==================== parity_frame_accumulator_flat
`config.mk`:
```
export PLATFORM = sky130hd
export DESIGN_NAME = parity_frame_accumulator_flat
export DESIGN_NICKNAME = d
export VERILOG_FILES = /design/src/rtl/parity_frame_accumulator_pkg.sv /design/src/rtl/parity_frame_accumulator_if.sv /design/src/rtl/parity_frame_accumulator_reduce.sv /design/src/rtl/parity_frame_accumulator.sv /design/src/flat_wrapper.sv
export SDC_FILE = /design/constraint.sdc
export NUM_CORES = 1
export LEC_CHECK = 0
export CORE_UTILIZATION = 35
export DETAILED_ROUTE_END_ITERATION = 7
export GPL_TIMING_DRIVEN = 0
export PLACE_DENSITY = 0.68
export REMOVE_ABC_BUFFERS = 1
export SLEW_MARGIN = 25
export SYNTH_ARGS = -nofsm -noshare
export SYNTH_HDL_FRONTEND = slang
export SYNTH_SLANG_ARGS = --single-unit
export TNS_END_PERCENT = 100
```
`constraint.sdc`:
```
create_clock -name clk -period 4.5 [get_ports clk]
set_clock_uncertainty 0.15 [all_clocks]
set_input_delay 0.675 -clock clk [delete_from_list [all_inputs] [get_ports clk]]
set_output_delay 0.675 -clock clk [all_outputs]
set_load 0.01 [all_outputs]
```
`src/rtl/parity_frame_accumulator_pkg.sv`:
```
// Shared types and helpers for the parity frame accumulator and later checker blocks.
// The state enum is exported so testbenches and checkers can observe the FSM directly.
package parity_pkg;

    typedef enum logic {
        ACCUM = 1'b0,
        HOLD  = 1'b1
    } state_e;

    // Number of bits needed to hold any value 0..max inclusive.
    function automatic int count_width(input int max);
        return $clog2(max + 1);
    endfunction

endpackage

```
`src/rtl/parity_frame_accumulator_if.sv`:
```
// Beat-in / result-out bundle for the parity frame accumulator.
// Handshake: a transfer happens on a rising clk edge where valid && ready are both high;
// the producer holds valid and payload steady until that edge, and ready never depends on valid.
interface parity_frame_accumulator_if #(
    parameter int WIDTH = 8,
    parameter int CW    = 5
);
    logic             in_valid;
    logic             in_ready;
    logic [WIDTH-1:0] in_data;
    logic             in_last;
    logic             odd_mode;
    logic             check_en;
    logic             exp_parity;

    logic             out_valid;
    logic             out_ready;
    logic             out_parity;
    logic             out_error;
    logic [CW-1:0]    out_count;
    logic             out_overflow;

    modport master (
        output in_valid, in_data, in_last, odd_mode, check_en, exp_parity, out_ready,
        input  in_ready, out_valid, out_parity, out_error, out_count, out_overflow
    );

    modport slave (
        input  in_valid, in_data, in_last, odd_mode, check_en, exp_parity, out_ready,
        output in_ready, out_valid, out_parity, out_error, out_count, out_overflow
    );
endinterface

```
`src/rtl/parity_frame_accumulator_reduce.sv`:
```
// Combinational XOR reduction of one data word to a single parity bit.
// WIDTH=1 degenerates to a wire.
module parity_reduce #(
    parameter int WIDTH = 8
) (
    input  logic [WIDTH-1:0] data_i,
    output logic             parity_o
);
    assign parity_o = ^data_i;
endmodule

```
`src/rtl/parity_frame_accumulator.sv`:
```
// Streaming frame parity generator/checker: XORs every accepted beat, then holds
// parity, check result, beat count and overflow flag until the consumer takes them.
module parity_frame_accumulator
    import parity_pkg::*;
#(
    parameter  int WIDTH     = 8,
    parameter  int MAX_WORDS = 16,
    localparam int CW        = count_width(MAX_WORDS)
) (
    input  logic                          clk,
    input  logic                          rst,
    parity_frame_accumulator_if.slave     bus,
    output state_e                        state_o
);

    state_e        state_q;
    logic          in_ready_q;
    logic          out_valid_q;
    logic          out_parity_q;
    logic          out_error_q;
    logic [CW-1:0] out_count_q;
    logic          out_overflow_q;

    logic          acc_q;
    logic [CW-1:0] cnt_q;
    logic          ovf_q;
    logic          mode_q;
    logic          mid_frame_q;

    logic          beat_par;
    logic          beat_fire;
    logic          acc_d;
    logic [CW-1:0] cnt_d;
    logic          ovf_d;
    logic          mode_d;
    logic          parity_d;

    parity_reduce #(.WIDTH(WIDTH)) u_reduce (
        .data_i   (bus.in_data),
        .parity_o (beat_par)
    );

    // Mode comes from the live input only on the first beat; later beats reuse the latched copy.
    always_comb begin
        beat_fire = bus.in_valid && in_ready_q;
        acc_d     = acc_q ^ beat_par;
        mode_d    = mid_frame_q ? mode_q : bus.odd_mode;
        cnt_d     = (cnt_q == CW'(MAX_WORDS)) ? cnt_q : cnt_q + CW'(1);
        ovf_d     = ovf_q || (cnt_q == CW'(MAX_WORDS));
        parity_d  = acc_d ^ mode_d;
    end

    always_ff @(posedge clk) begin
        if (rst) begin
            state_q        <= ACCUM;
            in_ready_q     <= 1'b1;
            out_valid_q    <= 1'b0;
            out_parity_q   <= 1'b0;
            out_error_q    <= 1'b0;
            out_count_q    <= '0;
            out_overflow_q <= 1'b0;
            acc_q          <= 1'b0;
            cnt_q          <= '0;
            ovf_q          <= 1'b0;
            mode_q         <= 1'b0;
            mid_frame_q    <= 1'b0;
        end else begin
            case (state_q)
                ACCUM: begin
                    if (beat_fire) begin
                        if (bus.in_last) begin
                            out_parity_q   <= parity_d;
                            out_error_q    <= bus.check_en && (parity_d != bus.exp_parity);
                            out_count_q    <= cnt_d;
                            out_overflow_q <= ovf_d;
                            acc_q          <= 1'b0;
                            cnt_q          <= '0;
                            ovf_q          <= 1'b0;
                            mode_q         <= 1'b0;
                            mid_frame_q    <= 1'b0;
                            state_q        <= HOLD;
                            in_ready_q     <= 1'b0;
                            out_valid_q    <= 1'b1;
                        end else begin
                            acc_q       <= acc_d;
                            cnt_q       <= cnt_d;
                            ovf_q       <= ovf_d;
                            mode_q      <= mode_d;
                            mid_frame_q <= 1'b1;
                        end
                    end
                end
                HOLD: begin
                    if (bus.out_ready) begin
                        state_q     <= ACCUM;
                        in_ready_q  <= 1'b1;
                        out_valid_q <= 1'b0;
                    end
                end
                default: begin
                    state_q     <= ACCUM;
                    in_ready_q  <= 1'b1;
                    out_valid_q <= 1'b0;
                end
            endcase
        end
    end

    assign bus.in_ready     = in_ready_q;
    assign bus.out_valid    = out_valid_q;
    assign bus.out_parity   = out_parity_q;
    assign bus.out_error    = out_error_q;
    assign bus.out_count    = out_count_q;
    assign bus.out_overflow = out_overflow_q;
    assign state_o          = state_q;

endmodule

```
`src/flat_wrapper.sv`:
```
// flat-port wrapper written by rule: the top's interface ports become plain ports
module parity_frame_accumulator_flat import parity_pkg::*;
#(
    parameter  int WIDTH     = 8,
    parameter  int MAX_WORDS = 16,
    localparam int CW        = count_width(MAX_WORDS)
)
  (clk, rst, state_o, bus_in_valid, bus_in_data, bus_in_last, bus_odd_mode, bus_check_en, bus_exp_parity, bus_out_ready, bus_in_ready, bus_out_valid, bus_out_parity, bus_out_error, bus_out_count, bus_out_overflow);
  parity_frame_accumulator_if #(.WIDTH(WIDTH), .CW((5))) bus_i ();
  input  logic clk;
  input  logic rst;
  output state_e state_o;
  input wire logic [$bits(bus_i.in_valid)-1:0] bus_in_valid;
  input wire logic [$bits(bus_i.in_data)-1:0] bus_in_data;
  input wire logic [$bits(bus_i.in_last)-1:0] bus_in_last;
  input wire logic [$bits(bus_i.odd_mode)-1:0] bus_odd_mode;
  input wire logic [$bits(bus_i.check_en)-1:0] bus_check_en;
  input wire logic [$bits(bus_i.exp_parity)-1:0] bus_exp_parity;
  input wire logic [$bits(bus_i.out_ready)-1:0] bus_out_ready;
  output wire logic [$bits(bus_i.in_ready)-1:0] bus_in_ready;
  output wire logic [$bits(bus_i.out_valid)-1:0] bus_out_valid;
  output wire logic [$bits(bus_i.out_parity)-1:0] bus_out_parity;
  output wire logic [$bits(bus_i.out_error)-1:0] bus_out_error;
  output wire logic [$bits(bus_i.out_count)-1:0] bus_out_count;
  output wire logic [$bits(bus_i.out_overflow)-1:0] bus_out_overflow;
  assign bus_i.in_valid = bus_in_valid;
  assign bus_i.in_data = bus_in_data;
  assign bus_i.in_last = bus_in_last;
  assign bus_i.odd_mode = bus_odd_mode;
  assign bus_i.check_en = bus_check_en;
  assign bus_i.exp_parity = bus_exp_parity;
  assign bus_i.out_ready = bus_out_ready;
  assign bus_in_ready = bus_i.in_ready;
  assign bus_out_valid = bus_i.out_valid;
  assign bus_out_parity = bus_i.out_parity;
  assign bus_out_error = bus_i.out_error;
  assign bus_out_count = bus_i.out_count;
  assign bus_out_overflow = bus_i.out_overflow;
  parity_frame_accumulator #(.WIDTH(WIDTH), .MAX_WORDS(MAX_WORDS)) u_core (.clk(clk), .rst(rst), .bus(bus_i), .state_o(state_o));
endmodule
```
Figure 1. Routed metal per tile (parity_frame_accumulator_flat).
The bar under the picture is 20 um long. 11 x 11 tiles, from dark blue (low) to red (high), scaled to the fullest tile. Values are wire area over tile area, all layers added.
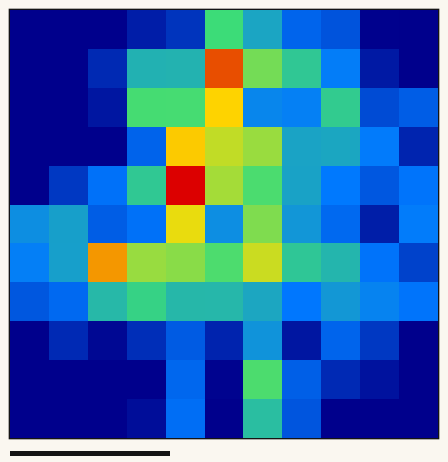
nearly empty tiles = 25%
mean over tiles = 0.096
emptiest ninth of the die = top left
densest ninth of the die = middle
tiles over half the peak = 17%
routed wire length: 1755 um
Vias: 777
GRT Total Usage: 14.06%
Avg WL per Cell: 11.11 um

Figure 2. Congestion heat map (parity_frame_accumulator_flat).
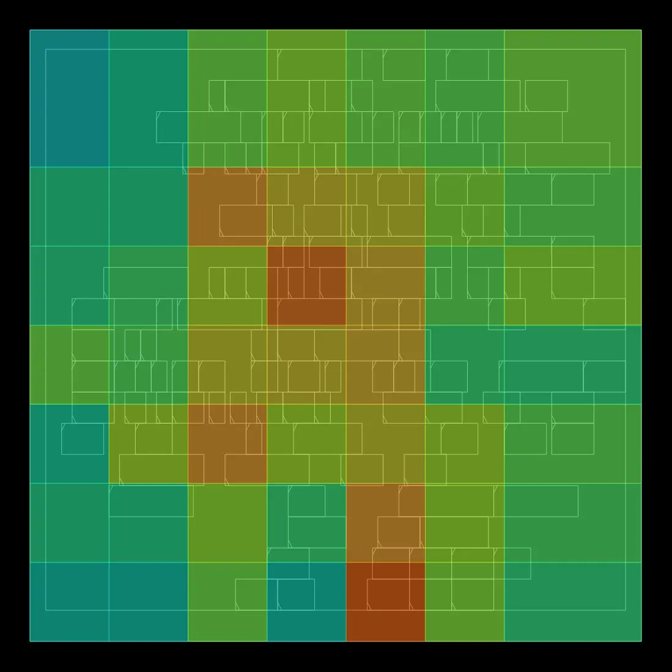
grt met1 use: 17.73%
GRT met3 Usage: 2.874%
layer with the highest usage: met2
met2 GRT Util: 23.13%

Figure 3. Placement by cell class (parity_frame_accumulator_flat).
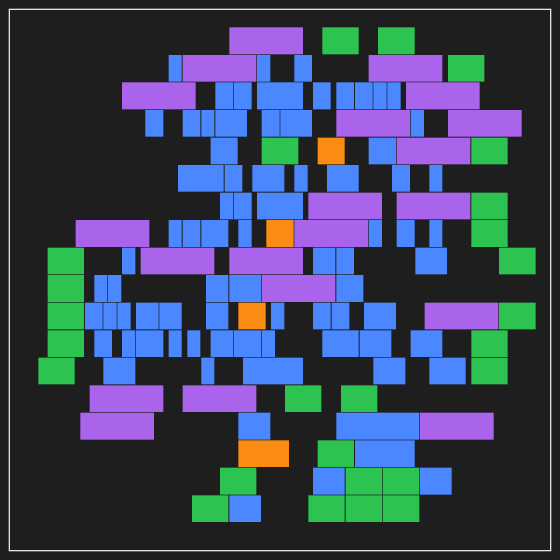
orange -> clock drivers and dummy loads  # cells 4, share of their area 3.0%
purple -> sequential cells  # cells 20, share of their area 33%
blue -> remaining logic cells  # cells 78, share of their area 42%
green -> remaining buffers and delay cells  # cells 26, share of their area 22%
Core Area: 2477 um^2
fin util: 50.30%
row cnt: 18

==> qor.yml <==
outcome:
  status: "complete, no violations"
cells_and_area:
  clk_share_pct: 2.912
  area_growth_pct: 34.96
  clkbuf_count: 4
synth:
  synth-simple-area-share_pct: 18.97
  ys_sh_adder_pct: 2.710
  synth_seq_share_pct: 43.36
  synthMuxAreaShare_pct: 1.084
sta:
  fmax_mhz: 436.2
  slew_headroom_pct: 42.84
  rsz0062_at_grt: "false"
floorplanning:
  die_area_um2: 2848
  die_h_um: 53.37
grt:
  grt_pass1_wl_um: 2863
  antenna_found_initial: 0
power_and_ir_drop:
  p_int_w: 0.0002840
  pg_seq_w: 0.000190
  clock_power_share_pct: 27.1
drt:
  met3_length_um: 63
  drt_iter0_drc: 11
clocking:
  clkLatencyLatePin_ns: 0.30
  post_cts_resized: 0
  cts_setup_buffers: 0
critical_path:
  rr_startpoint: "u_core.cnt_q[0]"
-- critical path: stages --
cell and delay (ns):
clkdlybuf4s50_1 0.47, xnor2_1 0.12, xnor3_1 0.46, xnor2_2 0.26, xnor2_1 0.11, a32o_1 0.26
-- Yosys cell counts --
| master | number |
|---|---|
| dfxtp_1 | 20 |
| nor2_1 | 11 |
| nand2_1 | 10 |
| a21oi_1 | 7 |
| xnor2_1 | 7 |
| o21ai_0 | 6 |
| nor3_1 | 4 |
| xor2_1 | 4 |
| clkbuf_1 | 3 |
| inv_1 | 3 |
| a22o_1 | 2 |
| ha_1 | 2 |
| nand3_1 | 2 |
| nor2b_1 | 2 |
| nor3b_1 | 2 |
| xnor2_2 | 2 |
| a22oi_1 | 1 |
| a311oi_1 | 1 |
| a31o_2 | 1 |
| a31oi_1 | 1 |
| a32o_1 | 1 |
| and2_1 | 1 |
| and4bb_2 | 1 |
| mux2i_1 | 1 |
| nand2b_1 | 1 |
| nand3b_1 | 1 |
| nand4_1 | 1 |
| o21a_1 | 1 |
| o31ai_1 | 1 |
| xnor3_1 | 1 |

==================== lfsr_seq_ctrl_flat
Figure 4. Placement by cell class (lfsr_seq_ctrl_flat).
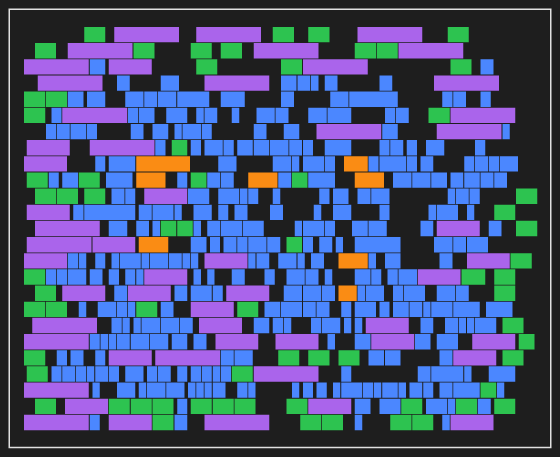
Figure 5. Routed metal per tile (lfsr_seq_ctrl_flat).
The bar under the picture is 20 um long. 18 x 15 tiles, from dark blue (low) to red (high), scaled to the fullest tile. Values are wire area over tile area, all layers added.
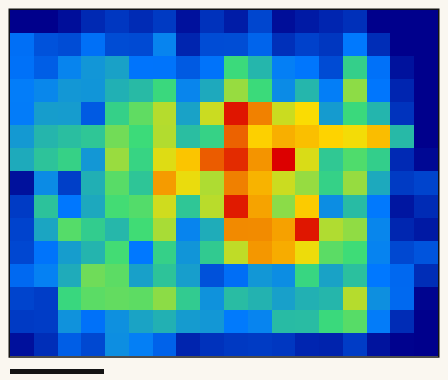
Figure 6. Local utilization (lfsr_seq_ctrl_flat).
The bar under the picture is 20 um long. 9 x 7 tiles, from dark blue (low) to red (high), 0 to 100% covered.
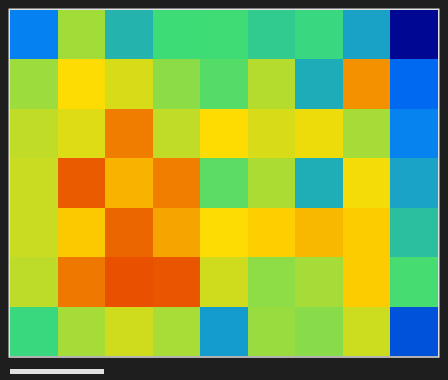
[src/rtl/lfsr_pkg.sv]
// Shared definitions for the LFSR sequencer: LFSR geometry, step function,
// controller state encoding and response error codes.
package lfsr_pkg;

  localparam int LFSR_W = 8;

  // XNOR feedback taps 8,6,5,4 map to state bits 7,5,4,3
  localparam logic [LFSR_W-1:0] LFSR_TAPS    = 8'hB8;
  localparam logic [LFSR_W-1:0] LOCKUP_STATE = 8'hFF;

  localparam logic MODE_RUN    = 1'b0;
  localparam logic MODE_PERIOD = 1'b1;

  localparam logic [1:0] ERR_OK          = 2'd0;
  localparam logic [1:0] ERR_LOCKUP_SEED = 2'd1;
  localparam logic [1:0] ERR_TIMEOUT     = 2'd2;
  localparam logic [1:0] ERR_ABORTED     = 2'd3;

  typedef enum logic [1:0] {
    ST_IDLE = 2'd0,
    ST_LOAD = 2'd1,
    ST_RUN  = 2'd2,
    ST_DONE = 2'd3
  } state_t;

  function automatic logic [LFSR_W-1:0] lfsr_step(input logic [LFSR_W-1:0] s);
    logic fb;
    fb = ~(^(s & LFSR_TAPS));
    return {s[LFSR_W-2:0], fb};
  endfunction

endpackage

[src/rtl/lfsr_seq_ctrl_if.sv]
// Job request / response bundle between a job issuer (master) and the
// LFSR sequencer (slave).
interface lfsr_seq_ctrl_if
  import lfsr_pkg::*;
#(
  parameter int STEP_W = 16
);

  logic              req_valid;
  logic              req_ready;
  logic [LFSR_W-1:0] req_seed;
  logic              req_mode;
  logic [STEP_W-1:0] req_steps;
  logic              abort;
  logic              busy;
  logic              rsp_valid;
  logic              rsp_ready;
  logic [LFSR_W-1:0] rsp_value;
  logic [STEP_W-1:0] rsp_count;
  logic [1:0]        rsp_err;

  modport master (
    output req_valid, req_seed, req_mode, req_steps, abort, rsp_ready,
    input  req_ready, busy, rsp_valid, rsp_value, rsp_count, rsp_err
  );

  modport slave (
    input  req_valid, req_seed, req_mode, req_steps, abort, rsp_ready,
    output req_ready, busy, rsp_valid, rsp_value, rsp_count, rsp_err
  );

endinterface

[src/rtl/lfsr_core.sv]
// 8-bit XNOR LFSR register. seed_en loads the seed and takes priority over
// enable; with neither asserted the state holds.
module lfsr_core
  import lfsr_pkg::*;
(
  input  logic              clk,
  input  logic              rst,
  input  logic              seed_en,
  input  logic              enable,
  input  logic [LFSR_W-1:0] seed,
  output logic [LFSR_W-1:0] state
);

  always_ff @(posedge clk) begin
    if (rst) begin
      state <= '0;
    end else if (seed_en) begin
      state <= seed;
    end else if (enable) begin
      state <= lfsr_step(state);
    end
  end

endmodule

[src/rtl/lfsr_seq_ctrl.sv]
// Job sequencer for the LFSR: accepts a seed/mode/step-count job, runs the
// LFSR for N steps or one full period, and holds the result until consumed.
module lfsr_seq_ctrl
  import lfsr_pkg::*;
#(
  parameter int STEP_W     = 16,
  parameter int MAX_PERIOD = 256
) (
  input logic            clk,
  input logic            rst,
  lfsr_seq_ctrl_if.slave bus
);

  localparam logic [STEP_W-1:0] MAX_CNT = STEP_W'(MAX_PERIOD);

  state_t            state_q, state_d;
  logic [1:0]        err_q, err_d;
  logic [STEP_W-1:0] count_q;
  logic [STEP_W-1:0] cnt_inc;
  logic [LFSR_W-1:0] seed_q;
  logic              mode_q;
  logic [STEP_W-1:0] steps_q;

  logic              accept;
  logic              seed_en;
  logic              lfsr_en;
  logic              cnt_clr;
  logic              cnt_step;
  logic [LFSR_W-1:0] lfsr_state;
  logic [LFSR_W-1:0] lfsr_nxt;

  logic              run_hit;
  logic              per_hit;
  logic              per_timeout;

  lfsr_core u_lfsr (
    .clk     (clk),
    .rst     (rst),
    .seed_en (seed_en),
    .enable  (lfsr_en),
    .seed    (seed_q),
    .state   (lfsr_state)
  );

  // Terminal conditions are evaluated on the post-step values so the
  // response reflects the step taken on the finishing edge.
  assign cnt_inc     = count_q + STEP_W'(1);
  assign lfsr_nxt    = lfsr_step(lfsr_state);
  assign run_hit     = (mode_q == MODE_RUN)    && (cnt_inc == steps_q);
  assign per_hit     = (mode_q == MODE_PERIOD) && (lfsr_nxt == seed_q);
  assign per_timeout = (mode_q == MODE_PERIOD) && (cnt_inc == MAX_CNT);

  always_ff @(posedge clk) begin
    if (rst) begin
      state_q <= ST_IDLE;
      err_q   <= ERR_OK;
    end else begin
      state_q <= state_d;
      err_q   <= err_d;
    end
  end

  always_ff @(posedge clk) begin
    if (rst) begin
      count_q <= '0;
    end else if (cnt_clr) begin
      count_q <= '0;
    end else if (cnt_step) begin
      count_q <= cnt_inc;
    end
  end

  always_ff @(posedge clk) begin
    if (accept) begin
      seed_q  <= bus.req_seed;
      mode_q  <= bus.req_mode;
      steps_q <= bus.req_steps;
    end
  end

  always_comb begin
    state_d  = state_q;
    err_d    = err_q;
    accept   = 1'b0;
    seed_en  = 1'b0;
    lfsr_en  = 1'b0;
    cnt_clr  = 1'b0;
    cnt_step = 1'b0;
    case (state_q)
      ST_IDLE: begin
        if (bus.req_valid) begin
          accept  = 1'b1;
          state_d = ST_LOAD;
        end
      end
      ST_LOAD: begin
        seed_en = 1'b1;
        cnt_clr = 1'b1;
        err_d   = ERR_OK;
        state_d = ST_RUN;
        // Lockup seed and zero-length jobs finish here and beat a concurrent abort
        if (seed_q == LOCKUP_STATE) begin
          state_d = ST_DONE;
          err_d   = ERR_LOCKUP_SEED;
        end else if ((mode_q == MODE_RUN) && (steps_q == '0)) begin
          state_d = ST_DONE;
        end else if (bus.abort) begin
          state_d = ST_DONE;
          err_d   = ERR_ABORTED;
        end
      end
      ST_RUN: begin
        if (run_hit || per_hit) begin
          lfsr_en  = 1'b1;
          cnt_step = 1'b1;
          state_d  = ST_DONE;
          err_d    = ERR_OK;
        end else if (per_timeout) begin
          lfsr_en  = 1'b1;
          cnt_step = 1'b1;
          state_d  = ST_DONE;
          err_d    = ERR_TIMEOUT;
        end else if (bus.abort) begin
          state_d  = ST_DONE;
          err_d    = ERR_ABORTED;
        end else begin
          lfsr_en  = 1'b1;
          cnt_step = 1'b1;
        end
      end
      ST_DONE: begin
        if (bus.rsp_ready) begin
          state_d = ST_IDLE;
        end
      end
      default: state_d = ST_IDLE;
    endcase
  end

  assign bus.req_ready = (state_q == ST_IDLE);
  assign bus.busy      = (state_q != ST_IDLE);
  assign bus.rsp_valid = (state_q == ST_DONE);
  assign bus.rsp_value = lfsr_state;
  assign bus.rsp_count = count_q;
  assign bus.rsp_err   = err_q;

endmodule
[src/flat_wrapper.sv]
// flat-port wrapper written by rule: the top's interface ports become plain ports
module lfsr_seq_ctrl_flat import lfsr_pkg::*;
#(
  parameter int STEP_W     = 16,
  parameter int MAX_PERIOD = 256
)
  (clk, rst, bus_req_valid, bus_req_seed, bus_req_mode, bus_req_steps, bus_abort, bus_rsp_ready, bus_req_ready, bus_busy, bus_rsp_valid, bus_rsp_value, bus_rsp_count, bus_rsp_err);
  lfsr_seq_ctrl_if #(.STEP_W(STEP_W)) bus_i ();
  input logic clk;
  input logic rst;
  input wire logic [$bits(bus_i.req_valid)-1:0] bus_req_valid;
  input wire logic [$bits(bus_i.req_seed)-1:0] bus_req_seed;
  input wire logic [$bits(bus_i.req_mode)-1:0] bus_req_mode;
  input wire logic [$bits(bus_i.req_steps)-1:0] bus_req_steps;
  input wire logic [$bits(bus_i.abort)-1:0] bus_abort;
  input wire logic [$bits(bus_i.rsp_ready)-1:0] bus_rsp_ready;
  output wire logic [$bits(bus_i.req_ready)-1:0] bus_req_ready;
  output wire logic [$bits(bus_i.busy)-1:0] bus_busy;
  output wire logic [$bits(bus_i.rsp_valid)-1:0] bus_rsp_valid;
  output wire logic [$bits(bus_i.rsp_value)-1:0] bus_rsp_value;
  output wire logic [$bits(bus_i.rsp_count)-1:0] bus_rsp_count;
  output wire logic [$bits(bus_i.rsp_err)-1:0] bus_rsp_err;
  assign bus_i.req_valid = bus_req_valid;
  assign bus_i.req_seed = bus_req_seed;
  assign bus_i.req_mode = bus_req_mode;
  assign bus_i.req_steps = bus_req_steps;
  assign bus_i.abort = bus_abort;
  assign bus_i.rsp_ready = bus_rsp_ready;
  assign bus_req_ready = bus_i.req_ready;
  assign bus_busy = bus_i.busy;
  assign bus_rsp_valid = bus_i.rsp_valid;
  assign bus_rsp_value = bus_i.rsp_value;
  assign bus_rsp_count = bus_i.rsp_count;
  assign bus_rsp_err = bus_i.rsp_err;
  lfsr_seq_ctrl #(.STEP_W(STEP_W), .MAX_PERIOD(MAX_PERIOD)) u_core (.clk(clk), .rst(rst), .bus(bus_i));
endmodule
[config.mk]
export PLATFORM = sky130hd
export DESIGN_NAME = lfsr_seq_ctrl_flat
export DESIGN_NICKNAME = d
export VERILOG_FILES = /design/src/rtl/lfsr_pkg.sv /design/src/rtl/lfsr_seq_ctrl_if.sv /design/src/rtl/lfsr_core.sv /design/src/rtl/lfsr_seq_ctrl.sv /design/src/flat_wrapper.sv
export SDC_FILE = /design/constraint.sdc
export NUM_CORES = 1
export LEC_CHECK = 0
export CAP_MARGIN = 40
export CORE_ASPECT_RATIO = 0.8
export CORE_MARGIN = 2
export CORE_UTILIZATION = 58
export CTS_CLUSTER_DIAMETER = 200
export DETAILED_ROUTE_END_ITERATION = 8
export PLACE_DENSITY = 0.85
export SETUP_SLACK_MARGIN = 0.4
export SLEW_MARGIN = 30
export SYNTH_ARGS = -nofsm -noshare
export SYNTH_HDL_FRONTEND = slang
export SYNTH_SLANG_ARGS = --single-unit
[constraint.sdc]
create_clock -name clk -period 4.5 [get_ports clk]
set_input_delay 1.125 -clock clk [delete_from_list [all_inputs] [get_ports clk]]
set_output_delay 1.125 -clock clk [all_outputs]
set_load 0.01 [all_outputs]
==> qor.yml <==
outcome:
  status: "complete, no violations"
critical_path:
  rr_startpoint: "u_core.bus.rsp_count[0]"
  endpoint: "u_core.bus.rsp_count[14]"
  worstSetupEndpointType: "register"
  cp-start-kind: "register"
cells_and_area:
  drive_above_1_share_pct: 6.651
  n_fill_cell: 457
  final_common_cell: "clkdlybuf4s50_1"
floorplanning:
  taps: 81
sta:
  finalSetupTns_ns: 0
  worst_clock_skew_ns: 0.009658
  hold_violations: 0
  min_period_ns: 3.675
  fmax_mhz: 272.1
grt:
  grt_pass1_vias: 3033
  antenna_found_initial: 0
synth:
  yosysMostFrequentCell: "dfxtp_1"
  synth_seq_share_pct: 37.44
  synthFlopType: "dfxtp_1"
  synth_nets: 428
drt:
  drt_iter0_drc: 310
  routed_wl_um: 10290
clocking:
  clock-sinks: 53
  root_buffer: "clkbuf_8"
worst_hold_path:
  hold_class: "register to register"
  hold_depth: 2
Notes on Figure 4 above:
orange -> clock drivers and dummy loads  # cells 8, share of their area 2.8%
blue -> remaining logic cells  # cells 308, share of their area 50%
purple -> sequential cells  # cells 53, share of their area 32%
green -> remaining buffers and delay cells  # cells 67, share of their area 16%
flop share of the area: 31.06%
row cnt: 25
Core Area: 5881 um^2
fin util: 71.79%

Notes on Figure 5 above:
nearly empty tiles = 5.9%
mean over tiles = 0.26
emptiest ninth of the die = top right
densest ninth of the die = middle
fullest tile = 0.72

Notes on Figure 6 above:
mean over tiles = 62%
nearly empty tiles = 1.6%
tiles over 75% full = 24%
FP Core Util: 59.55%

## cell families after synthesis
logic type | Yosys count | share of synthesized area (%)
adders and majority gates | 6 | 2.144
buffers and inverters | 51 | 6.359
xor gates and xnor gates | 27 | 7.574
DFF | 53 | 37.44
muxes | 8 | 2.287
and+or+nand+nor | 152 | 25.40
AOI/OAI and AO/OA | 95 | 18.79
## routing by layer
metal	GRT usage, %	share of wire (%)
met5	0	0
met4	9.764	2.4
met3	9.641	10
met2	45.52	43
met1	44.88	45
## metrics by stage
stage / cells / setup WS (ns) / util [%] / total power (W)
floorplan: 392 / 1.387 / - / 0.001181
global placement: 508 / 0.7966 / 69.66 / 0.001446
detailed placement: 508 / 0.8838 / 69.66 / 0.001459
CTS: 516 / 0.8500 / 71.60 / 0.001783
global route: 517 / 0.6297 / 71.79 / 0.001896
finish: 517 / 0.8251 / 71.79 / 0.001801
## power breakdown
part           internal, W  leakage [nW]  switching [W]
sequential        0.000623         0.465       0.000110
combinational     0.000341         0.973       0.000399
clock             0.000149        0.0584       0.000179
total              0.00111          1.50       0.000688

==================== puf_eval_sequencer_flat
`src/rtl/puf_eval_sequencer_pkg.sv`:
```
// Shared types and constants for the PUF evaluation sequencer.
// Optional feature macro: PUF_VOTE_EN (three passes per challenge, majority vote).
package puf_seq_pkg;

    typedef enum logic [2:0] {
        StIdle,
        StPrst,
        StArm,
        StSettle,
        StSample,
        StDone
    } seq_state_e;

    // Cycles the PUF bank reset is held high per pass.
    localparam int unsigned PRST_CYC = 2;

`ifdef PUF_VOTE_EN
    localparam int unsigned VOTE_PASSES = 3;
`else
    localparam int unsigned VOTE_PASSES = 1;
`endif

endpackage

```
`src/rtl/puf_eval_sequencer_if.sv`:
```
// Control/response bundle between the sequencer, its LA-side driver and the PUF bank.
// Signal suffixes are from the sequencer's point of view.
interface puf_eval_sequencer_if #(
    parameter int unsigned NUM_PUF = 4,
    parameter int unsigned CHAL_W  = 8,
    parameter int unsigned RESP_W  = 32
);
    logic                start_i;
    logic                abort_i;
    logic [CHAL_W-1:0]   seed_i;
    logic [NUM_PUF-1:0]  puf_res_i;
    logic                puf_rst_o;
    logic                puf_run_o;
    logic [CHAL_W-1:0]   puf_chal_o;
    logic [RESP_W-1:0]   resp_o;
    logic                resp_valid_o;
    logic                busy_o;
    logic                done_o;

    // Sequencer side.
    modport slave (
        input  start_i, abort_i, seed_i, puf_res_i,
        output puf_rst_o, puf_run_o, puf_chal_o, resp_o, resp_valid_o, busy_o, done_o
    );

    // Driver / PUF bank side.
    modport master (
        output start_i, abort_i, seed_i, puf_res_i,
        input  puf_rst_o, puf_run_o, puf_chal_o, resp_o, resp_valid_o, busy_o, done_o
    );
endinterface

```
`src/rtl/puf_majority3.sv`:
```
// Bitwise 2-of-3 majority vote over three PUF samples.
// Only compiled when PUF_VOTE_EN is defined; the default build has no vote logic.
`ifdef PUF_VOTE_EN
module puf_majority3 #(
    parameter int unsigned WIDTH = 4
) (
    input  logic [WIDTH-1:0] a_i,
    input  logic [WIDTH-1:0] b_i,
    input  logic [WIDTH-1:0] c_i,
    output logic [WIDTH-1:0] y_o
);
    // Each output bit follows whichever value at least two samples agree on.
    always_comb begin
        y_o = (a_i & b_i) | (a_i & c_i) | (b_i & c_i);
    end
endmodule
`endif

```
`src/rtl/puf_eval_sequencer.sv`:
```
// Sequences a bank of delay-PUF instances: reset pulse, run/settle, sample, for
// RESP_W/NUM_PUF consecutive challenges, packing the results into one response word.
// Optional feature macro: PUF_VOTE_EN (three passes per challenge, majority vote).
module puf_eval_sequencer
    import puf_seq_pkg::*;
#(
    parameter int unsigned NUM_PUF    = 4,
    parameter int unsigned CHAL_W     = 8,
    parameter int unsigned RESP_W     = 32,
    parameter int unsigned SETTLE_CYC = 16
) (
    input logic                   wb_clk_i,
    input logic                   wb_rst_n_i,
    puf_eval_sequencer_if.slave   bus
);
    localparam int unsigned NUM_CHAL = RESP_W / NUM_PUF;
    localparam int unsigned CNT_W    = $clog2(NUM_CHAL + 1);
    localparam int unsigned TMR_MAX  = (SETTLE_CYC > PRST_CYC) ? SETTLE_CYC : PRST_CYC;
    localparam int unsigned TMR_W    = $clog2(TMR_MAX + 1);

    seq_state_e          state_q;
    logic [CHAL_W-1:0]   chal_q;
    logic [CNT_W-1:0]    cnt_q;
    logic [TMR_W-1:0]    tmr_q;
    logic [RESP_W-1:0]   resp_q;
    logic                resp_valid_q;
    logic                puf_rst_q;
    logic                puf_run_q;
    logic                busy_q;
    logic                done_q;

    logic                last_pass;
    logic [NUM_PUF-1:0]  sample_bits;

`ifdef PUF_VOTE_EN
    logic [1:0]          pass_q;
    logic [NUM_PUF-1:0]  vote0_q;
    logic [NUM_PUF-1:0]  vote1_q;
    logic [NUM_PUF-1:0]  voted;

    // Third pass samples directly from the bank; the first two come from registers.
    puf_majority3 #(
        .WIDTH (NUM_PUF)
    ) u_vote (
        .a_i (vote0_q),
        .b_i (vote1_q),
        .c_i (bus.puf_res_i),
        .y_o (voted)
    );

    // Vote result is only shifted in on the final pass of a challenge.
    always_comb begin
        last_pass   = (pass_q == 2'(VOTE_PASSES - 1));
        sample_bits = voted;
    end
`else
    // Single pass per challenge: every sample is shifted in directly.
    always_comb begin
        last_pass   = 1'b1;
        sample_bits = bus.puf_res_i;
    end
`endif

    // Sequencer FSM with registered outputs; abort overrides everything except reset.
    always_ff @(posedge wb_clk_i or negedge wb_rst_n_i) begin
        if (!wb_rst_n_i) begin
            state_q      <= StIdle;
            chal_q       <= '0;
            cnt_q        <= '0;
            tmr_q        <= '0;
            resp_q       <= '0;
            resp_valid_q <= 1'b0;
            puf_rst_q    <= 1'b0;
            puf_run_q    <= 1'b0;
            busy_q       <= 1'b0;
            done_q       <= 1'b0;
`ifdef PUF_VOTE_EN
            pass_q       <= '0;
            vote0_q      <= '0;
            vote1_q      <= '0;
`endif
        end else if (bus.abort_i) begin
            state_q      <= StIdle;
            tmr_q        <= '0;
            resp_valid_q <= 1'b0;
            puf_rst_q    <= 1'b0;
            puf_run_q    <= 1'b0;
            busy_q       <= 1'b0;
            done_q       <= 1'b0;
`ifdef PUF_VOTE_EN
            pass_q       <= '0;
`endif
        end else begin
            done_q <= 1'b0;
            unique case (state_q)
                StIdle: begin
                    if (bus.start_i) begin
                        chal_q       <= bus.seed_i;
                        resp_q       <= '0;
                        resp_valid_q <= 1'b0;
                        cnt_q        <= '0;
                        tmr_q        <= '0;
                        puf_rst_q    <= 1'b1;
                        busy_q       <= 1'b1;
                        state_q      <= StPrst;
`ifdef PUF_VOTE_EN
                        pass_q       <= '0;
`endif
                    end
                end
                StPrst: begin
                    if (tmr_q == TMR_W'(PRST_CYC - 1)) begin
                        tmr_q     <= '0;
                        puf_rst_q <= 1'b0;
                        puf_run_q <= 1'b1;
                        state_q   <= StArm;
                    end else begin
                        tmr_q <= tmr_q + 1'b1;
                    end
                end
                StArm: begin
                    tmr_q   <= '0;
                    state_q <= StSettle;
                end
                StSettle: begin
                    if (tmr_q == TMR_W'(SETTLE_CYC - 1)) begin
                        tmr_q   <= '0;
                        state_q <= StSample;
                    end else begin
                        tmr_q <= tmr_q + 1'b1;
                    end
                end
                StSample: begin
                    puf_run_q <= 1'b0;
                    tmr_q     <= '0;
`ifdef PUF_VOTE_EN
                    if (pass_q == 2'd0) begin
                        vote0_q <= bus.puf_res_i;
                    end
                    if (pass_q == 2'd1) begin
                        vote1_q <= bus.puf_res_i;
                    end
                    pass_q <= last_pass ? 2'd0 : pass_q + 1'b1;
`endif
                    if (last_pass) begin
                        // Earlier challenges migrate toward the MSBs as later ones shift in.
                        resp_q <= {resp_q[RESP_W-NUM_PUF-1:0], sample_bits};
                        chal_q <= chal_q + 1'b1;
                        cnt_q  <= cnt_q + 1'b1;
                        if (cnt_q == CNT_W'(NUM_CHAL - 1)) begin
                            state_q <= StDone;
                        end else begin
                            puf_rst_q <= 1'b1;
                            state_q   <= StPrst;
                        end
                    end else begin
                        puf_rst_q <= 1'b1;
                        state_q   <= StPrst;
                    end
                end
                StDone: begin
                    done_q       <= 1'b1;
                    resp_valid_q <= 1'b1;
                    busy_q       <= 1'b0;
                    state_q      <= StIdle;
                end
                default: begin
                    state_q <= StIdle;
                end
            endcase
        end
    end

    assign bus.puf_rst_o    = puf_rst_q;
    assign bus.puf_run_o    = puf_run_q;
    assign bus.puf_chal_o   = chal_q;
    assign bus.resp_o       = resp_q;
    assign bus.resp_valid_o = resp_valid_q;
    assign bus.busy_o       = busy_q;
    assign bus.done_o       = done_q;

endmodule
```
`src/flat_wrapper.sv`:
```
// flat-port wrapper written by rule: the top's interface ports become plain ports
module puf_eval_sequencer_flat import puf_seq_pkg::*;
#(
    parameter int unsigned NUM_PUF    = 4,
    parameter int unsigned CHAL_W     = 8,
    parameter int unsigned RESP_W     = 32,
    parameter int unsigned SETTLE_CYC = 16
)
  (wb_clk_i, wb_rst_n_i, bus_start_i, bus_abort_i, bus_seed_i, bus_puf_res_i, bus_puf_rst_o, bus_puf_run_o, bus_puf_chal_o, bus_resp_o, bus_resp_valid_o, bus_busy_o, bus_done_o);
  puf_eval_sequencer_if #(.NUM_PUF(NUM_PUF), .CHAL_W(CHAL_W), .RESP_W(RESP_W)) bus_i ();
  input logic wb_clk_i;
  input logic wb_rst_n_i;
  input wire logic [$bits(bus_i.start_i)-1:0] bus_start_i;
  input wire logic [$bits(bus_i.abort_i)-1:0] bus_abort_i;
  input wire logic [$bits(bus_i.seed_i)-1:0] bus_seed_i;
  input wire logic [$bits(bus_i.puf_res_i)-1:0] bus_puf_res_i;
  output wire logic [$bits(bus_i.puf_rst_o)-1:0] bus_puf_rst_o;
  output wire logic [$bits(bus_i.puf_run_o)-1:0] bus_puf_run_o;
  output wire logic [$bits(bus_i.puf_chal_o)-1:0] bus_puf_chal_o;
  output wire logic [$bits(bus_i.resp_o)-1:0] bus_resp_o;
  output wire logic [$bits(bus_i.resp_valid_o)-1:0] bus_resp_valid_o;
  output wire logic [$bits(bus_i.busy_o)-1:0] bus_busy_o;
  output wire logic [$bits(bus_i.done_o)-1:0] bus_done_o;
  assign bus_i.start_i = bus_start_i;
  assign bus_i.abort_i = bus_abort_i;
  assign bus_i.seed_i = bus_seed_i;
  assign bus_i.puf_res_i = bus_puf_res_i;
  assign bus_puf_rst_o = bus_i.puf_rst_o;
  assign bus_puf_run_o = bus_i.puf_run_o;
  assign bus_puf_chal_o = bus_i.puf_chal_o;
  assign bus_resp_o = bus_i.resp_o;
  assign bus_resp_valid_o = bus_i.resp_valid_o;
  assign bus_busy_o = bus_i.busy_o;
  assign bus_done_o = bus_i.done_o;
  puf_eval_sequencer #(.NUM_PUF(NUM_PUF), .CHAL_W(CHAL_W), .RESP_W(RESP_W), .SETTLE_CYC(SETTLE_CYC)) u_core (.wb_clk_i(wb_clk_i), .wb_rst_n_i(wb_rst_n_i), .bus(bus_i));
endmodule
```
`config.mk`:
```
export PLATFORM = sky130hd
export DESIGN_NAME = puf_eval_sequencer_flat
export DESIGN_NICKNAME = d
export VERILOG_FILES = /design/src/rtl/puf_eval_sequencer_pkg.sv /design/src/rtl/puf_eval_sequencer_if.sv /design/src/rtl/puf_majority3.sv /design/src/rtl/puf_eval_sequencer.sv /design/src/flat_wrapper.sv
export SDC_FILE = /design/constraint.sdc
export NUM_CORES = 1
export LEC_CHECK = 0
export CORE_ASPECT_RATIO = 1.25
export CORE_MARGIN = 2
export CORE_UTILIZATION = 50
export DETAILED_ROUTE_END_ITERATION = 10
export HOLD_SLACK_MARGIN = 0.05
export PLACE_DENSITY = 0.81
export SLEW_MARGIN = 5
export SYNTH_ARGS = -nofsm -noshare
export SYNTH_HDL_FRONTEND = slang
export SYNTH_SLANG_ARGS = --single-unit
```
`constraint.sdc`:
```
create_clock -name wb_clk_i -period 3.6 [get_ports wb_clk_i]
set_input_delay 0.54 -clock wb_clk_i [delete_from_list [all_inputs] [get_ports wb_clk_i]]
set_output_delay 0.54 -clock wb_clk_i [all_outputs]
set_load 0.1 [all_outputs]
```
Figure 7. Placement by cell class (puf_eval_sequencer_flat).
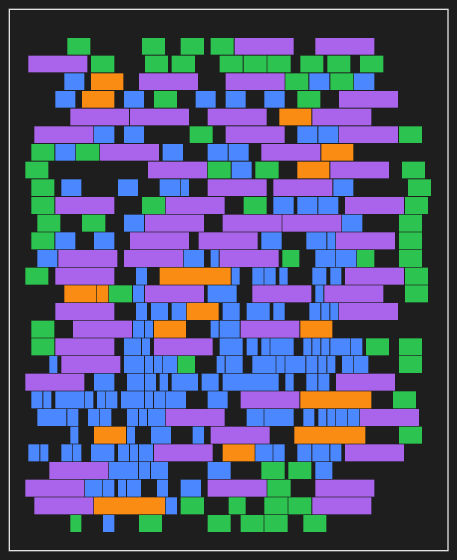
purple -> sequential cells  # cells 57, share of their area 43%
orange -> clock drivers and dummy loads  # cells 16, share of their area 8.3%
green -> remaining buffers and delay cells  # cells 64, share of their area 19%
blue -> remaining logic cells  # cells 151, share of their area 30%
row cnt: 28
Core Area: 4765 um^2
fin area: 3413 um^2
fin util: 71.64%

Figure 8. Drive-strength map (puf_eval_sequencer_flat).
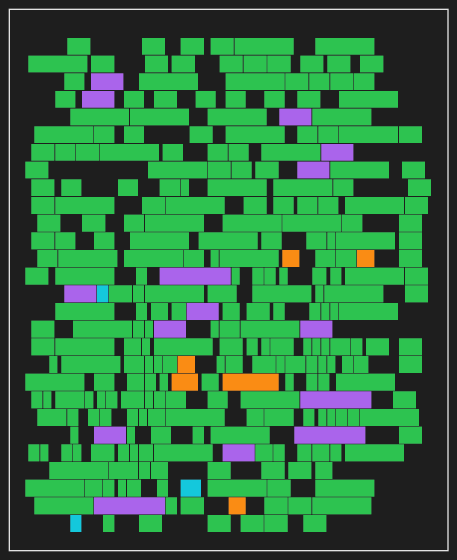
orange -> x3 and x4  # cells 6
green -> x1 and smaller  # cells 264
purple -> x6 and larger  # cells 15
cyan -> x2  # cells 3

Figure 9. Local utilization (puf_eval_sequencer_flat).
The bar under the picture is 20 um long. 7 x 8 tiles, from dark blue (low) to red (high), 0 to 100% covered.
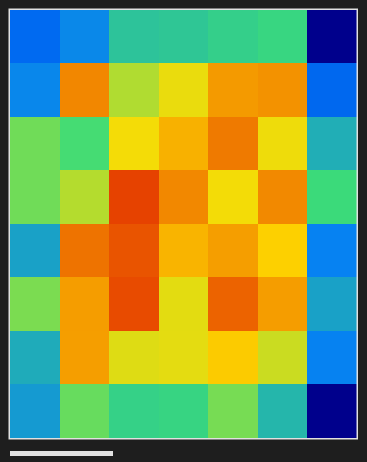
nearly empty tiles = 3.6%
tiles over 75% full = 34%
densest ninth of the die = middle
mean over tiles = 60%
fullest tile = 93%
FP Core Util: 52.55%

==> qor.yml <==
outcome:
  status: "complete, no violations"
power_and_ir_drop:
  total_power_w: 0.002101
  p_leak_nw: 1.490
  worst_ir_drop_vdd_mv: 0.4188
  power_leader: "the clock network"
  seq_power_share_pct: 36.2
sta:
  worstMarginPinSlew_ns: 1.011
  fin_crit_sh_pct: 69.49
floorplanning:
  die_h_um: 83.12
clocking:
  cts_setup_buffers: 0
  cts_tree: "built"
  clkLatencyLatePin_ns: 0.33
critical_path:
  cp-start-kind: "register"
  cp-startpoint: "u_core.bus.puf_chal_o[2]"
  endpoint: "bus_puf_chal_o[2]"
grt:
  grt_pass1_vias: 2033
  grtUsageMet1_pct: 30.19
synth:
  synth_cell_type_count: 42
  synth_area_per_cell_um2: 11.18
  yosys.area.top_type: "dfrtp_1"
  ys_seq_elements: 57
  synthMuxAreaShare_pct: 0.3998
  yosysMostFrequentCell: "dfrtp_1"
  yosys_warnings: 0
  synth_nets: 245
  ys_sh_aoi_pct: 21.74
cells_and_area:
  area_growth_pct: 36.33
drt:
  drt_iter0_drc: 196
  highest_layer: "met4"
==> placed cells by master (no fill, tap or decap), types with 4 or more instances in the layout <==
master,count
clkdlybuf4s50_1,59
dfrtp_1,57
a22o_1,32
nand2_1,22
a21oi_1,13
nor2_1,11
clkbuf_8,11
o21ai_0,10
nand3_1,8
nor3_1,6
ha_1,5
inv_1,4
bufinv_16,4
buf_4,4
==> final cells by class <==
type | count | area, um^2 | share of cell area (%)
clock buffers | 11 | 151.4 | 4.435
clock inverters | 5 | 125.1 | 3.666
multi-input cells | 147 | 994.7 | 29.14
inverters | 4 | 15.01 | 0.4399
well taps | 60 | 75.07 | 2.199
flip-flops and latches | 57 | 1426 | 41.79
repair buffers | 64 | 625.6 | 18.33
==> sequential cells by signal (all words and copies together) (netlist names) <==
register and flops:
u_core.bus.resp_o 32, u_core.cnt_q 4, u_core.tmr_q 5, u_core.bus.puf_chal_o 8, u_core.bus.resp_valid_o 1, u_core.bus.done_o 1
u_core.state_q 3, u_core.bus.puf_run_o 1, u_core.bus.busy_o 1, u_core.bus.puf_rst_o 1

==================== uart_link_core
File: src/rtl/uart_link_core.sv
// rtl/uart_link_core.sv - UART link with TX/RX FIFOs, serialiser and mid-bit-sampling deserialiser
// Frames: start, DATA_BITS LSB first, optional parity, STOP_BITS stop bits; errors are sticky until err_clr.
module uart_link_core #(
  parameter int CLKS_PER_BIT = 868,
  parameter int DATA_BITS    = 8,
  parameter int FIFO_DEPTH   = 16,
  parameter int PARITY       = 0,
  parameter int STOP_BITS    = 1
) (
  input  logic                        clk,
  input  logic                        rst_n,
  input  logic                        tx_wr_en,
  input  logic [DATA_BITS-1:0]        tx_data,
  output logic                        tx_full,
  output logic [$clog2(FIFO_DEPTH):0] tx_level,
  output logic                        tx,
  output logic                        tx_busy,
  input  logic                        rx,
  input  logic                        rx_rd_en,
  output logic [DATA_BITS-1:0]        rx_data,
  output logic                        rx_empty,
  output logic [$clog2(FIFO_DEPTH):0] rx_level,
  output logic                        rx_busy,
  input  logic                        err_clr,
  output logic                        err_frame,
  output logic                        err_parity,
  output logic                        err_overrun
);

  localparam int AW = $clog2(FIFO_DEPTH);
  localparam int LW = AW + 1;
  localparam int CW = $clog2(CLKS_PER_BIT);
  localparam logic [CW-1:0] BIT_LAST  = CW'(CLKS_PER_BIT - 1);
  localparam logic [CW-1:0] HALF_LAST = CW'(CLKS_PER_BIT / 2 - 1);
  localparam logic [3:0]    DATA_LAST = 4'(DATA_BITS - 1);
  localparam logic [3:0]    STOP_LAST = 4'(STOP_BITS - 1);
  localparam logic [LW-1:0] FULL_LVL  = LW'(FIFO_DEPTH);
  localparam logic          ODD       = (PARITY == 1);

  typedef enum logic [2:0] {S_IDLE, S_START, S_DATA, S_PARITY, S_STOP} state_t;

  // ---------------- TX FIFO ----------------
  logic [DATA_BITS-1:0] txf_mem_q [FIFO_DEPTH];
  logic [AW-1:0]        txf_wr_q, txf_rd_q;
  logic [LW-1:0]        txf_lvl_q;
  logic                 txf_push, txf_pop, txf_empty;
  logic [DATA_BITS-1:0] txf_head;

  assign tx_full   = (txf_lvl_q == FULL_LVL);
  assign tx_level  = txf_lvl_q;
  assign txf_empty = (txf_lvl_q == '0);
  assign txf_push  = tx_wr_en && !tx_full;
  assign txf_head  = txf_mem_q[txf_rd_q];

  always_ff @(posedge clk) begin
    if (txf_push) txf_mem_q[txf_wr_q] <= tx_data;
  end

  always_ff @(posedge clk) begin
    if (!rst_n) begin
      txf_wr_q  <= '0;
      txf_rd_q  <= '0;
      txf_lvl_q <= '0;
    end else begin
      if (txf_push) txf_wr_q <= txf_wr_q + 1'b1;
      if (txf_pop)  txf_rd_q <= txf_rd_q + 1'b1;
      txf_lvl_q <= txf_lvl_q + LW'(txf_push) - LW'(txf_pop);
    end
  end

  // ---------------- TX serialiser ----------------
  state_t               tx_state_q, tx_state_d;
  logic [CW-1:0]        tx_cnt_q, tx_cnt_d;
  logic [3:0]           tx_bit_q, tx_bit_d;
  logic [DATA_BITS-1:0] tx_shift_q, tx_shift_d;
  logic                 tx_par_q, tx_par_d;

  always_ff @(posedge clk) begin
    if (!rst_n) begin
      tx_state_q <= S_IDLE;
      tx_cnt_q   <= '0;
      tx_bit_q   <= '0;
      tx_shift_q <= '0;
      tx_par_q   <= 1'b0;
    end else begin
      tx_state_q <= tx_state_d;
      tx_cnt_q   <= tx_cnt_d;
      tx_bit_q   <= tx_bit_d;
      tx_shift_q <= tx_shift_d;
      tx_par_q   <= tx_par_d;
    end
  end

  always_comb begin
    tx_state_d = tx_state_q;
    tx_cnt_d   = tx_cnt_q;
    tx_bit_d   = tx_bit_q;
    tx_shift_d = tx_shift_q;
    tx_par_d   = tx_par_q;
    txf_pop    = 1'b0;
    if (tx_state_q != S_IDLE) tx_cnt_d = tx_cnt_q + 1'b1;
    case (tx_state_q)
      S_START: if (tx_cnt_q == BIT_LAST) begin
        tx_cnt_d   = '0;
        tx_bit_d   = '0;
        tx_state_d = S_DATA;
      end
      S_DATA: if (tx_cnt_q == BIT_LAST) begin
        tx_cnt_d   = '0;
        tx_shift_d = tx_shift_q >> 1;
        tx_bit_d   = tx_bit_q + 1'b1;
        if (tx_bit_q == DATA_LAST) begin
          tx_bit_d   = '0;
          tx_state_d = (PARITY != 0) ? S_PARITY : S_STOP;
        end
      end
      S_PARITY: if (tx_cnt_q == BIT_LAST) begin
        tx_cnt_d   = '0;
        tx_state_d = S_STOP;
      end
      S_STOP: if (tx_cnt_q == BIT_LAST) begin
        tx_cnt_d = '0;
        tx_bit_d = tx_bit_q + 1'b1;
        if (tx_bit_q == STOP_LAST) begin
          tx_bit_d   = '0;
          tx_state_d = S_IDLE;
        end
      end
      default: ;
    endcase
    // Load from the FIFO in IDLE or straight out of the last stop bit: no gap between frames.
    if (!txf_empty && (tx_state_q == S_IDLE || (tx_state_q == S_STOP && tx_state_d == S_IDLE))) begin
      txf_pop    = 1'b1;
      tx_shift_d = txf_head;
      tx_par_d   = (^txf_head) ^ ODD;
      tx_cnt_d   = '0;
      tx_bit_d   = '0;
      tx_state_d = S_START;
    end
  end

  assign tx_busy = (tx_state_q != S_IDLE);
  assign tx = (tx_state_q == S_START)  ? 1'b0 :
              (tx_state_q == S_DATA)   ? tx_shift_q[0] :
              (tx_state_q == S_PARITY) ? tx_par_q : 1'b1;

  // ---------------- RX deserialiser ----------------
  logic                 rx_meta_q, rx_sync_q, rx_prev_q;
  state_t               rx_state_q, rx_state_d;
  logic [CW-1:0]        rx_cnt_q, rx_cnt_d;
  logic [3:0]           rx_bit_q, rx_bit_d;
  logic [DATA_BITS-1:0] rx_shift_q, rx_shift_d;
  logic                 rx_pbad_q, rx_pbad_d;
  logic                 rx_good, set_frame, set_parity;

  always_ff @(posedge clk) begin
    if (!rst_n) begin
      rx_meta_q  <= 1'b1;
      rx_sync_q  <= 1'b1;
      rx_prev_q  <= 1'b1;
      rx_state_q <= S_IDLE;
      rx_cnt_q   <= '0;
      rx_bit_q   <= '0;
      rx_shift_q <= '0;
      rx_pbad_q  <= 1'b0;
    end else begin
      rx_meta_q  <= rx;
      rx_sync_q  <= rx_meta_q;
      rx_prev_q  <= rx_sync_q;
      rx_state_q <= rx_state_d;
      rx_cnt_q   <= rx_cnt_d;
      rx_bit_q   <= rx_bit_d;
      rx_shift_q <= rx_shift_d;
      rx_pbad_q  <= rx_pbad_d;
    end
  end

  // The counter runs down; each state acts when it reaches zero (mid-bit).
  always_comb begin
    rx_state_d = rx_state_q;
    rx_cnt_d   = rx_cnt_q;
    rx_bit_d   = rx_bit_q;
    rx_shift_d = rx_shift_q;
    rx_pbad_d  = rx_pbad_q;
    rx_good    = 1'b0;
    set_frame  = 1'b0;
    set_parity = 1'b0;
    if (rx_state_q != S_IDLE && rx_cnt_q != '0) begin
      rx_cnt_d = rx_cnt_q - 1'b1;
    end else begin
      case (rx_state_q)
        S_IDLE: if (rx_prev_q && !rx_sync_q) begin
          rx_state_d = S_START;
          rx_cnt_d   = HALF_LAST;
          rx_pbad_d  = 1'b0;
        end
        S_START: begin
          rx_cnt_d   = BIT_LAST;
          rx_bit_d   = '0;
          rx_state_d = rx_sync_q ? S_IDLE : S_DATA;
        end
        S_DATA: begin
          rx_cnt_d   = BIT_LAST;
          rx_shift_d = {rx_sync_q, rx_shift_q[DATA_BITS-1:1]};
          rx_bit_d   = rx_bit_q + 1'b1;
          if (rx_bit_q == DATA_LAST) rx_state_d = (PARITY != 0) ? S_PARITY : S_STOP;
        end
        S_PARITY: begin
          rx_cnt_d   = BIT_LAST;
          rx_pbad_d  = rx_sync_q != ((^rx_shift_q) ^ ODD);
          rx_state_d = S_STOP;
        end
        S_STOP: begin
          rx_state_d = S_IDLE;
          if (!rx_sync_q)     set_frame  = 1'b1;
          else if (rx_pbad_q) set_parity = 1'b1;
          else                rx_good    = 1'b1;
        end
        default: rx_state_d = S_IDLE;
      endcase
    end
  end

  assign rx_busy = (rx_state_q != S_IDLE);

  // ---------------- RX FIFO ----------------
  logic [DATA_BITS-1:0] rxf_mem_q [FIFO_DEPTH];
  logic [AW-1:0]        rxf_wr_q, rxf_rd_q;
  logic [LW-1:0]        rxf_lvl_q;
  logic                 rxf_push, rxf_pop, rxf_full, set_overrun;

  assign rxf_full    = (rxf_lvl_q == FULL_LVL);
  assign rx_empty    = (rxf_lvl_q == '0);
  assign rx_level    = rxf_lvl_q;
  assign rxf_pop     = rx_rd_en && !rx_empty;
  assign rxf_push    = rx_good && (!rxf_full || rxf_pop);
  assign set_overrun = rx_good && rxf_full && !rxf_pop;
  assign rx_data     = rx_empty ? '0 : rxf_mem_q[rxf_rd_q];

  always_ff @(posedge clk) begin
    if (rxf_push) rxf_mem_q[rxf_wr_q] <= rx_shift_q;
  end

  always_ff @(posedge clk) begin
    if (!rst_n) begin
      rxf_wr_q    <= '0;
      rxf_rd_q    <= '0;
      rxf_lvl_q   <= '0;
      err_frame   <= 1'b0;
      err_parity  <= 1'b0;
      err_overrun <= 1'b0;
    end else begin
      if (rxf_push) rxf_wr_q <= rxf_wr_q + 1'b1;
      if (rxf_pop)  rxf_rd_q <= rxf_rd_q + 1'b1;
      rxf_lvl_q   <= rxf_lvl_q + LW'(rxf_push) - LW'(rxf_pop);
      err_frame   <= (err_frame   && !err_clr) || set_frame;
      err_parity  <= (err_parity  && !err_clr) || set_parity;
      err_overrun <= (err_overrun && !err_clr) || set_overrun;
    end
  end

endmodule

File: config.mk
export PLATFORM = sky130hd
export DESIGN_NAME = uart_link_core
export DESIGN_NICKNAME = d
export VERILOG_FILES = /design/src/rtl/uart_link_core.sv
export SDC_FILE = /design/constraint.sdc
export NUM_CORES = 1
export LEC_CHECK = 0
export CAP_MARGIN = 20
export CORE_UTILIZATION = 30
export CTS_BUF_LIST = sky130_fd_sc_hd__clkbuf_4 sky130_fd_sc_hd__clkbuf_8
export DETAILED_ROUTE_END_ITERATION = 10
export PLACE_DENSITY = 0.43
export REMOVE_ABC_BUFFERS = 1
export SLEW_MARGIN = 15
export SYNTH_ARGS = -nofsm -noshare
export SYNTH_HDL_FRONTEND = slang
export SYNTH_SLANG_ARGS = --single-unit
export TNS_END_PERCENT = 30
File: constraint.sdc
create_clock -name clk -period 6.65 [get_ports clk]
set_input_delay 1.33 -clock clk [delete_from_list [all_inputs] [get_ports clk]]
set_output_delay 1.33 -clock clk [all_outputs]
set_load 0.02 [all_outputs]
==> qor.yml <==
outcome:
  status: "finished, violations left"
  violations: "DRC"
critical_path:
  crit_fanout: 17
  cpPeakStageDelay_ns: 0.74
  worstSetupPathType: "register to output pin"
  cp.required_ns: 5.32
power_and_ir_drop:
  clock_power_share_pct: 33.6
  seq_power_share_pct: 41.4
  p_leak_nw: 5.623
  pwr_density_cell_nw_per_um2: 376.3
  p_sw_w: 0.001858
synth:
  synth_top_area_share_pct: 53.50
  ys_sh_xor_pct: 2.926
  edf_count: 256
  synth_cell_type_count: 62
  yosys_warnings: 0
  common_cells: "edfxtp_1, dfxtp_1, mux4_2"
  netlist_area_um2: 14370
  ys_sh_aoi_pct: 4.893
drt:
  routed_wl_um: 31850
  via_per_inst: 4.675
  remaining_drc_errors: 1
  vias: 7808
  highest_layer: "met4"
  avgRoutedWirePerCell_um: 19.07
clocking:
  clock-sinks: 348
  htree_levels: 3
sta:
  slew_violations: 0
  setup_violations: 0
  setup_ws_ns: 1.796
  fin_hold_ws_ns: 0.4070
  hold_violations: 0
grt:
  grt_pass1_vias: 8014
  overflow: 0
place:
  gp_congestion: 0.7503
  dp_hpwl_um: 19680
run:
  drv_cap: 0
-- placed cells by master (no fill, tap or decap), types with 5 or more instances in the layout --
cell,count
xor2_1,12
nand4_1,7
o211a_1,7
clkinv_1,13
clkbuf_8,71
dfxtp_1,90
o21ai_0,23
clkdlybuf4s50_1,38
nand3_1,10
xnor2_1,36
and2_1,42
clkbuf_4,19
clkinv_2,10
nand2_1,60
nand2b_1,11
a21boi_0,16
buf_4,11
mux4_2,72
or3_1,8
edfxtp_1,256
inv_1,32
nor2_1,52
a21oi_1,14
clkinvlp_4,5
nor2b_1,18
and3_1,11
ha_1,27
mux2i_1,9
a22oi_1,18
nor3_1,9
-- worst min-delay path by stage --
stage           endpoint  slack [ns]  depth (start not counted)
3_5_place_dp   rx_sync_q        0.40                          1
4_1_cts        rx_sync_q        0.41                          1
5_1_grt        rx_sync_q        0.44                          1
3_3_place_gp   rx_sync_q        0.40                          1
2_1_floorplan  rx_sync_q        0.39                          1
6_report       rx_sync_q        0.41                          1
-- final cells by class --
cell class	count	area, um^2
sequential	348	9532
tap	607	759.5
inverter	34	127.6
timing repair buffer	50	467.9
multi-input combinational	511	4523
fill	4566	30100
clock inverter	30	222.7
clock buffer	90	1120
Figure 10. Routed metal per tile (uart_link_core).
The bar under the picture is 50 um long. 22 x 22 tiles, from dark blue (low) to red (high), scaled to the fullest tile. Values are wire area over tile area, all layers added.
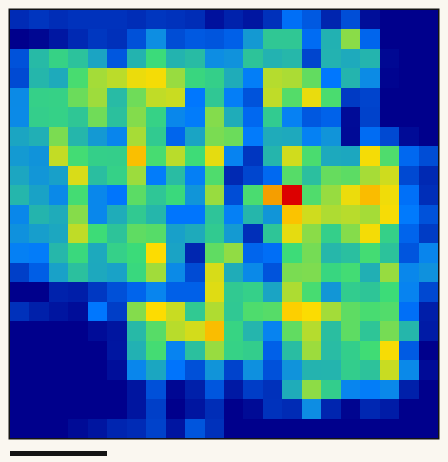
fullest tile = 0.32
emptiest ninth of the die = bottom left
mean over tiles = 0.10
nearly empty tiles = 15%
tiles over half the peak = 23%

Figure 11. Congestion heat map (uart_link_core).
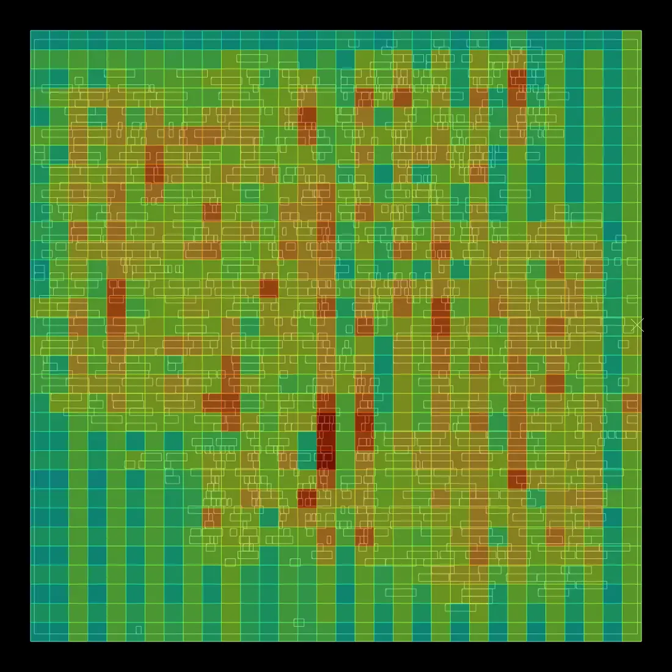
layer with the highest usage: met2
GRT met3 Usage: 3.386%
GRT Total Usage: 13.32%
grt met1 use: 16.61%
fin util: 35.76%

Figure 12. Placement by cell class (uart_link_core).
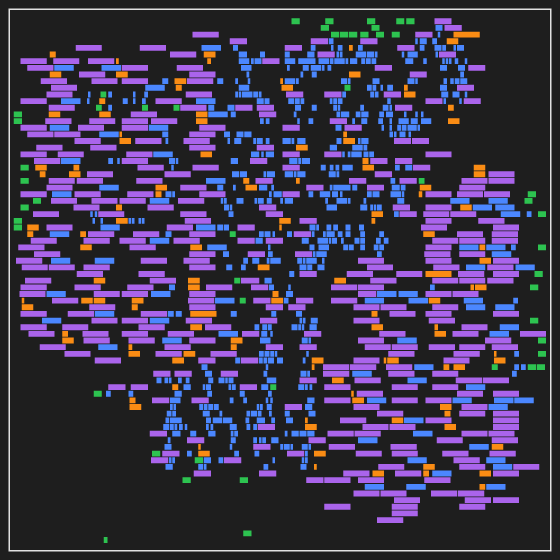
blue -> remaining logic cells  # cells 545, share of their area 29%
orange -> clock drivers and dummy loads  # cells 120, share of their area 8.4%
green -> remaining buffers and delay cells  # cells 50, share of their area 2.9%
purple -> sequential cells  # cells 348, share of their area 60%


==================== pipe_exe_md_stage
Figure 13. Local utilization (pipe_exe_md_stage).
The bar under the picture is 50 um long. 19 x 19 tiles, from dark blue (low) to red (high), 0 to 100% covered.
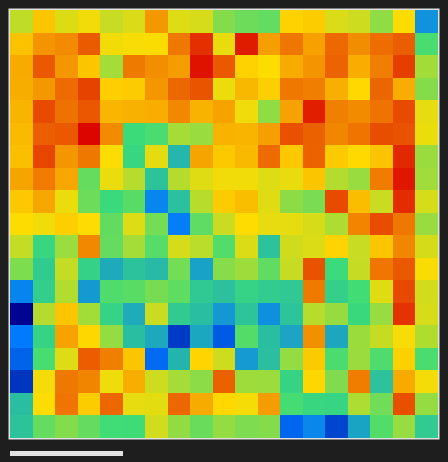
Figure 14. Routed metal per tile (pipe_exe_md_stage).
The bar under the picture is 50 um long. 38 x 38 tiles, from dark blue (low) to red (high), scaled to the fullest tile. Values are wire area over tile area, all layers added.
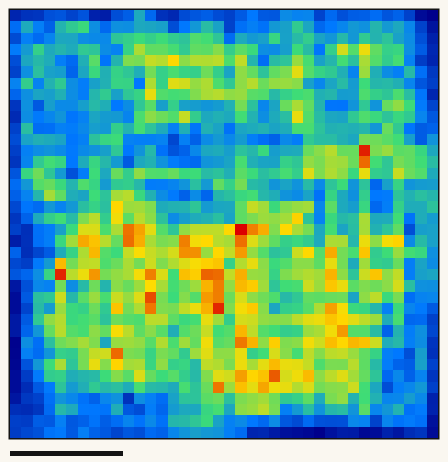
$ cat config.mk
export PLATFORM = sky130hd
export DESIGN_NAME = pipe_exe_md_stage
export DESIGN_NICKNAME = d
export VERILOG_FILES = /design/src/rtl/pipe_exe_md_stage.sv
export SDC_FILE = /design/constraint.sdc
export NUM_CORES = 1
export LEC_CHECK = 0
export CAP_MARGIN = 10
export CORE_UTILIZATION = 62
export CTS_CLUSTER_SIZE = 16
export DETAILED_ROUTE_END_ITERATION = 10
export HOLD_SLACK_MARGIN = 0.03
export PLACE_DENSITY = 0.86
export SLEW_MARGIN = 5
export SYNTH_ARGS = -nofsm -noshare
export SYNTH_HDL_FRONTEND = slang
export SYNTH_SLANG_ARGS = --single-unit
$ cat constraint.sdc
create_clock -name clk -period 12.34 [get_ports clk]
set_clock_uncertainty 0.2 [all_clocks]
set_input_delay 3.085 -clock clk [delete_from_list [all_inputs] [get_ports clk]]
set_output_delay 3.085 -clock clk [all_outputs]
set_load 0.05 [all_outputs]
$ cat src/rtl/pipe_exe_md_stage.sv
// EX stage: 1-cycle ALU/jal/mfhi/mflo result; multu/divu run iteratively with HI/LO written 33 cycles after issue.
// Backpressure: stall is held for the whole mul/div, and gated control bits make EXE/MEM capture bubbles meanwhile.
module pipe_exe_md_stage (
  input  logic        clk,
  input  logic        resetn,
  input  logic        ewreg,
  input  logic        em2reg,
  input  logic        ewmem,
  input  logic [3:0]  ealuc,
  input  logic        ealuimm,
  input  logic        eshift,
  input  logic        ejal,
  input  logic [2:0]  emdop,
  input  logic [4:0]  ern0,
  input  logic [31:0] epc4,
  input  logic [31:0] ea,
  input  logic [31:0] eb,
  input  logic [31:0] eimm,
  output logic [31:0] ealu,
  output logic [31:0] eb_o,
  output logic [4:0]  ern,
  output logic        ewreg_o,
  output logic        em2reg_o,
  output logic        ewmem_o,
  output logic        stall
);

  typedef enum logic [1:0] {IDLE, BUSY, DONE} state_t;

  localparam logic [2:0] MD_MULTU = 3'b001;
  localparam logic [2:0] MD_DIVU  = 3'b010;
  localparam logic [2:0] MD_MFHI  = 3'b011;
  localparam logic [2:0] MD_MFLO  = 3'b100;

  state_t      state, state_nx;
  logic [4:0]  count;
  logic        md_div;
  logic [31:0] md_opnd;
  logic [31:0] acc_hi, acc_lo;
  logic [31:0] hi, lo;

  logic [31:0] opa, opb, alu_res;
  logic        md_issue;

  assign opa      = eshift ? {27'b0, eimm[10:6]} : ea;
  assign opb      = ealuimm ? eimm : eb;
  assign md_issue = (emdop == MD_MULTU) || (emdop == MD_DIVU);

  always_comb begin
    alu_res = 32'b0;
    case (ealuc[2:0])
      3'b000: alu_res = opa + opb;
      3'b100: alu_res = opa - opb;
      3'b001: alu_res = opa & opb;
      3'b101: alu_res = opa | opb;
      3'b010: alu_res = opa ^ opb;
      3'b110: alu_res = {opb[15:0], 16'b0};
      3'b011: alu_res = opb << opa[4:0];
      3'b111: alu_res = ealuc[3] ? 32'($signed(opb) >>> opa[4:0]) : (opb >> opa[4:0]);
      default: alu_res = 32'b0;
    endcase
  end

  // One iteration step. Multiply: {acc_hi,acc_lo} holds partial product and
  // remaining multiplier bits. Divide: acc_hi is the partial remainder and
  // acc_lo shifts dividend bits out while quotient bits shift in.
  logic [32:0] mul_sum;
  logic [32:0] div_sh;
  logic        div_ge;
  logic [31:0] div_rem;
  logic [31:0] acc_hi_nx, acc_lo_nx;

  always_comb begin
    mul_sum = {1'b0, acc_hi} + (acc_lo[0] ? {1'b0, md_opnd} : 33'b0);
    div_sh  = {acc_hi, acc_lo[31]};
    div_ge  = div_sh >= {1'b0, md_opnd};
    div_rem = div_sh[31:0] - md_opnd;
    if (md_div) begin
      acc_hi_nx = div_ge ? div_rem : div_sh[31:0];
      acc_lo_nx = {acc_lo[30:0], div_ge};
    end else begin
      acc_hi_nx = mul_sum[32:1];
      acc_lo_nx = {mul_sum[0], acc_lo[31:1]};
    end
  end

  always_comb begin
    state_nx = state;
    stall    = 1'b0;
    case (state)
      IDLE: begin
        if (md_issue) begin
          state_nx = BUSY;
          stall    = resetn;
        end
      end
      BUSY: begin
        stall = resetn;
        if (count == 5'd31) state_nx = DONE;
      end
      DONE:    state_nx = IDLE;
      default: state_nx = IDLE;
    endcase
  end

  always_ff @(posedge clk or negedge resetn) begin
    if (!resetn) begin
      state   <= IDLE;
      count   <= 5'd0;
      md_div  <= 1'b0;
      md_opnd <= 32'b0;
      acc_hi  <= 32'b0;
      acc_lo  <= 32'b0;
      hi      <= 32'b0;
      lo      <= 32'b0;
    end else begin
      state <= state_nx;
      case (state)
        IDLE: begin
          if (md_issue) begin
            md_div  <= (emdop == MD_DIVU);
            md_opnd <= (emdop == MD_DIVU) ? opb : opa;
            acc_lo  <= (emdop == MD_DIVU) ? opa : opb;
            acc_hi  <= 32'b0;
            count   <= 5'd0;
          end
        end
        BUSY: begin
          acc_hi <= acc_hi_nx;
          acc_lo <= acc_lo_nx;
          count  <= count + 5'd1;
        end
        DONE: begin
          // Product and quotient/remainder land in the same halves.
          hi <= acc_hi;
          lo <= acc_lo;
        end
        default: ;
      endcase
    end
  end

  always_comb begin
    if (ejal)                   ealu = epc4 + 32'd4;
    else if (emdop == MD_MFHI)  ealu = hi;
    else if (emdop == MD_MFLO)  ealu = lo;
    else                        ealu = alu_res;
  end

  assign ern      = ejal ? 5'd31 : ern0;
  assign eb_o     = eb;
  assign ewreg_o  = ewreg  & ~stall;
  assign em2reg_o = em2reg & ~stall;
  assign ewmem_o  = ewmem  & ~stall;

endmodule

==> qor.yml <==
outcome:
  status: "finished, violations left"
  violations: "DRC"
power_and_ir_drop:
  combinationalPower_w: 0.00324
  p_int_w: 0.002244
  pg_seq_w: 0.000959
  p_comb_share_pct: 68.3
  clock_net_power_w: 0.000543
floorplanning:
  rows: 68
  die_area_um2: 35720
  die_h_um: 189.0
synth:
  yosys_area_um2: 21680
  netlist_area_um2: 21680
  synth_nets: 3182
  async_flop_share_pct: 100.0
  synthCells: 2868
  synthTopCellsByArea: "dfrtp_1, ha_1, mux2i_1, a21oi_1, nand2_1"
drt:
  drt_iter0_drc: 3942
  remaining_drc_errors: 2
worst_hold_path:
  hold_depth: 1
  hold_class: "register to register"
  min_to: "hi[24]"
  hold_start: "hi[24]"
place:
  dp_hpwl_um: 70250
cells_and_area:
  n_fill_cell: 2727
  clkbuf_count: 17
  n_antenna_cell: 3
  buffers_excl_clock: 297
  nets: 3278
  largest_class: "logic gates"
critical_path:
  cp.arrival_ns: 8.48
  reg2regPathDepth: 12
grt:
  overflow: 0
  grt_max_degree: 83
  grt_use_total_pct: 51.03
  grt_pass1_wl_um: 137800
  antenna_found_initial: 4
clocking:
  root_buffer: "clkbuf_16"
  clk_pin_slew_ns: 0.07
  clkLatencyLatePin_ns: 0.47
sta:
  finalSetupTns_ns: 0
  fin_hold_ws_ns: 0.3039
  hold_violations: 0
run:
  warnings: 59
  drv_cap: 0
## Picture notes: Figure 13
tiles over 75% full = 41%
fullest tile = 99%
nearly empty tiles = 0.30%
mean over tiles = 68%

## Picture notes: Figure 14
emptiest ninth of the die = top left
fullest tile = 1.1
nearly empty tiles = 0.50%

metal layers:
layer / global-route usage [%] / share of wire [%] / up-vias
met5: 0 / 0.013 / -
met4: 27.54 / 6.6 / 2
met3: 17.63 / 15 / 476
met2: 74.82 / 41 / 1988
met1: 65.63 / 37 / 11338
li1: - / - / 10530
sequential cells by signal (all words and copies together) (netlist names):
register / cells
md_opnd: 32
md_div: 1
lo: 32
state: 2
acc_hi: 32
acc_lo: 32
count: 5
hi: 32
cells by family after synthesis:
kind of cell	synth area share, %
flops	19.39
simple gates	17.85
xor+xnor	5.212
mux	14.10
fa+ha+maj	9.685
buf+inv	7.048
compound gates	26.71
worst max-delay path, cell delays in order:
cell	delay, ns
clkdlybuf4s50_1	0.49
buf_4	0.38
nor2_1	0.11
nand2_1	0.65
o21ai_0	0.25
xnor2_1	0.19
ha_1	0.40
nand3_1	0.19
nor2_1	0.14
o311ai_1	0.16
a21o_1	0.24
a21oi_1	0.32
o41ai_2	0.12
buf_4	0.16
o31ai_1	0.50
mux2i_1	0.25
a21oi_1	0.09
o21ai_0	0.50
buf_12	0.21

==================== operand_fetch_stage_flat
## src/rtl/operand_fetch_stage_if.sv

```systemverilog
// Bundles the fetch, register-file, writeback and execute-side signals of the operand fetch stage.
// slave = the stage itself; master = the surrounding pipeline (fetch, regfile, writeback, execute).
interface operand_fetch_stage_if #(
  parameter int unsigned XLEN = 64,
  parameter int unsigned AW   = 5
);
  logic            in_valid;
  logic            in_ready;
  logic [31:0]     in_instr;
  logic [XLEN-1:0] in_pc;
  logic            in_rb_sel;
  logic            in_wr_rd;
  logic            flush;
  logic [AW-1:0]   rf_rreg1;
  logic [AW-1:0]   rf_rreg2;
  logic [XLEN-1:0] rf_rdata1;
  logic [XLEN-1:0] rf_rdata2;
  logic            wb_regwrite;
  logic [AW-1:0]   wb_reg;
  logic [XLEN-1:0] wb_data;
  logic            out_valid;
  logic            out_ready;
  logic [XLEN-1:0] out_pc;
  logic [31:0]     out_instr;
  logic [XLEN-1:0] out_a;
  logic [XLEN-1:0] out_b;
  logic [AW-1:0]   out_rd;
  logic            out_wr_rd;

  modport slave (
    input  in_valid, in_instr, in_pc, in_rb_sel, in_wr_rd, flush,
    input  rf_rdata1, rf_rdata2, wb_regwrite, wb_reg, wb_data, out_ready,
    output in_ready, rf_rreg1, rf_rreg2,
    output out_valid, out_pc, out_instr, out_a, out_b, out_rd, out_wr_rd
  );

  modport master (
    output in_valid, in_instr, in_pc, in_rb_sel, in_wr_rd, flush,
    output rf_rdata1, rf_rdata2, wb_regwrite, wb_reg, wb_data, out_ready,
    input  in_ready, rf_rreg1, rf_rreg2,
    input  out_valid, out_pc, out_instr, out_a, out_b, out_rd, out_wr_rd
  );
endinterface

```

## src/rtl/operand_fetch_stage.sv

```systemverilog
// Decode/operand-read stage: regfile addressing, X31-reads-zero, scoreboard RAW stalls, output register.
// Define OPF_BYPASS_EN to forward same-cycle writeback data and release the stall in the writeback cycle.
module operand_fetch_stage #(
  parameter int unsigned XLEN     = 64,
  parameter int unsigned NREG     = 32,
  parameter int unsigned CNT_W    = 2,
  parameter int unsigned ZERO_REG = 31
) (
  input logic                clk,
  input logic                rst,
  operand_fetch_stage_if.slave bus
);

`ifdef OPF_BYPASS_EN
  localparam bit BYPASS = 1'b1;
`else
  localparam bit BYPASS = 1'b0;
`endif

  localparam int unsigned AW = $clog2(NREG);
  typedef logic [AW-1:0] reg_t;
  localparam reg_t ZERO = reg_t'(ZERO_REG);

  logic [CNT_W-1:0] cnt_q [NREG];
  logic [CNT_W-1:0] cnt_d [NREG];

  logic            valid_q, valid_d;
  logic [XLEN-1:0] pc_q, pc_d;
  logic [31:0]     instr_q, instr_d;
  logic [XLEN-1:0] a_q, a_d;
  logic [XLEN-1:0] b_q, b_d;
  reg_t            rd_q, rd_d;
  logic            wr_q, wr_d;

  reg_t            rn, rb, rd;
  logic            wb_hit_a, wb_hit_b;
  logic            haz_a, haz_b, struct_stall;
  logic            accept, issue, inc_en, dec_en;
  logic [XLEN-1:0] op_a, op_b;

  // A pending count of exactly one that retires this cycle is covered by the bypass.
  function automatic logic busy(input logic [CNT_W-1:0] c, input logic wb_hit);
    return (c != '0) && !(BYPASS && (c == CNT_W'(1)) && wb_hit);
  endfunction

  assign rn = bus.in_instr[9:5];
  assign rb = bus.in_rb_sel ? bus.in_instr[4:0] : bus.in_instr[20:16];
  assign rd = bus.in_instr[4:0];

  assign bus.rf_rreg1 = rn;
  assign bus.rf_rreg2 = rb;

  assign wb_hit_a = bus.wb_regwrite && (bus.wb_reg == rn);
  assign wb_hit_b = bus.wb_regwrite && (bus.wb_reg == rb);

  assign haz_a = (rn != ZERO) && ((valid_q && wr_q && (rd_q == rn)) || busy(cnt_q[rn], wb_hit_a));
  assign haz_b = (rb != ZERO) && ((valid_q && wr_q && (rd_q == rb)) || busy(cnt_q[rb], wb_hit_b));
  assign struct_stall = bus.in_wr_rd && (cnt_q[rd] == '1);

  assign bus.in_ready = (!valid_q || bus.out_ready) && !haz_a && !haz_b && !struct_stall && !bus.flush;
  assign accept = bus.in_valid && bus.in_ready;
  assign issue  = valid_q && bus.out_ready;

  assign op_a = (rn == ZERO) ? '0 : (BYPASS && wb_hit_a) ? bus.wb_data : bus.rf_rdata1;
  assign op_b = (rb == ZERO) ? '0 : (BYPASS && wb_hit_b) ? bus.wb_data : bus.rf_rdata2;

  assign inc_en = issue && wr_q && (rd_q != ZERO);
  assign dec_en = bus.wb_regwrite && (bus.wb_reg != ZERO);

  always_comb begin
    for (int unsigned i = 0; i < NREG; i++) begin
      cnt_d[i] = cnt_q[i];
      if ((inc_en && (rd_q == reg_t'(i))) && !(dec_en && (bus.wb_reg == reg_t'(i))))
        cnt_d[i] = cnt_q[i] + 1'b1;
      else if ((dec_en && (bus.wb_reg == reg_t'(i))) && !(inc_en && (rd_q == reg_t'(i))))
        cnt_d[i] = cnt_q[i] - 1'b1;
    end
  end

  // Flush kills only the held slot; an issue in the same cycle has already been counted above.
  always_comb begin
    valid_d = valid_q;
    pc_d    = pc_q;
    instr_d = instr_q;
    a_d     = a_q;
    b_d     = b_q;
    rd_d    = rd_q;
    wr_d    = wr_q;
    if (bus.flush) begin
      valid_d = 1'b0;
    end else if (accept) begin
      valid_d = 1'b1;
      pc_d    = bus.in_pc;
      instr_d = bus.in_instr;
      a_d     = op_a;
      b_d     = op_b;
      rd_d    = rd;
      wr_d    = bus.in_wr_rd;
    end else if (issue) begin
      valid_d = 1'b0;
    end
  end

  always_ff @(posedge clk or negedge rst) begin
    if (!rst) begin
      valid_q <= 1'b0;
      pc_q    <= '0;
      instr_q <= '0;
      a_q     <= '0;
      b_q     <= '0;
      rd_q    <= '0;
      wr_q    <= 1'b0;
      for (int unsigned i = 0; i < NREG; i++) cnt_q[i] <= '0;
    end else begin
      valid_q <= valid_d;
      pc_q    <= pc_d;
      instr_q <= instr_d;
      a_q     <= a_d;
      b_q     <= b_d;
      rd_q    <= rd_d;
      wr_q    <= wr_d;
      for (int unsigned i = 0; i < NREG; i++) cnt_q[i] <= cnt_d[i];
    end
  end

  assign bus.out_valid = valid_q;
  assign bus.out_pc    = pc_q;
  assign bus.out_instr = instr_q;
  assign bus.out_a     = a_q;
  assign bus.out_b     = b_q;
  assign bus.out_rd    = rd_q;
  assign bus.out_wr_rd = wr_q;

  a_no_underflow: assert property (@(posedge clk) disable iff (!rst)
    dec_en |-> (cnt_q[bus.wb_reg] != '0));

endmodule

```

## src/flat_wrapper.sv

```systemverilog
// flat-port wrapper written by rule: the top's interface ports become plain ports
module operand_fetch_stage_flat 
#(
  parameter int unsigned XLEN     = 64,
  parameter int unsigned NREG     = 32,
  parameter int unsigned CNT_W    = 2,
  parameter int unsigned ZERO_REG = 31
)
  (clk, rst, bus_in_valid, bus_in_instr, bus_in_pc, bus_in_rb_sel, bus_in_wr_rd, bus_flush, bus_rf_rdata1, bus_rf_rdata2, bus_wb_regwrite, bus_wb_reg, bus_wb_data, bus_out_ready, bus_in_ready, bus_rf_rreg1, bus_rf_rreg2, bus_out_valid, bus_out_pc, bus_out_instr, bus_out_a, bus_out_b, bus_out_rd, bus_out_wr_rd);
  operand_fetch_stage_if #(.XLEN(XLEN), .AW(5)) bus_i ();
  input logic clk;
  input logic rst;
  input wire logic [$bits(bus_i.in_valid)-1:0] bus_in_valid;
  input wire logic [$bits(bus_i.in_instr)-1:0] bus_in_instr;
  input wire logic [$bits(bus_i.in_pc)-1:0] bus_in_pc;
  input wire logic [$bits(bus_i.in_rb_sel)-1:0] bus_in_rb_sel;
  input wire logic [$bits(bus_i.in_wr_rd)-1:0] bus_in_wr_rd;
  input wire logic [$bits(bus_i.flush)-1:0] bus_flush;
  input wire logic [$bits(bus_i.rf_rdata1)-1:0] bus_rf_rdata1;
  input wire logic [$bits(bus_i.rf_rdata2)-1:0] bus_rf_rdata2;
  input wire logic [$bits(bus_i.wb_regwrite)-1:0] bus_wb_regwrite;
  input wire logic [$bits(bus_i.wb_reg)-1:0] bus_wb_reg;
  input wire logic [$bits(bus_i.wb_data)-1:0] bus_wb_data;
  input wire logic [$bits(bus_i.out_ready)-1:0] bus_out_ready;
  output wire logic [$bits(bus_i.in_ready)-1:0] bus_in_ready;
  output wire logic [$bits(bus_i.rf_rreg1)-1:0] bus_rf_rreg1;
  output wire logic [$bits(bus_i.rf_rreg2)-1:0] bus_rf_rreg2;
  output wire logic [$bits(bus_i.out_valid)-1:0] bus_out_valid;
  output wire logic [$bits(bus_i.out_pc)-1:0] bus_out_pc;
  output wire logic [$bits(bus_i.out_instr)-1:0] bus_out_instr;
  output wire logic [$bits(bus_i.out_a)-1:0] bus_out_a;
  output wire logic [$bits(bus_i.out_b)-1:0] bus_out_b;
  output wire logic [$bits(bus_i.out_rd)-1:0] bus_out_rd;
  output wire logic [$bits(bus_i.out_wr_rd)-1:0] bus_out_wr_rd;
  assign bus_i.in_valid = bus_in_valid;
  assign bus_i.in_instr = bus_in_instr;
  assign bus_i.in_pc = bus_in_pc;
  assign bus_i.in_rb_sel = bus_in_rb_sel;
  assign bus_i.in_wr_rd = bus_in_wr_rd;
  assign bus_i.flush = bus_flush;
  assign bus_i.rf_rdata1 = bus_rf_rdata1;
  assign bus_i.rf_rdata2 = bus_rf_rdata2;
  assign bus_i.wb_regwrite = bus_wb_regwrite;
  assign bus_i.wb_reg = bus_wb_reg;
  assign bus_i.wb_data = bus_wb_data;
  assign bus_i.out_ready = bus_out_ready;
  assign bus_in_ready = bus_i.in_ready;
  assign bus_rf_rreg1 = bus_i.rf_rreg1;
  assign bus_rf_rreg2 = bus_i.rf_rreg2;
  assign bus_out_valid = bus_i.out_valid;
  assign bus_out_pc = bus_i.out_pc;
  assign bus_out_instr = bus_i.out_instr;
  assign bus_out_a = bus_i.out_a;
  assign bus_out_b = bus_i.out_b;
  assign bus_out_rd = bus_i.out_rd;
  assign bus_out_wr_rd = bus_i.out_wr_rd;
  operand_fetch_stage #(.XLEN(XLEN), .NREG(NREG), .CNT_W(CNT_W), .ZERO_REG(ZERO_REG)) u_core (.clk(clk), .rst(rst), .bus(bus_i));
endmodule
```

## config.mk

```make
export PLATFORM = sky130hd
export DESIGN_NAME = operand_fetch_stage_flat
export DESIGN_NICKNAME = d
export VERILOG_FILES = /design/src/rtl/operand_fetch_stage_if.sv /design/src/rtl/operand_fetch_stage.sv /design/src/flat_wrapper.sv
export SDC_FILE = /design/constraint.sdc
export NUM_CORES = 1
export LEC_CHECK = 0
export CORE_AREA = 4 4 211 213
export DETAILED_ROUTE_END_ITERATION = 12
export DIE_AREA = 0 0 215 217
export HOLD_SLACK_MARGIN = 0.08
export PLACE_DENSITY_LB_ADDON = 0.08
export SLEW_MARGIN = 20
export SYNTH_ARGS = -nofsm -noshare
export SYNTH_HDL_FRONTEND = slang
export SYNTH_SLANG_ARGS = --single-unit
```

## constraint.sdc

```tcl
create_clock -name clk -period 3.3 [get_ports clk]
set_input_delay 0.66 -clock clk [delete_from_list [all_inputs] [get_ports clk]]
set_output_delay 0.66 -clock clk [all_outputs]
set_load 0.005 [all_outputs]
```

Figure 15. Congestion heat map (operand_fetch_stage_flat).
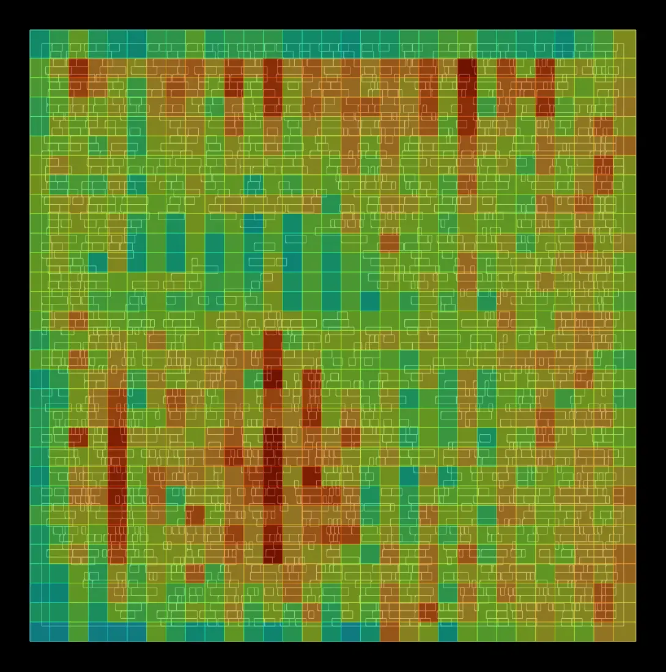
Avg WL per Cell: 21.63 um
GRT Total Usage: 21.91%
met2 GRT Util: 36.80%
grt met1 use: 28.07%

Figure 16. Placement by cell class (operand_fetch_stage_flat).
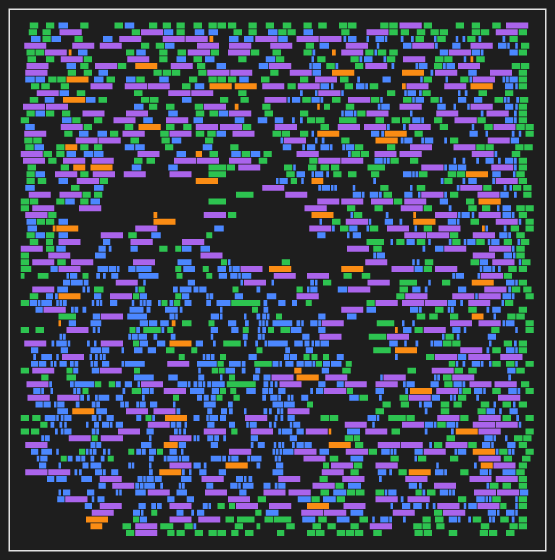
purple -> sequential cells  # cells 290, share of their area 35%
blue -> remaining logic cells  # cells 947, share of their area 32%
orange -> clock drivers and dummy loads  # cells 62, share of their area 5.4%
green -> remaining buffers and delay cells  # cells 571, share of their area 28%

==> qor.yml <==
synth:
  common_cells: "dfrtp_1, nand2_1, inv_1"
  synthMuxAreaShare_pct: 19.09
  synth_area_per_cell_um2: 10.83
place:
  gp_congestion: 0.8680
  dp_hpwl_um: 39990
  dp.cells: 2348
sta:
  worst_clock_skew_ns: 0.02290
worst_hold_path:
  hold_class: "input port to async pin"
grt:
  grt_pass1_wl_um: 78420
  antenna_found_initial: 7
floorplanning:
  die_area_um2: 46660
  num_io_pins: 543
run:
  warnings: 90
  drv_cap: 0
critical_path:
  worstSetupEndpointType: "output pin"
  rr_startpoint: "u_core.cnt_q[48]"
  crit_fanout: 4
power_and_ir_drop:
  total_power_w: 0.01787
  clock_net_power_w: 0.00385
  p_leak_nw: 9.736
  combinationalPower_w: 0.00738
  p_int_w: 0.01201
cells_and_area:
  logic_area_um2: 6086
  drive_above_1_share_pct: 14.97
drt:
  remaining_drc_errors: 0
  vias: 11344
  via_per_inst: 4.691
outcome:
  status: "complete, no violations"
## layout make-up
| type | instances | share of cell area (%) |
|---|---|---|
| inverter | 141 | 2.466 |
| multi-input combinational | 806 | 28.36 |
| antenna | 2 | 0.02332 |
| tap | 546 | 3.184 |
| clock buffer | 53 | 4.974 |
| sequential | 290 | 33.82 |
| timing repair buffer | 571 | 26.88 |
| clock inverter | 9 | 0.2915 |
## path summary, 6_finish.rpt
check / to / slack [ns]
max: bus_in_ready / 0.06
min: u_core.cnt_q[30] / 0.11
max reg2reg: u_core.bus.out_a[34] / 0.28
min reg2reg: u_core.cnt_q[1] / 0.40
max in group asynchronous: u_core.bus.out_instr[15] / 2.30
min in group clk: u_core.cnt_q[1] / 0.40
## worst max-delay path, cell delays in order
cell	delay (ns)
dlygate4sd2_1	0.31
bufbuf_16	0.30
buf_4	0.14
nor3_1	0.16
a21oi_1	0.12
o2111ai_1	0.21
nand4b_1	0.15
nor2_2	0.16
nand2_1	0.11
nor2_4	0.13
buf_2	0.13
## what timing repair did
action / CTS / global route
setup endpoints to repair: 1 / 7
hold buffers: 0 / 0
pin swaps: 8 / 12
cloned: 2 / 0
resized: 28 / 18
setup buffers: 3 / 2
hold endpoints to repair: 0 / 0

==================== battousai_store
Figure 17. Routed metal per tile (battousai_store).
The bar under the picture is 50 um long. 32 x 25 tiles, from dark blue (low) to red (high), scaled to the fullest tile. Values are wire area over tile area, all layers added.
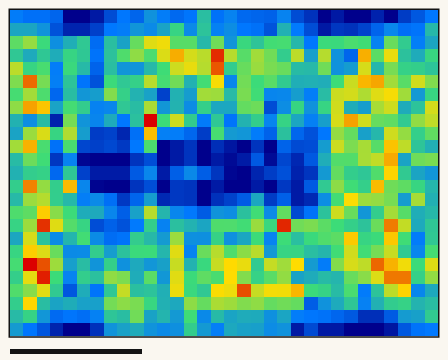
Figure 18. Congestion heat map (battousai_store).
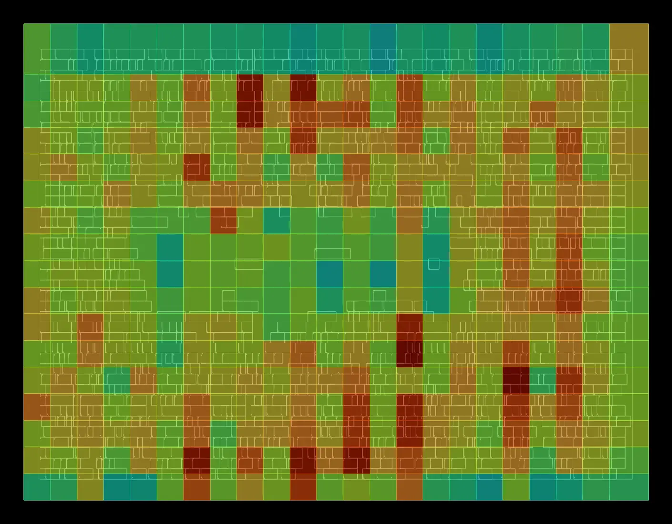
Figure 19. Drive-strength map (battousai_store).
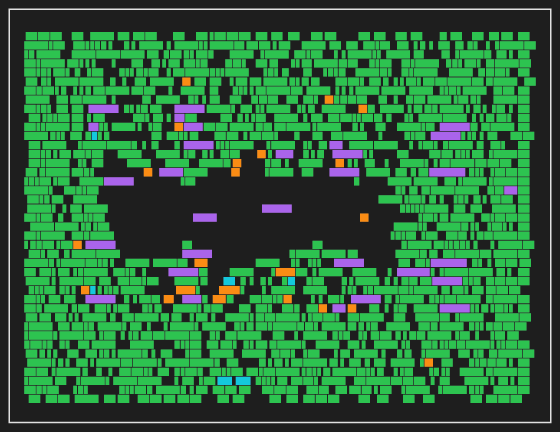
## config.mk

```make
export PLATFORM = sky130hd
export DESIGN_NAME = battousai_store
export DESIGN_NICKNAME = d
export VERILOG_FILES = /design/src/rtl/battousai_store_pkg.sv /design/src/rtl/battousai_store_merge.sv /design/src/rtl/battousai_store.sv
export SDC_FILE = /design/constraint.sdc
export NUM_CORES = 1
export LEC_CHECK = 0
export CAP_MARGIN = 20
export CORE_ASPECT_RATIO = 0.75
export CORE_MARGIN = 4
export CORE_UTILIZATION = 45
export DETAILED_ROUTE_END_ITERATION = 8
export PLACE_DENSITY = 0.86
export SKIP_CTS_REPAIR_TIMING = 1
export SLEW_MARGIN = 15
export SYNTH_ARGS = -nofsm -noshare
export SYNTH_HDL_FRONTEND = slang
export SYNTH_SLANG_ARGS = --single-unit
```

## constraint.sdc

```tcl
create_clock -name clk -period 4.35 [get_ports clk]
set_input_delay 0.87 -clock clk [delete_from_list [all_inputs] [get_ports clk]]
set_output_delay 0.87 -clock clk [all_outputs]
set_load 0.05 [all_outputs]
```

## src/rtl/battousai_store_pkg.sv

```systemverilog
`default_nettype none
// ============================================================================
// Module      : battousai_store_pkg
// Description : Shared types and constants for the RV64 store unit.
//               The alignment helper is used when BATTOUSAI_STORE_MISALIGN_TRAP_EN is set.
// Revision    : 1.0 - initial release
// ============================================================================
package battousai_store_pkg;

   typedef enum logic [2:0] {
      ST_IDLE  = 3'd0,
      ST_READ  = 3'd1,
      ST_MERGE = 3'd2,
      ST_WRITE = 3'd3,
      ST_FIN   = 3'd4,
      ST_ERR   = 3'd5
   } state_t;

   localparam logic [6:0] OPC_STORE = 7'd35;

   localparam logic [2:0] SB = 3'd0;
   localparam logic [2:0] SH = 3'd1;
   localparam logic [2:0] SW = 3'd2;
   localparam logic [2:0] SD = 3'd3;

   function automatic logic misaligned(input logic [2:0] funct3, input logic [2:0] lsb);
      logic r;
      r = 1'b0;
      case (funct3)
         SH:      r = lsb[0];
         SW:      r = |lsb[1:0];
         SD:      r = |lsb[2:0];
         default: r = 1'b0;
      endcase
      return r;
   endfunction

endpackage
`default_nettype wire

```

## src/rtl/battousai_store_merge.sv

```systemverilog
`default_nettype none
// ============================================================================
// Module      : battousai_store_merge
// Description : Combinational sub-word merge of store data into a read doubleword.
// Revision    : 1.0 - initial release
// ============================================================================
module battousai_store_merge
   import battousai_store_pkg::*;
(
   input  logic [2:0]  funct3,
   input  logic [63:0] rs2,
   input  logic [63:0] rdata,
   output logic [63:0] merged
);

   always_comb begin
      merged = rs2;
      case (funct3)
         SB:      merged = {rdata[63:8],  rs2[7:0]};
         SH:      merged = {rdata[63:16], rs2[15:0]};
         SW:      merged = {rdata[63:32], rs2[31:0]};
         default: merged = rs2;
      endcase
   end

endmodule
`default_nettype wire

```

## src/rtl/battousai_store.sv

```systemverilog
`default_nettype none
// ============================================================================
// Module      : battousai_store
// Description : RV64 sb/sh/sw/sd executor using read-modify-write on 64-bit memory.
//               Optional alignment trap: define BATTOUSAI_STORE_MISALIGN_TRAP_EN.
// Revision    : 1.0 - initial release
// ============================================================================
module battousai_store
   import battousai_store_pkg::*;
(
   input  logic        clk,
   input  logic        reset,
   input  logic        start,
   input  logic [31:0] instr,
   input  logic [63:0] addr,
   input  logic [63:0] rs2_data,
   input  logic [63:0] mem_rdata,
   output logic [63:0] mem_addr,
   output logic [63:0] mem_wdata,
   output logic        mem_wr,
   output logic        busy,
   output logic        done,
   output logic        err
);

   state_t      r_state;
   state_t      w_next;
   logic [2:0]  r_funct3;
   logic [63:0] r_addr;
   logic [63:0] r_rs2;
   logic [63:0] r_wdata;
   logic [63:0] w_merged;
   logic [2:0]  w_funct3;
   logic        w_accept;
   logic        w_trap;
   logic        w_unused_instr;

   assign w_funct3       = instr[14:12];
   assign w_accept       = (r_state == ST_IDLE) && start && (instr[6:0] == OPC_STORE);
   assign w_unused_instr = ^{instr[31:15], instr[11:7]};

`ifdef BATTOUSAI_STORE_MISALIGN_TRAP_EN
   assign w_trap = misaligned(w_funct3, addr[2:0]);
`else
   assign w_trap = 1'b0;
`endif

   battousai_store_merge u_merge (
      .funct3 (r_funct3),
      .rs2    (r_rs2),
      .rdata  (mem_rdata),
      .merged (w_merged)
   );

   always_comb begin
      w_next = r_state;
      case (r_state)
         ST_IDLE: begin
            if (w_accept) begin
               if (w_funct3[2] || w_trap) w_next = ST_ERR;
               else if (w_funct3 == SD)   w_next = ST_WRITE;
               else                       w_next = ST_READ;
            end
         end
         ST_READ:  w_next = ST_MERGE;
         ST_MERGE: w_next = ST_WRITE;
         ST_WRITE: w_next = ST_FIN;
         ST_FIN:   w_next = ST_IDLE;
         ST_ERR:   w_next = ST_IDLE;
         default:  w_next = ST_IDLE;
      endcase
   end

   always_ff @(posedge clk) begin
      if (reset) begin
         r_state  <= ST_IDLE;
         r_funct3 <= 3'd0;
         r_addr   <= 64'd0;
         r_rs2    <= 64'd0;
         r_wdata  <= 64'd0;
      end else begin
         r_state <= w_next;
         if (w_accept) begin
            r_funct3 <= w_funct3;
            r_addr   <= addr;
            r_rs2    <= rs2_data;
            // sd skips the read phase, so its data goes straight to the write register
            if (w_funct3 == SD) r_wdata <= rs2_data;
         end
         if (r_state == ST_MERGE) r_wdata <= w_merged;
      end
   end

   assign mem_addr  = r_addr;
   assign mem_wdata = r_wdata;
   assign mem_wr    = (r_state == ST_WRITE);
   assign busy      = (r_state != ST_IDLE);
   assign done      = (r_state == ST_FIN) || (r_state == ST_ERR);
   assign err       = (r_state == ST_ERR);

endmodule
`default_nettype wire

```

==> qor.yml <==
cells_and_area:
  n_fill_cell: 1389
  nets: 1517
  comb_area_share_pct: 30.63
  final_common_cell: "nand2_1"
  clk_share_pct: 4.993
  buf_share_pct: 28.86
  lay_top_cells: "nand2_1, clkdlybuf4s50_1, dfxtp_1, a21oi_1, a311oi_1"
  inverters: 1
power_and_ir_drop:
  p_leak_nw: 3.804
  p_sw_share_pct: 36.54
  p_comb_share_pct: 33.1
  pg_seq_w: 0.00215
  worst_ir_drop_vdd_mv: 0.2498
  pwr_density_cell_nw_per_um2: 467.3
sta:
  setup_ws_ns: 1.428
  slew_headroom_pct: 36.32
  worst_clock_skew_ns: 0.01077
  fmax_mhz: 342.2
floorplanning:
  die_h_um: 123.5
  rows: 41
  die_x_um: 162.0
  core-area_um2: 17130
  die_area_um2: 19990
synth:
  yosys_warnings: 0
  synth_nets: 1241
  synth_cell_type_count: 24
  yosys_area_um2: 7999
  netlist_area_um2: 7999
  synth_seq_share_pct: 49.55
  ys_sh_adder_pct: 0
  ys_seq_elements: 198
  ys_sh_aoi_pct: 20.99
  yosys.area.top_type: "dfxtp_1"
clocking:
  htree_levels: 4
  clkLatencyLatePin_ns: 0.43
  cts_tree: "built"
  cts_buffer_depth: 2
critical_path:
  cp.required_ns: 3.48
  cp-start-kind: "register"
place:
  gp_congestion: 0.8056
worst_hold_path:
  hold_depth: 2
  min_to: "r_rs2[49]"
outcome:
  status: "complete, no violations"
grt:
  grt_use_total_pct: 24.16
## Picture notes: Figure 17
emptiest ninth of the die = middle
fullest tile = 0.51
tiles over half the peak = 33%
mean over tiles = 0.21
nearly empty tiles = 4.0%

## Picture notes: Figure 18
Avg WL per Cell: 16.40 um
grt met1 use: 28.40%

## Picture notes: Figure 19
purple -> x6 and larger  # cells 30
orange -> x3 and x4  # cells 22
green -> x1 and smaller  # cells 1244
cyan -> x2  # cells 6

[sequential cells by signal (all words and copies together) (netlist names)]
signal	flops
r_rs2	64
mem_wdata	64
r_funct3	3
mem_addr	64
r_state	3
[worst max-delay path, stage by stage (launching register included)]
cell	delay, ns
dfxtp_1	0.46
nor2b_1	0.21
and2_1	0.14
clkdlybuf4s50_1	0.83
[through the flow]
stage / utilization [%] / instance area (um^2) / std cells / hold WS, ns
after floorplan: - / 7999 / 1014 / 0.4318
after global placement: 66.31 / 11360 / 1505 / 0.4372
after detailed placement: 66.47 / 11390 / 1506 / 0.4421
after CTS: 69.97 / 11990 / 1537 / 0.4521
after global routing: 70.06 / 12000 / 1538 / 0.4662
final: 70.06 / 12000 / 1538 / 0.4502
[logic make-up after synthesis]
kind of cell           count (synthesis)
AND-OR/OR-AND                        257
AND/OR/NAND/NOR                      470
flip-flops                           198
buffers and inverters                 89
[routing by layer]
metal  track usage, %  up-vias  routed length (um)
li1                 -     3994                   -
met1            28.40     3780               10270
met2            42.40      301               12240
met3            8.431       31                2265
met4            6.550        0                 441
met5                0        -                   0

==================== execute
===== config.mk =====
export PLATFORM = sky130hd
export DESIGN_NAME = execute
export DESIGN_NICKNAME = d
export VERILOG_FILES = /design/src/rtl/execute.sv
export SDC_FILE = /design/constraint.sdc
export NUM_CORES = 2
export LEC_CHECK = 0
export CAP_MARGIN = 40
export CELL_PAD_IN_SITES_DETAIL_PLACEMENT = 1
export CELL_PAD_IN_SITES_GLOBAL_PLACEMENT = 2
export CORE_MARGIN = 5
export CORE_UTILIZATION = 41
export DETAILED_ROUTE_END_ITERATION = 8
export DONT_BUFFER_PORTS = 1
export PLACE_DENSITY = 0.94
export SETUP_SLACK_MARGIN = 0.02
export SYNTH_ARGS = -nofsm -noshare
export SYNTH_HDL_FRONTEND = slang
export SYNTH_SLANG_ARGS = --single-unit

===== constraint.sdc =====
create_clock -name clk -period 12.95 [get_ports clk]
set_input_delay 2.59 -clock clk [delete_from_list [all_inputs] [get_ports clk]]
set_output_delay 2.59 -clock clk [all_outputs]
set_load 0.01 [all_outputs]

===== src/rtl/execute.sv =====
// Execute stage of the RV32IM pipeline: ALU, multiplier, branch resolution and an iterative
// radix-2 restoring divider, with all results registered toward mem_access.
module execute #(
  parameter bit         DIV_EN        = 1'b1,
  parameter logic [4:0] BUBBLE_OPCODE = 5'b00100
) (
  input  logic        clk,
  input  logic        rst,
  input  logic        valid_i,
  output logic        ready_o,
  input  logic [4:0]  opcode_i,
  input  logic [2:0]  funct3_i,
  input  logic [6:0]  funct7_i,
  input  logic [4:0]  rd_i,
  input  logic [31:0] pc_i,
  input  logic [31:0] rs1_data_i,
  input  logic [31:0] rs2_data_i,
  input  logic [31:0] imm_i,
  output logic        valid_o,
  output logic [4:0]  opcode_o,
  output logic [4:0]  rd_o,
  output logic [31:0] alu_result_o,
  output logic [31:0] data_o,
  output logic        branch_taken_o,
  output logic [31:0] branch_target_o
);

  localparam logic [4:0] OpcLoad   = 5'b00000;
  localparam logic [4:0] OpcStore  = 5'b01000;
  localparam logic [4:0] OpcOpImm  = 5'b00100;
  localparam logic [4:0] OpcOp     = 5'b01100;
  localparam logic [4:0] OpcLui    = 5'b01101;
  localparam logic [4:0] OpcAuipc  = 5'b00101;
  localparam logic [4:0] OpcJal    = 5'b11011;
  localparam logic [4:0] OpcJalr   = 5'b11001;
  localparam logic [4:0] OpcBranch = 5'b11000;

  localparam logic StIdle = 1'b0;
  localparam logic StBusy = 1'b1;

  logic        state_q;
  logic [4:0]  cnt_q;
  logic [31:0] quo_q, rem_q, dvs_q, div_data_q;
  logic [4:0]  div_opc_q, div_rd_q;
  logic        neg_quo_q, neg_rem_q, want_rem_q, div_zero_q;

  logic        is_op, is_m, is_div, sgn_div, a_neg, b_neg;
  logic [31:0] op_b, alu_res, sra_res, mul_res, res, target;
  logic [4:0]  shamt;
  logic        br_cond, taken;
  logic [32:0] mul_a, mul_b;
  logic signed [65:0] prod;
  logic        unused_prod;

  assign ready_o = (state_q == StIdle);
  assign is_op   = (opcode_i == OpcOp);
  assign is_m    = is_op && (funct7_i == 7'b0000001);
  assign is_div  = is_m && funct3_i[2];
  assign op_b    = is_op ? rs2_data_i : imm_i;
  assign shamt   = op_b[4:0];
  assign sra_res = $signed(rs1_data_i) >>> shamt;

  // MULH/MULHSU need signed operands; a 33-bit signed multiply covers all four variants.
  assign mul_a   = {((funct3_i == 3'b001) || (funct3_i == 3'b010)) & rs1_data_i[31], rs1_data_i};
  assign mul_b   = {(funct3_i == 3'b001) & rs2_data_i[31], rs2_data_i};
  assign prod    = $signed(mul_a) * $signed(mul_b);
  assign mul_res = (funct3_i == 3'b000) ? prod[31:0] : prod[63:32];
  assign unused_prod = ^prod[65:64];

  always_comb begin
    alu_res = '0;
    case (funct3_i)
      3'b000:  alu_res = (is_op && funct7_i[5]) ? rs1_data_i - op_b : rs1_data_i + op_b;
      3'b001:  alu_res = rs1_data_i << shamt;
      3'b010:  alu_res = {31'b0, $signed(rs1_data_i) < $signed(op_b)};
      3'b011:  alu_res = {31'b0, rs1_data_i < op_b};
      3'b100:  alu_res = rs1_data_i ^ op_b;
      3'b101:  alu_res = funct7_i[5] ? sra_res : rs1_data_i >> shamt;
      3'b110:  alu_res = rs1_data_i | op_b;
      default: alu_res = rs1_data_i & op_b;
    endcase
  end

  always_comb begin
    br_cond = 1'b0;
    case (funct3_i)
      3'b000:  br_cond = rs1_data_i == rs2_data_i;
      3'b001:  br_cond = rs1_data_i != rs2_data_i;
      3'b100:  br_cond = $signed(rs1_data_i) < $signed(rs2_data_i);
      3'b101:  br_cond = $signed(rs1_data_i) >= $signed(rs2_data_i);
      3'b110:  br_cond = rs1_data_i < rs2_data_i;
      3'b111:  br_cond = rs1_data_i >= rs2_data_i;
      default: br_cond = 1'b0;
    endcase
  end

  always_comb begin
    res    = '0;
    taken  = 1'b0;
    target = pc_i + imm_i;
    case (opcode_i)
      OpcOp, OpcOpImm:    res = is_m ? (funct3_i[2] ? 32'h0 : mul_res) : alu_res;
      OpcLoad, OpcStore:  res = rs1_data_i + imm_i;
      OpcLui:             res = imm_i;
      OpcAuipc:           res = pc_i + imm_i;
      OpcJal: begin
        res   = pc_i + 32'd4;
        taken = 1'b1;
      end
      OpcJalr: begin
        res    = pc_i + 32'd4;
        target = (rs1_data_i + imm_i) & ~32'h1;
        taken  = 1'b1;
      end
      OpcBranch:          taken = br_cond;
      default:            res = '0;
    endcase
  end

  // Divider works on magnitudes; signs are reapplied on the final iteration.
  logic [32:0] rem_shift;
  logic        rem_ge;
  logic [31:0] rem_nxt, quo_nxt, div_quo, div_rem;

  assign sgn_div   = ~funct3_i[0];
  assign a_neg     = sgn_div & rs1_data_i[31];
  assign b_neg     = sgn_div & rs2_data_i[31];
  assign rem_shift = {rem_q, quo_q[31]};
  assign rem_ge    = rem_shift >= {1'b0, dvs_q};
  assign rem_nxt   = rem_ge ? 32'(rem_shift - {1'b0, dvs_q}) : rem_shift[31:0];
  assign quo_nxt   = {quo_q[30:0], rem_ge};
  assign div_quo   = div_zero_q ? 32'hFFFF_FFFF : (neg_quo_q ? -quo_nxt : quo_nxt);
  assign div_rem   = neg_rem_q ? -rem_nxt : rem_nxt;

  always_ff @(posedge clk) begin
    if (rst) begin
      state_q         <= StIdle;
      cnt_q           <= '0;
      quo_q           <= '0;
      rem_q           <= '0;
      dvs_q           <= '0;
      div_data_q      <= '0;
      div_opc_q       <= '0;
      div_rd_q        <= '0;
      neg_quo_q       <= 1'b0;
      neg_rem_q       <= 1'b0;
      want_rem_q      <= 1'b0;
      div_zero_q      <= 1'b0;
      valid_o         <= 1'b0;
      opcode_o        <= BUBBLE_OPCODE;
      rd_o            <= '0;
      alu_result_o    <= '0;
      data_o          <= '0;
      branch_taken_o  <= 1'b0;
      branch_target_o <= '0;
    end else begin
      case (state_q)
        StIdle: begin
          if (valid_i && DIV_EN && is_div) begin
            state_q        <= StBusy;
            cnt_q          <= '0;
            quo_q          <= a_neg ? -rs1_data_i : rs1_data_i;
            dvs_q          <= b_neg ? -rs2_data_i : rs2_data_i;
            rem_q          <= '0;
            neg_quo_q      <= a_neg ^ b_neg;
            neg_rem_q      <= a_neg;
            want_rem_q     <= funct3_i[1];
            div_zero_q     <= (rs2_data_i == 32'h0);
            div_data_q     <= rs2_data_i;
            div_opc_q      <= opcode_i;
            div_rd_q       <= rd_i;
            valid_o        <= 1'b0;
            opcode_o       <= BUBBLE_OPCODE;
            branch_taken_o <= 1'b0;
          end else if (valid_i) begin
            valid_o         <= 1'b1;
            opcode_o        <= opcode_i;
            rd_o            <= rd_i;
            alu_result_o    <= res;
            data_o          <= rs2_data_i;
            branch_taken_o  <= taken;
            branch_target_o <= target;
          end else begin
            valid_o        <= 1'b0;
            opcode_o       <= BUBBLE_OPCODE;
            branch_taken_o <= 1'b0;
          end
        end
        StBusy: begin
          quo_q <= quo_nxt;
          rem_q <= rem_nxt;
          cnt_q <= cnt_q + 5'd1;
          if (cnt_q == 5'd31) begin
            state_q        <= StIdle;
            valid_o        <= 1'b1;
            opcode_o       <= div_opc_q;
            rd_o           <= div_rd_q;
            alu_result_o   <= want_rem_q ? div_rem : div_quo;
            data_o         <= div_data_q;
            branch_taken_o <= 1'b0;
          end
        end
        default: state_q <= StIdle;
      endcase
    end
  end

endmodule


Figure 20. Routed metal per tile (execute).
The bar under the picture is 100 um long. 21 x 21 tiles, from dark blue (low) to red (high), scaled to the fullest tile. Values are wire area over tile area, all layers added.
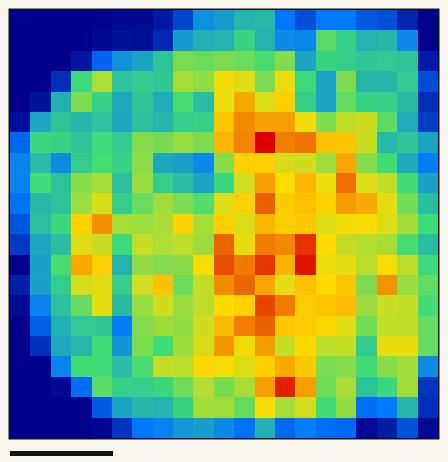
tiles over half the peak = 53%
mean over tiles = 0.34
emptiest ninth of the die = top left
fullest tile = 0.68

Figure 21. Placement by cell class (execute).
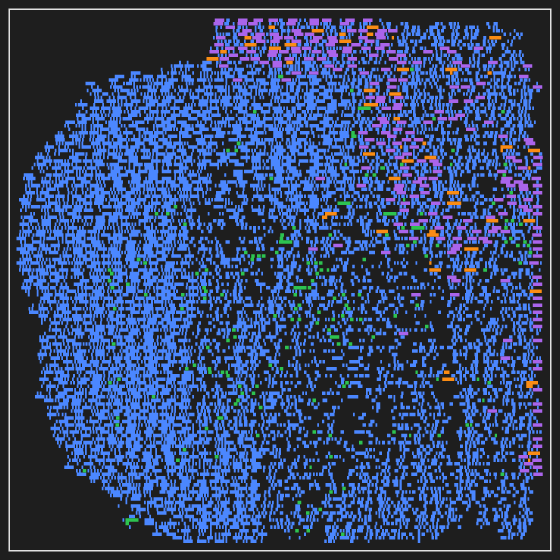
orange -> clock drivers and dummy loads  # cells 53, share of their area 1.5%
blue -> remaining logic cells  # cells 7815, share of their area 89%
green -> remaining buffers and delay cells  # cells 179, share of their area 2.2%
purple -> sequential cells  # cells 255, share of their area 7.5%

==> qor.yml <==
critical_path:
  rr_startpoint: "dvs_q[17]"
  rrSetupSlack_ns: 6.56
cells_and_area:
  seq_area_um2: 5109
  stdcell_area_um2: 71280
  nets: 10040
  buf_share_pct: 2.073
clocking:
  clk_pin_slew_ns: 0.06
  root_buffer: "clkbuf_16"
  clkLatencyLatePin_ns: 0.63
synth:
  ys_cells: 8625
  synth_seq_share_pct: 7.509
drt:
  first_pass_iters: 8
  ant_nets: 0
outcome:
  status: "complete, no violations"
floorplanning:
  core-area_um2: 165000
-- placed cells by master (no fill, tap or decap), drive strengths merged, types with 105 or more instances in the layout --
cell	instances
xnor2	203
fa	1130
nor3	152
nand3	106
dfxtp	255
inv	1399
a211oi	146
ha	478
buf	175
nand2	1168
o21ai	321
a21oi	493
xor2	105
a21o	127
nor2	863
-- logic make-up after synthesis --
group | Yosys count | share of synthesized area, %
flops | 255 | 7.509
mux | 130 | 2.321
compound gates | 1736 | 16.82
fa+ha+maj | 1608 | 42.07
buf+inv | 1971 | 10.94
simple gates | 2617 | 16.37
xor+xnor | 308 | 3.968
-- state kept, by name, indices dropped and copies added, names as in the netlist, 5 cells and up --
name and cells:
rem_q 32, quo_q 32, div_data_q 31, div_opc_q 5, branch_target_o 32, rd_o 5
data_o 32, opcode_o 5, div_rd_q 5, alu_result_o 32, cnt_q 5, dvs_q 32
-- per-layer routing --
metal	track usage, %	vias up	wire, um
met5	0	-	97
met3	7.687	926	33160
met4	22.32	14	25000
met1	48.41	34461	130300
met2	60.52	3540	151300
li1	-	27327	-
-- tightest hold or removal path, stage by stage (launching register included) --
cell and delay, ns:
dfxtp_1 0.31, nand2_1 0.05, a21oi_1 0.05

==================== gshare_branch_pred
**config.mk**
```make
export PLATFORM = sky130hd
export DESIGN_NAME = gshare_branch_pred
export DESIGN_NICKNAME = d
export VERILOG_FILES = /design/src/rtl/bp_pkg.sv /design/src/rtl/bp_counter_table.sv /design/src/rtl/gshare_branch_pred.sv
export SDC_FILE = /design/constraint.sdc
export NUM_CORES = 1
export LEC_CHECK = 0
export CORE_MARGIN = 8
export CORE_UTILIZATION = 40
export CTS_CLUSTER_SIZE = 12
export DETAILED_ROUTE_END_ITERATION = 6
export HOLD_SLACK_MARGIN = 0.06
export PLACE_DENSITY = 0.6
export SLEW_MARGIN = 25
export SYNTH_ARGS = -nofsm -noshare
export SYNTH_HDL_FRONTEND = slang
export SYNTH_SLANG_ARGS = --single-unit
```
**constraint.sdc**
```tcl
create_clock -name clk -period 48.2 [get_ports clk]
set_input_delay 12.05 -clock clk [delete_from_list [all_inputs] [get_ports clk]]
set_output_delay 12.05 -clock clk [all_outputs]
set_load 0.01 [all_outputs]
```
**src/rtl/bp_pkg.sv**
```systemverilog
// Shared types and helpers for the gshare direction predictor:
// FSM state encoding, saturating-counter step and table index hash.
package bp_pkg;

    typedef enum logic {
        BP_INIT = 1'b0,
        BP_RUN  = 1'b1
    } bp_state_t;

    // Saturating step of a counter that is 'width' bits wide.
    // The value is carried in 32 bits so one function serves every counter width.
    function automatic logic [31:0] sat_next(input logic [31:0] ctr,
                                             input logic        taken,
                                             input int          width);
        logic [31:0] max_val;
        max_val = (32'd1 << width) - 32'd1;
        if (taken) begin
            return (ctr >= max_val) ? max_val : ctr + 32'd1;
        end
        return (ctr == 32'd0) ? 32'd0 : ctr - 32'd1;
    endfunction

    // gshare hash: low PC bits XOR the zero-extended history, masked to the index width.
    function automatic logic [31:0] gshare_index(input logic [31:0] pc,
                                                 input logic [31:0] ghr,
                                                 input int          idx_w);
        logic [31:0] mask;
        mask = (32'd1 << idx_w) - 32'd1;
        return (pc ^ ghr) & mask;
    endfunction

endpackage

```
**src/rtl/bp_counter_table.sv**
```systemverilog
// Counter storage for the predictor: one registered read port for lookups,
// one combinational read port for the resolve-time read-modify-write, and
// one write port. A registered read that collides with a write returns the old data.
module bp_counter_table #(
    parameter int DEPTH_BITS = 8,
    parameter int WIDTH      = 2
) (
    input  logic                  clk,
    input  logic                  rd_en,
    input  logic [DEPTH_BITS-1:0] rd_addr,
    output logic [WIDTH-1:0]      rd_data,
    input  logic [DEPTH_BITS-1:0] ard_addr,
    output logic [WIDTH-1:0]      ard_data,
    input  logic                  wr_en,
    input  logic [DEPTH_BITS-1:0] wr_addr,
    input  logic [WIDTH-1:0]      wr_data
);

    logic [WIDTH-1:0] mem_reg [2**DEPTH_BITS];
    logic [WIDTH-1:0] rd_data_reg;

    // Write port and registered read port share one edge (read-before-write).
    always_ff @(posedge clk) begin
        if (wr_en) begin
            mem_reg[wr_addr] <= wr_data;
        end
        if (rd_en) begin
            rd_data_reg <= mem_reg[rd_addr];
        end
    end

    assign rd_data  = rd_data_reg;
    assign ard_data = mem_reg[ard_addr];

endmodule

```
**src/rtl/gshare_branch_pred.sv**
```systemverilog
// gshare direction predictor: saturating-counter table indexed by PC XOR history,
// with a speculative history (shifted at predict time, restored on mispredict)
// and an architectural history (shifted at resolve time). The table is cleared
// to weakly-not-taken by a sweep after reset.
// Optional build macro: GSHARE_UPDATE_BYPASS_EN forwards a same-cycle update
// result to a lookup hitting the same entry; otherwise the lookup sees the old value.
module gshare_branch_pred
    import bp_pkg::*;
#(
    parameter int PC_BITWIDTH    = 30,
    parameter int INDEX_BITWIDTH = 8,
    parameter int GHRWIDTH       = 8,
    parameter int CTR_BITWIDTH   = 2
) (
    input  logic                   clk,
    input  logic                   sync_rst,
    input  logic                   clk_en,
    input  logic                   lookup_valid,
    input  logic [PC_BITWIDTH-1:0] lookup_pc,
    output logic                   pred_valid,
    output logic                   pred_taken,
    output logic [GHRWIDTH-1:0]    pred_ghr,
    input  logic                   spec_push,
    input  logic                   spec_dir,
    input  logic                   update_valid,
    input  logic [PC_BITWIDTH-1:0] update_pc,
    input  logic [GHRWIDTH-1:0]    update_ghr,
    input  logic                   update_taken,
    input  logic                   update_mispredict,
    output logic [GHRWIDTH-1:0]    arch_ghr,
    output logic                   init_busy
);

    localparam logic [INDEX_BITWIDTH-1:0] LAST_IDX = INDEX_BITWIDTH'((2**INDEX_BITWIDTH) - 1);
    localparam logic [CTR_BITWIDTH-1:0]   WNT_VAL  = CTR_BITWIDTH'((2**(CTR_BITWIDTH-1)) - 1);

    bp_state_t                 state_reg;
    logic [INDEX_BITWIDTH-1:0] ptr_reg;
    logic [GHRWIDTH-1:0]       spec_ghr_reg;
    logic [GHRWIDTH-1:0]       arch_ghr_reg;
    logic                      pred_valid_reg;
    logic [GHRWIDTH-1:0]       pred_ghr_reg;
    logic                      rd_gate_reg;
    logic                      init_busy_reg;

    logic [INDEX_BITWIDTH-1:0] lookup_idx;
    logic [INDEX_BITWIDTH-1:0] update_idx;
    logic [CTR_BITWIDTH-1:0]   upd_ctr;
    logic [CTR_BITWIDTH-1:0]   upd_ctr_next;
    logic [CTR_BITWIDTH-1:0]   rd_ctr;
    logic                      run_en;
    logic                      init_en;
    logic                      upd_en;
    logic                      wr_en;
    logic [INDEX_BITWIDTH-1:0] wr_addr;
    logic [CTR_BITWIDTH-1:0]   wr_data;
    logic                      lookup_msb;

    assign lookup_idx   = INDEX_BITWIDTH'(gshare_index(32'(lookup_pc), 32'(spec_ghr_reg), INDEX_BITWIDTH));
    assign update_idx   = INDEX_BITWIDTH'(gshare_index(32'(update_pc), 32'(update_ghr), INDEX_BITWIDTH));
    assign upd_ctr_next = CTR_BITWIDTH'(sat_next(32'(upd_ctr), update_taken, CTR_BITWIDTH));

    // Reset wins over everything; the table is only touched on enabled edges.
    assign run_en  = clk_en & ~sync_rst & (state_reg == BP_RUN);
    assign init_en = clk_en & ~sync_rst & (state_reg == BP_INIT);
    assign upd_en  = run_en & update_valid;

    // The sweep owns the write port during INIT; resolves own it during RUN.
    always_comb begin
        wr_en   = init_en | upd_en;
        wr_addr = update_idx;
        wr_data = upd_ctr_next;
        if (init_en) begin
            wr_addr = ptr_reg;
            wr_data = WNT_VAL;
        end
    end

    bp_counter_table #(
        .DEPTH_BITS (INDEX_BITWIDTH),
        .WIDTH      (CTR_BITWIDTH)
    ) u_table (
        .clk      (clk),
        .rd_en    (run_en),
        .rd_addr  (lookup_idx),
        .rd_data  (rd_ctr),
        .ard_addr (update_idx),
        .ard_data (upd_ctr),
        .wr_en    (wr_en),
        .wr_addr  (wr_addr),
        .wr_data  (wr_data)
    );

`ifdef GSHARE_UPDATE_BYPASS_EN
    logic byp_hit_reg;
    logic byp_val_reg;

    // Capture whether this lookup collided with the update being written.
    always_ff @(posedge clk) begin
        if (sync_rst) begin
            byp_hit_reg <= 1'b0;
            byp_val_reg <= 1'b0;
        end else if (run_en) begin
            byp_hit_reg <= update_valid && (lookup_idx == update_idx);
            byp_val_reg <= upd_ctr_next[CTR_BITWIDTH-1];
        end
    end

    assign lookup_msb = byp_hit_reg ? byp_val_reg : rd_ctr[CTR_BITWIDTH-1];
`else
    assign lookup_msb = rd_ctr[CTR_BITWIDTH-1];
`endif

    // Control FSM, sweep pointer, both histories and the registered prediction fields.
    always_ff @(posedge clk) begin
        if (sync_rst) begin
            state_reg      <= BP_INIT;
            ptr_reg        <= '0;
            spec_ghr_reg   <= '0;
            arch_ghr_reg   <= '0;
            pred_valid_reg <= 1'b0;
            pred_ghr_reg   <= '0;
            rd_gate_reg    <= 1'b0;
            init_busy_reg  <= 1'b1;
        end else if (clk_en) begin
            case (state_reg)
                BP_INIT: begin
                    pred_valid_reg <= 1'b0;
                    ptr_reg        <= ptr_reg + INDEX_BITWIDTH'(1);
                    if (ptr_reg == LAST_IDX) begin
                        state_reg     <= BP_RUN;
                        init_busy_reg <= 1'b0;
                    end
                end
                BP_RUN: begin
                    pred_valid_reg <= lookup_valid;
                    pred_ghr_reg   <= spec_ghr_reg;
                    rd_gate_reg    <= 1'b1;
                    if (update_valid) begin
                        arch_ghr_reg <= {arch_ghr_reg[GHRWIDTH-2:0], update_taken};
                    end
                    // A mispredict restore overrides a speculative push in the same cycle.
                    if (update_valid && update_mispredict) begin
                        spec_ghr_reg <= {update_ghr[GHRWIDTH-2:0], update_taken};
                    end else if (spec_push) begin
                        spec_ghr_reg <= {spec_ghr_reg[GHRWIDTH-2:0], spec_dir};
                    end
                end
                default: begin
                    state_reg <= BP_INIT;
                end
            endcase
        end
    end

    assign pred_valid = pred_valid_reg;
    assign pred_taken = rd_gate_reg & lookup_msb;
    assign pred_ghr   = pred_ghr_reg;
    assign arch_ghr   = arch_ghr_reg;
    assign init_busy  = init_busy_reg;

endmodule

```
Figure 22. Congestion heat map (gshare_branch_pred).
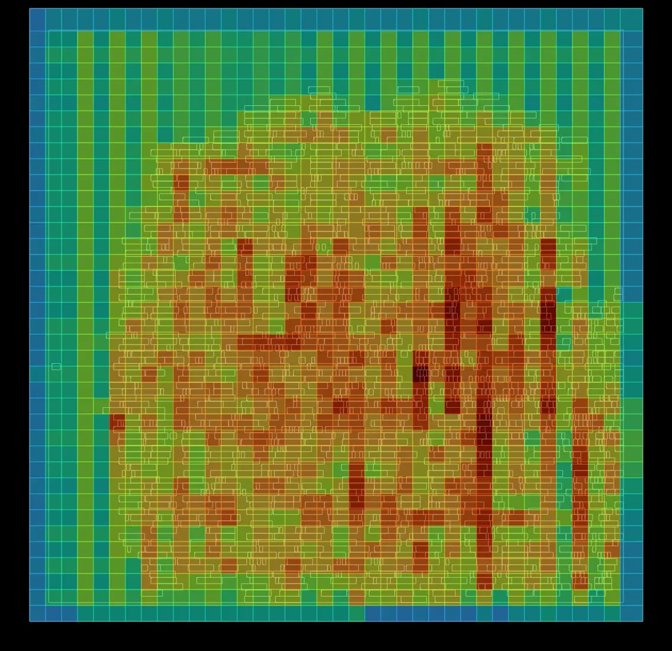
Avg WL per Cell: 27.56 um
met2 GRT Util: 30.64%

==> qor.yml <==
worst_hold_path:
  hold_depth: 2
synth:
  ys_seq_elements: 549
  yosys_area_um2: 24820
  ys_sh_xor_pct: 1.129
  yosys.area.top_type: "edfxtp_1"
  synthMuxAreaShare_pct: 19.01
  synth-simple-area-share_pct: 8.804
  topCombFamilyByArea: "multiplexers"
  synth_seq_share_pct: 64.98
critical_path:
  rrSetupSlack_ns: 43.57
  endpoint: "u_table.mem_reg[217][0]"
  reg2regPathDepth: 9
cells_and_area:
  drive_above_1_share_pct: 18.17
  n_fill_cell: 5296
clocking:
  cts-buffers-inserted: 57
power_and_ir_drop:
  p_int_w: 0.0008474
  seq_power_share_pct: 50.3
outcome:
  status: "complete, no violations"
sta:
  min_period_ns: 18.14
grt:
  grt_pass1_vias: 15117
place:
  gp_congestion: 0.8784
-- area by class of cell --
class | instances | share of cell area (%)
clock buffers | 72 | 5.395
clock inverters | 25 | 0.7631
inverters | 2 | 0.02678
multi-input cells | 930 | 29.56
flip-flops and latches | 549 | 57.52
well taps | 790 | 3.526
repair buffers | 101 | 3.213
-- power by group through the flow --
stage	Clock (W)	Combinational (W)	Sequential, W
CTS	0.000421	0.000150	0.000569
global route	0.000441	0.000160	0.000569
floorplan	0	0.0000895	0.000606
global placement	0	0.000145	0.000580
detailed placement	0	0.000150	0.000579
finish	0.000414	0.000149	0.000569
-- metrics by stage --
stage          hold slack [ns]  instances  utilization, %  instance area [um^2]  power (W)
6_report                0.4549       2469           45.60                 28040   0.001133
5_1_grt                 0.4762       2469           45.60                 28040   0.001170
4_1_cts                 0.4606       2469           45.60                 28040   0.001141
3_5_place_dp            0.4498       2372           42.79                 26310  0.0007288
3_3_place_gp            0.4446       2371           42.75                 26290  0.0007250
2_1_floorplan           0.4317       1580               -                 24820  0.0006951
-- layer usage --
layer / global-route usage [%] / wire [um]
met5: 0 / 0
met1: 26.20 / 28030
met2: 30.64 / 31860
met4: 6.407 / 2115
met3: 4.054 / 6054


==> gallery <==
Congestion heat map.
panel A
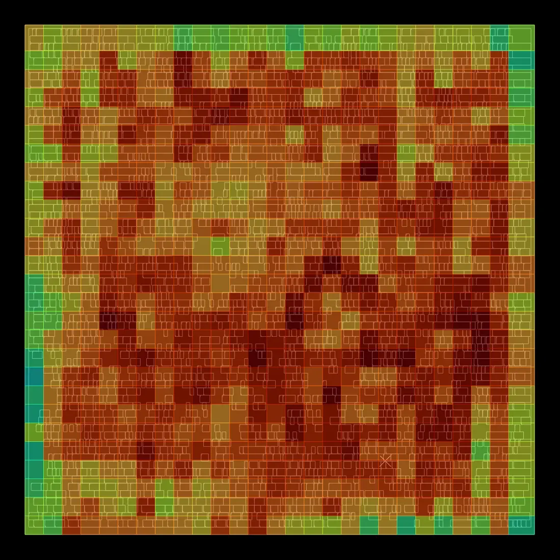
panel B
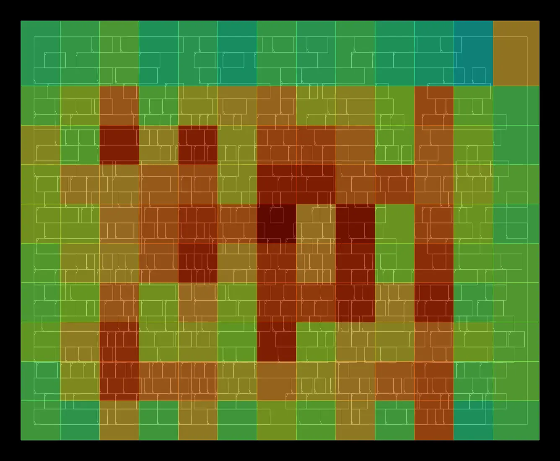
panel C
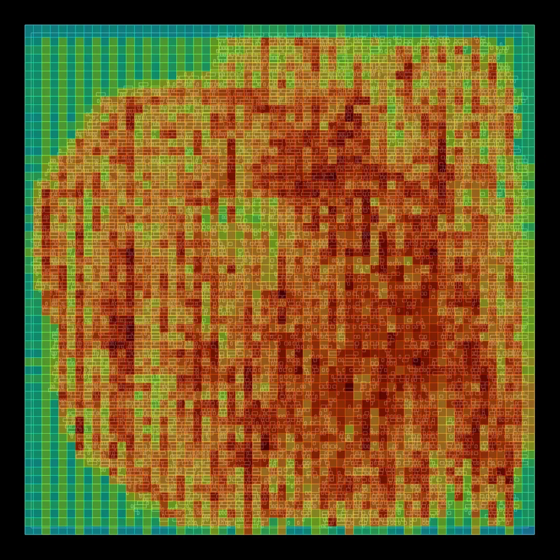
panel D
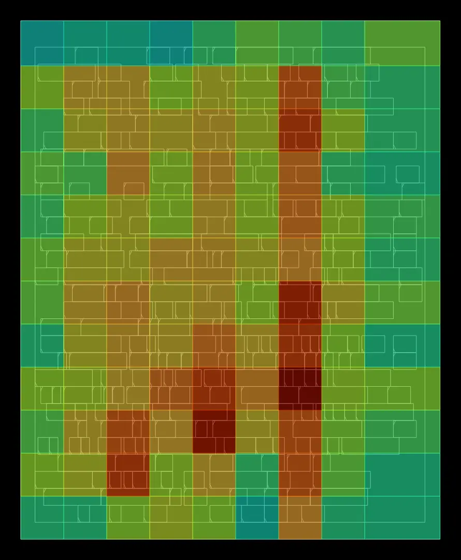
panel C -> execute
panel D -> puf_eval_sequencer_flat
panel B -> lfsr_seq_ctrl_flat
panel A -> pipe_exe_md_stage
Of these, highest track usage: panel A
Of these, lowest track usage: panel D


==> notes/layouts.md <==
Pictures saved along the way, in no particular order.

Routed metal per tile.
Plate I
The bar under the picture is 100 um long. 27 x 27 tiles, from dark blue (low) to red (high), scaled to the fullest tile. Values are wire area over tile area, all layers added.
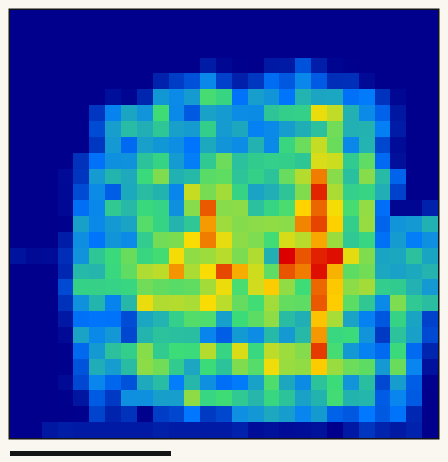
Plate II
The bar under the picture is 50 um long. 22 x 22 tiles, from dark blue (low) to red (high), scaled to the fullest tile. Values are wire area over tile area, all layers added.
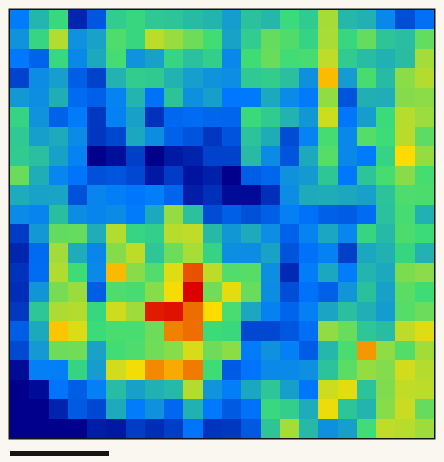
Plate III
The bar under the picture is 20 um long. 13 x 17 tiles, from dark blue (low) to red (high), scaled to the fullest tile. Values are wire area over tile area, all layers added.
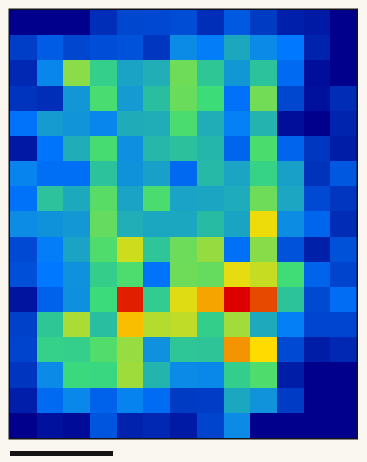
For gshare_branch_pred, see Plate I.
For operand_fetch_stage_flat, see Plate II.
For puf_eval_sequencer_flat, see Plate III.
- largest die: Plate I
- smallest die: Plate III

Key to Plate II:
fullest tile = 0.46
tiles over half the peak = 29%
nearly empty tiles = 2.1%
mean over tiles = 0.18

Power and IR drop assume default switching activity.
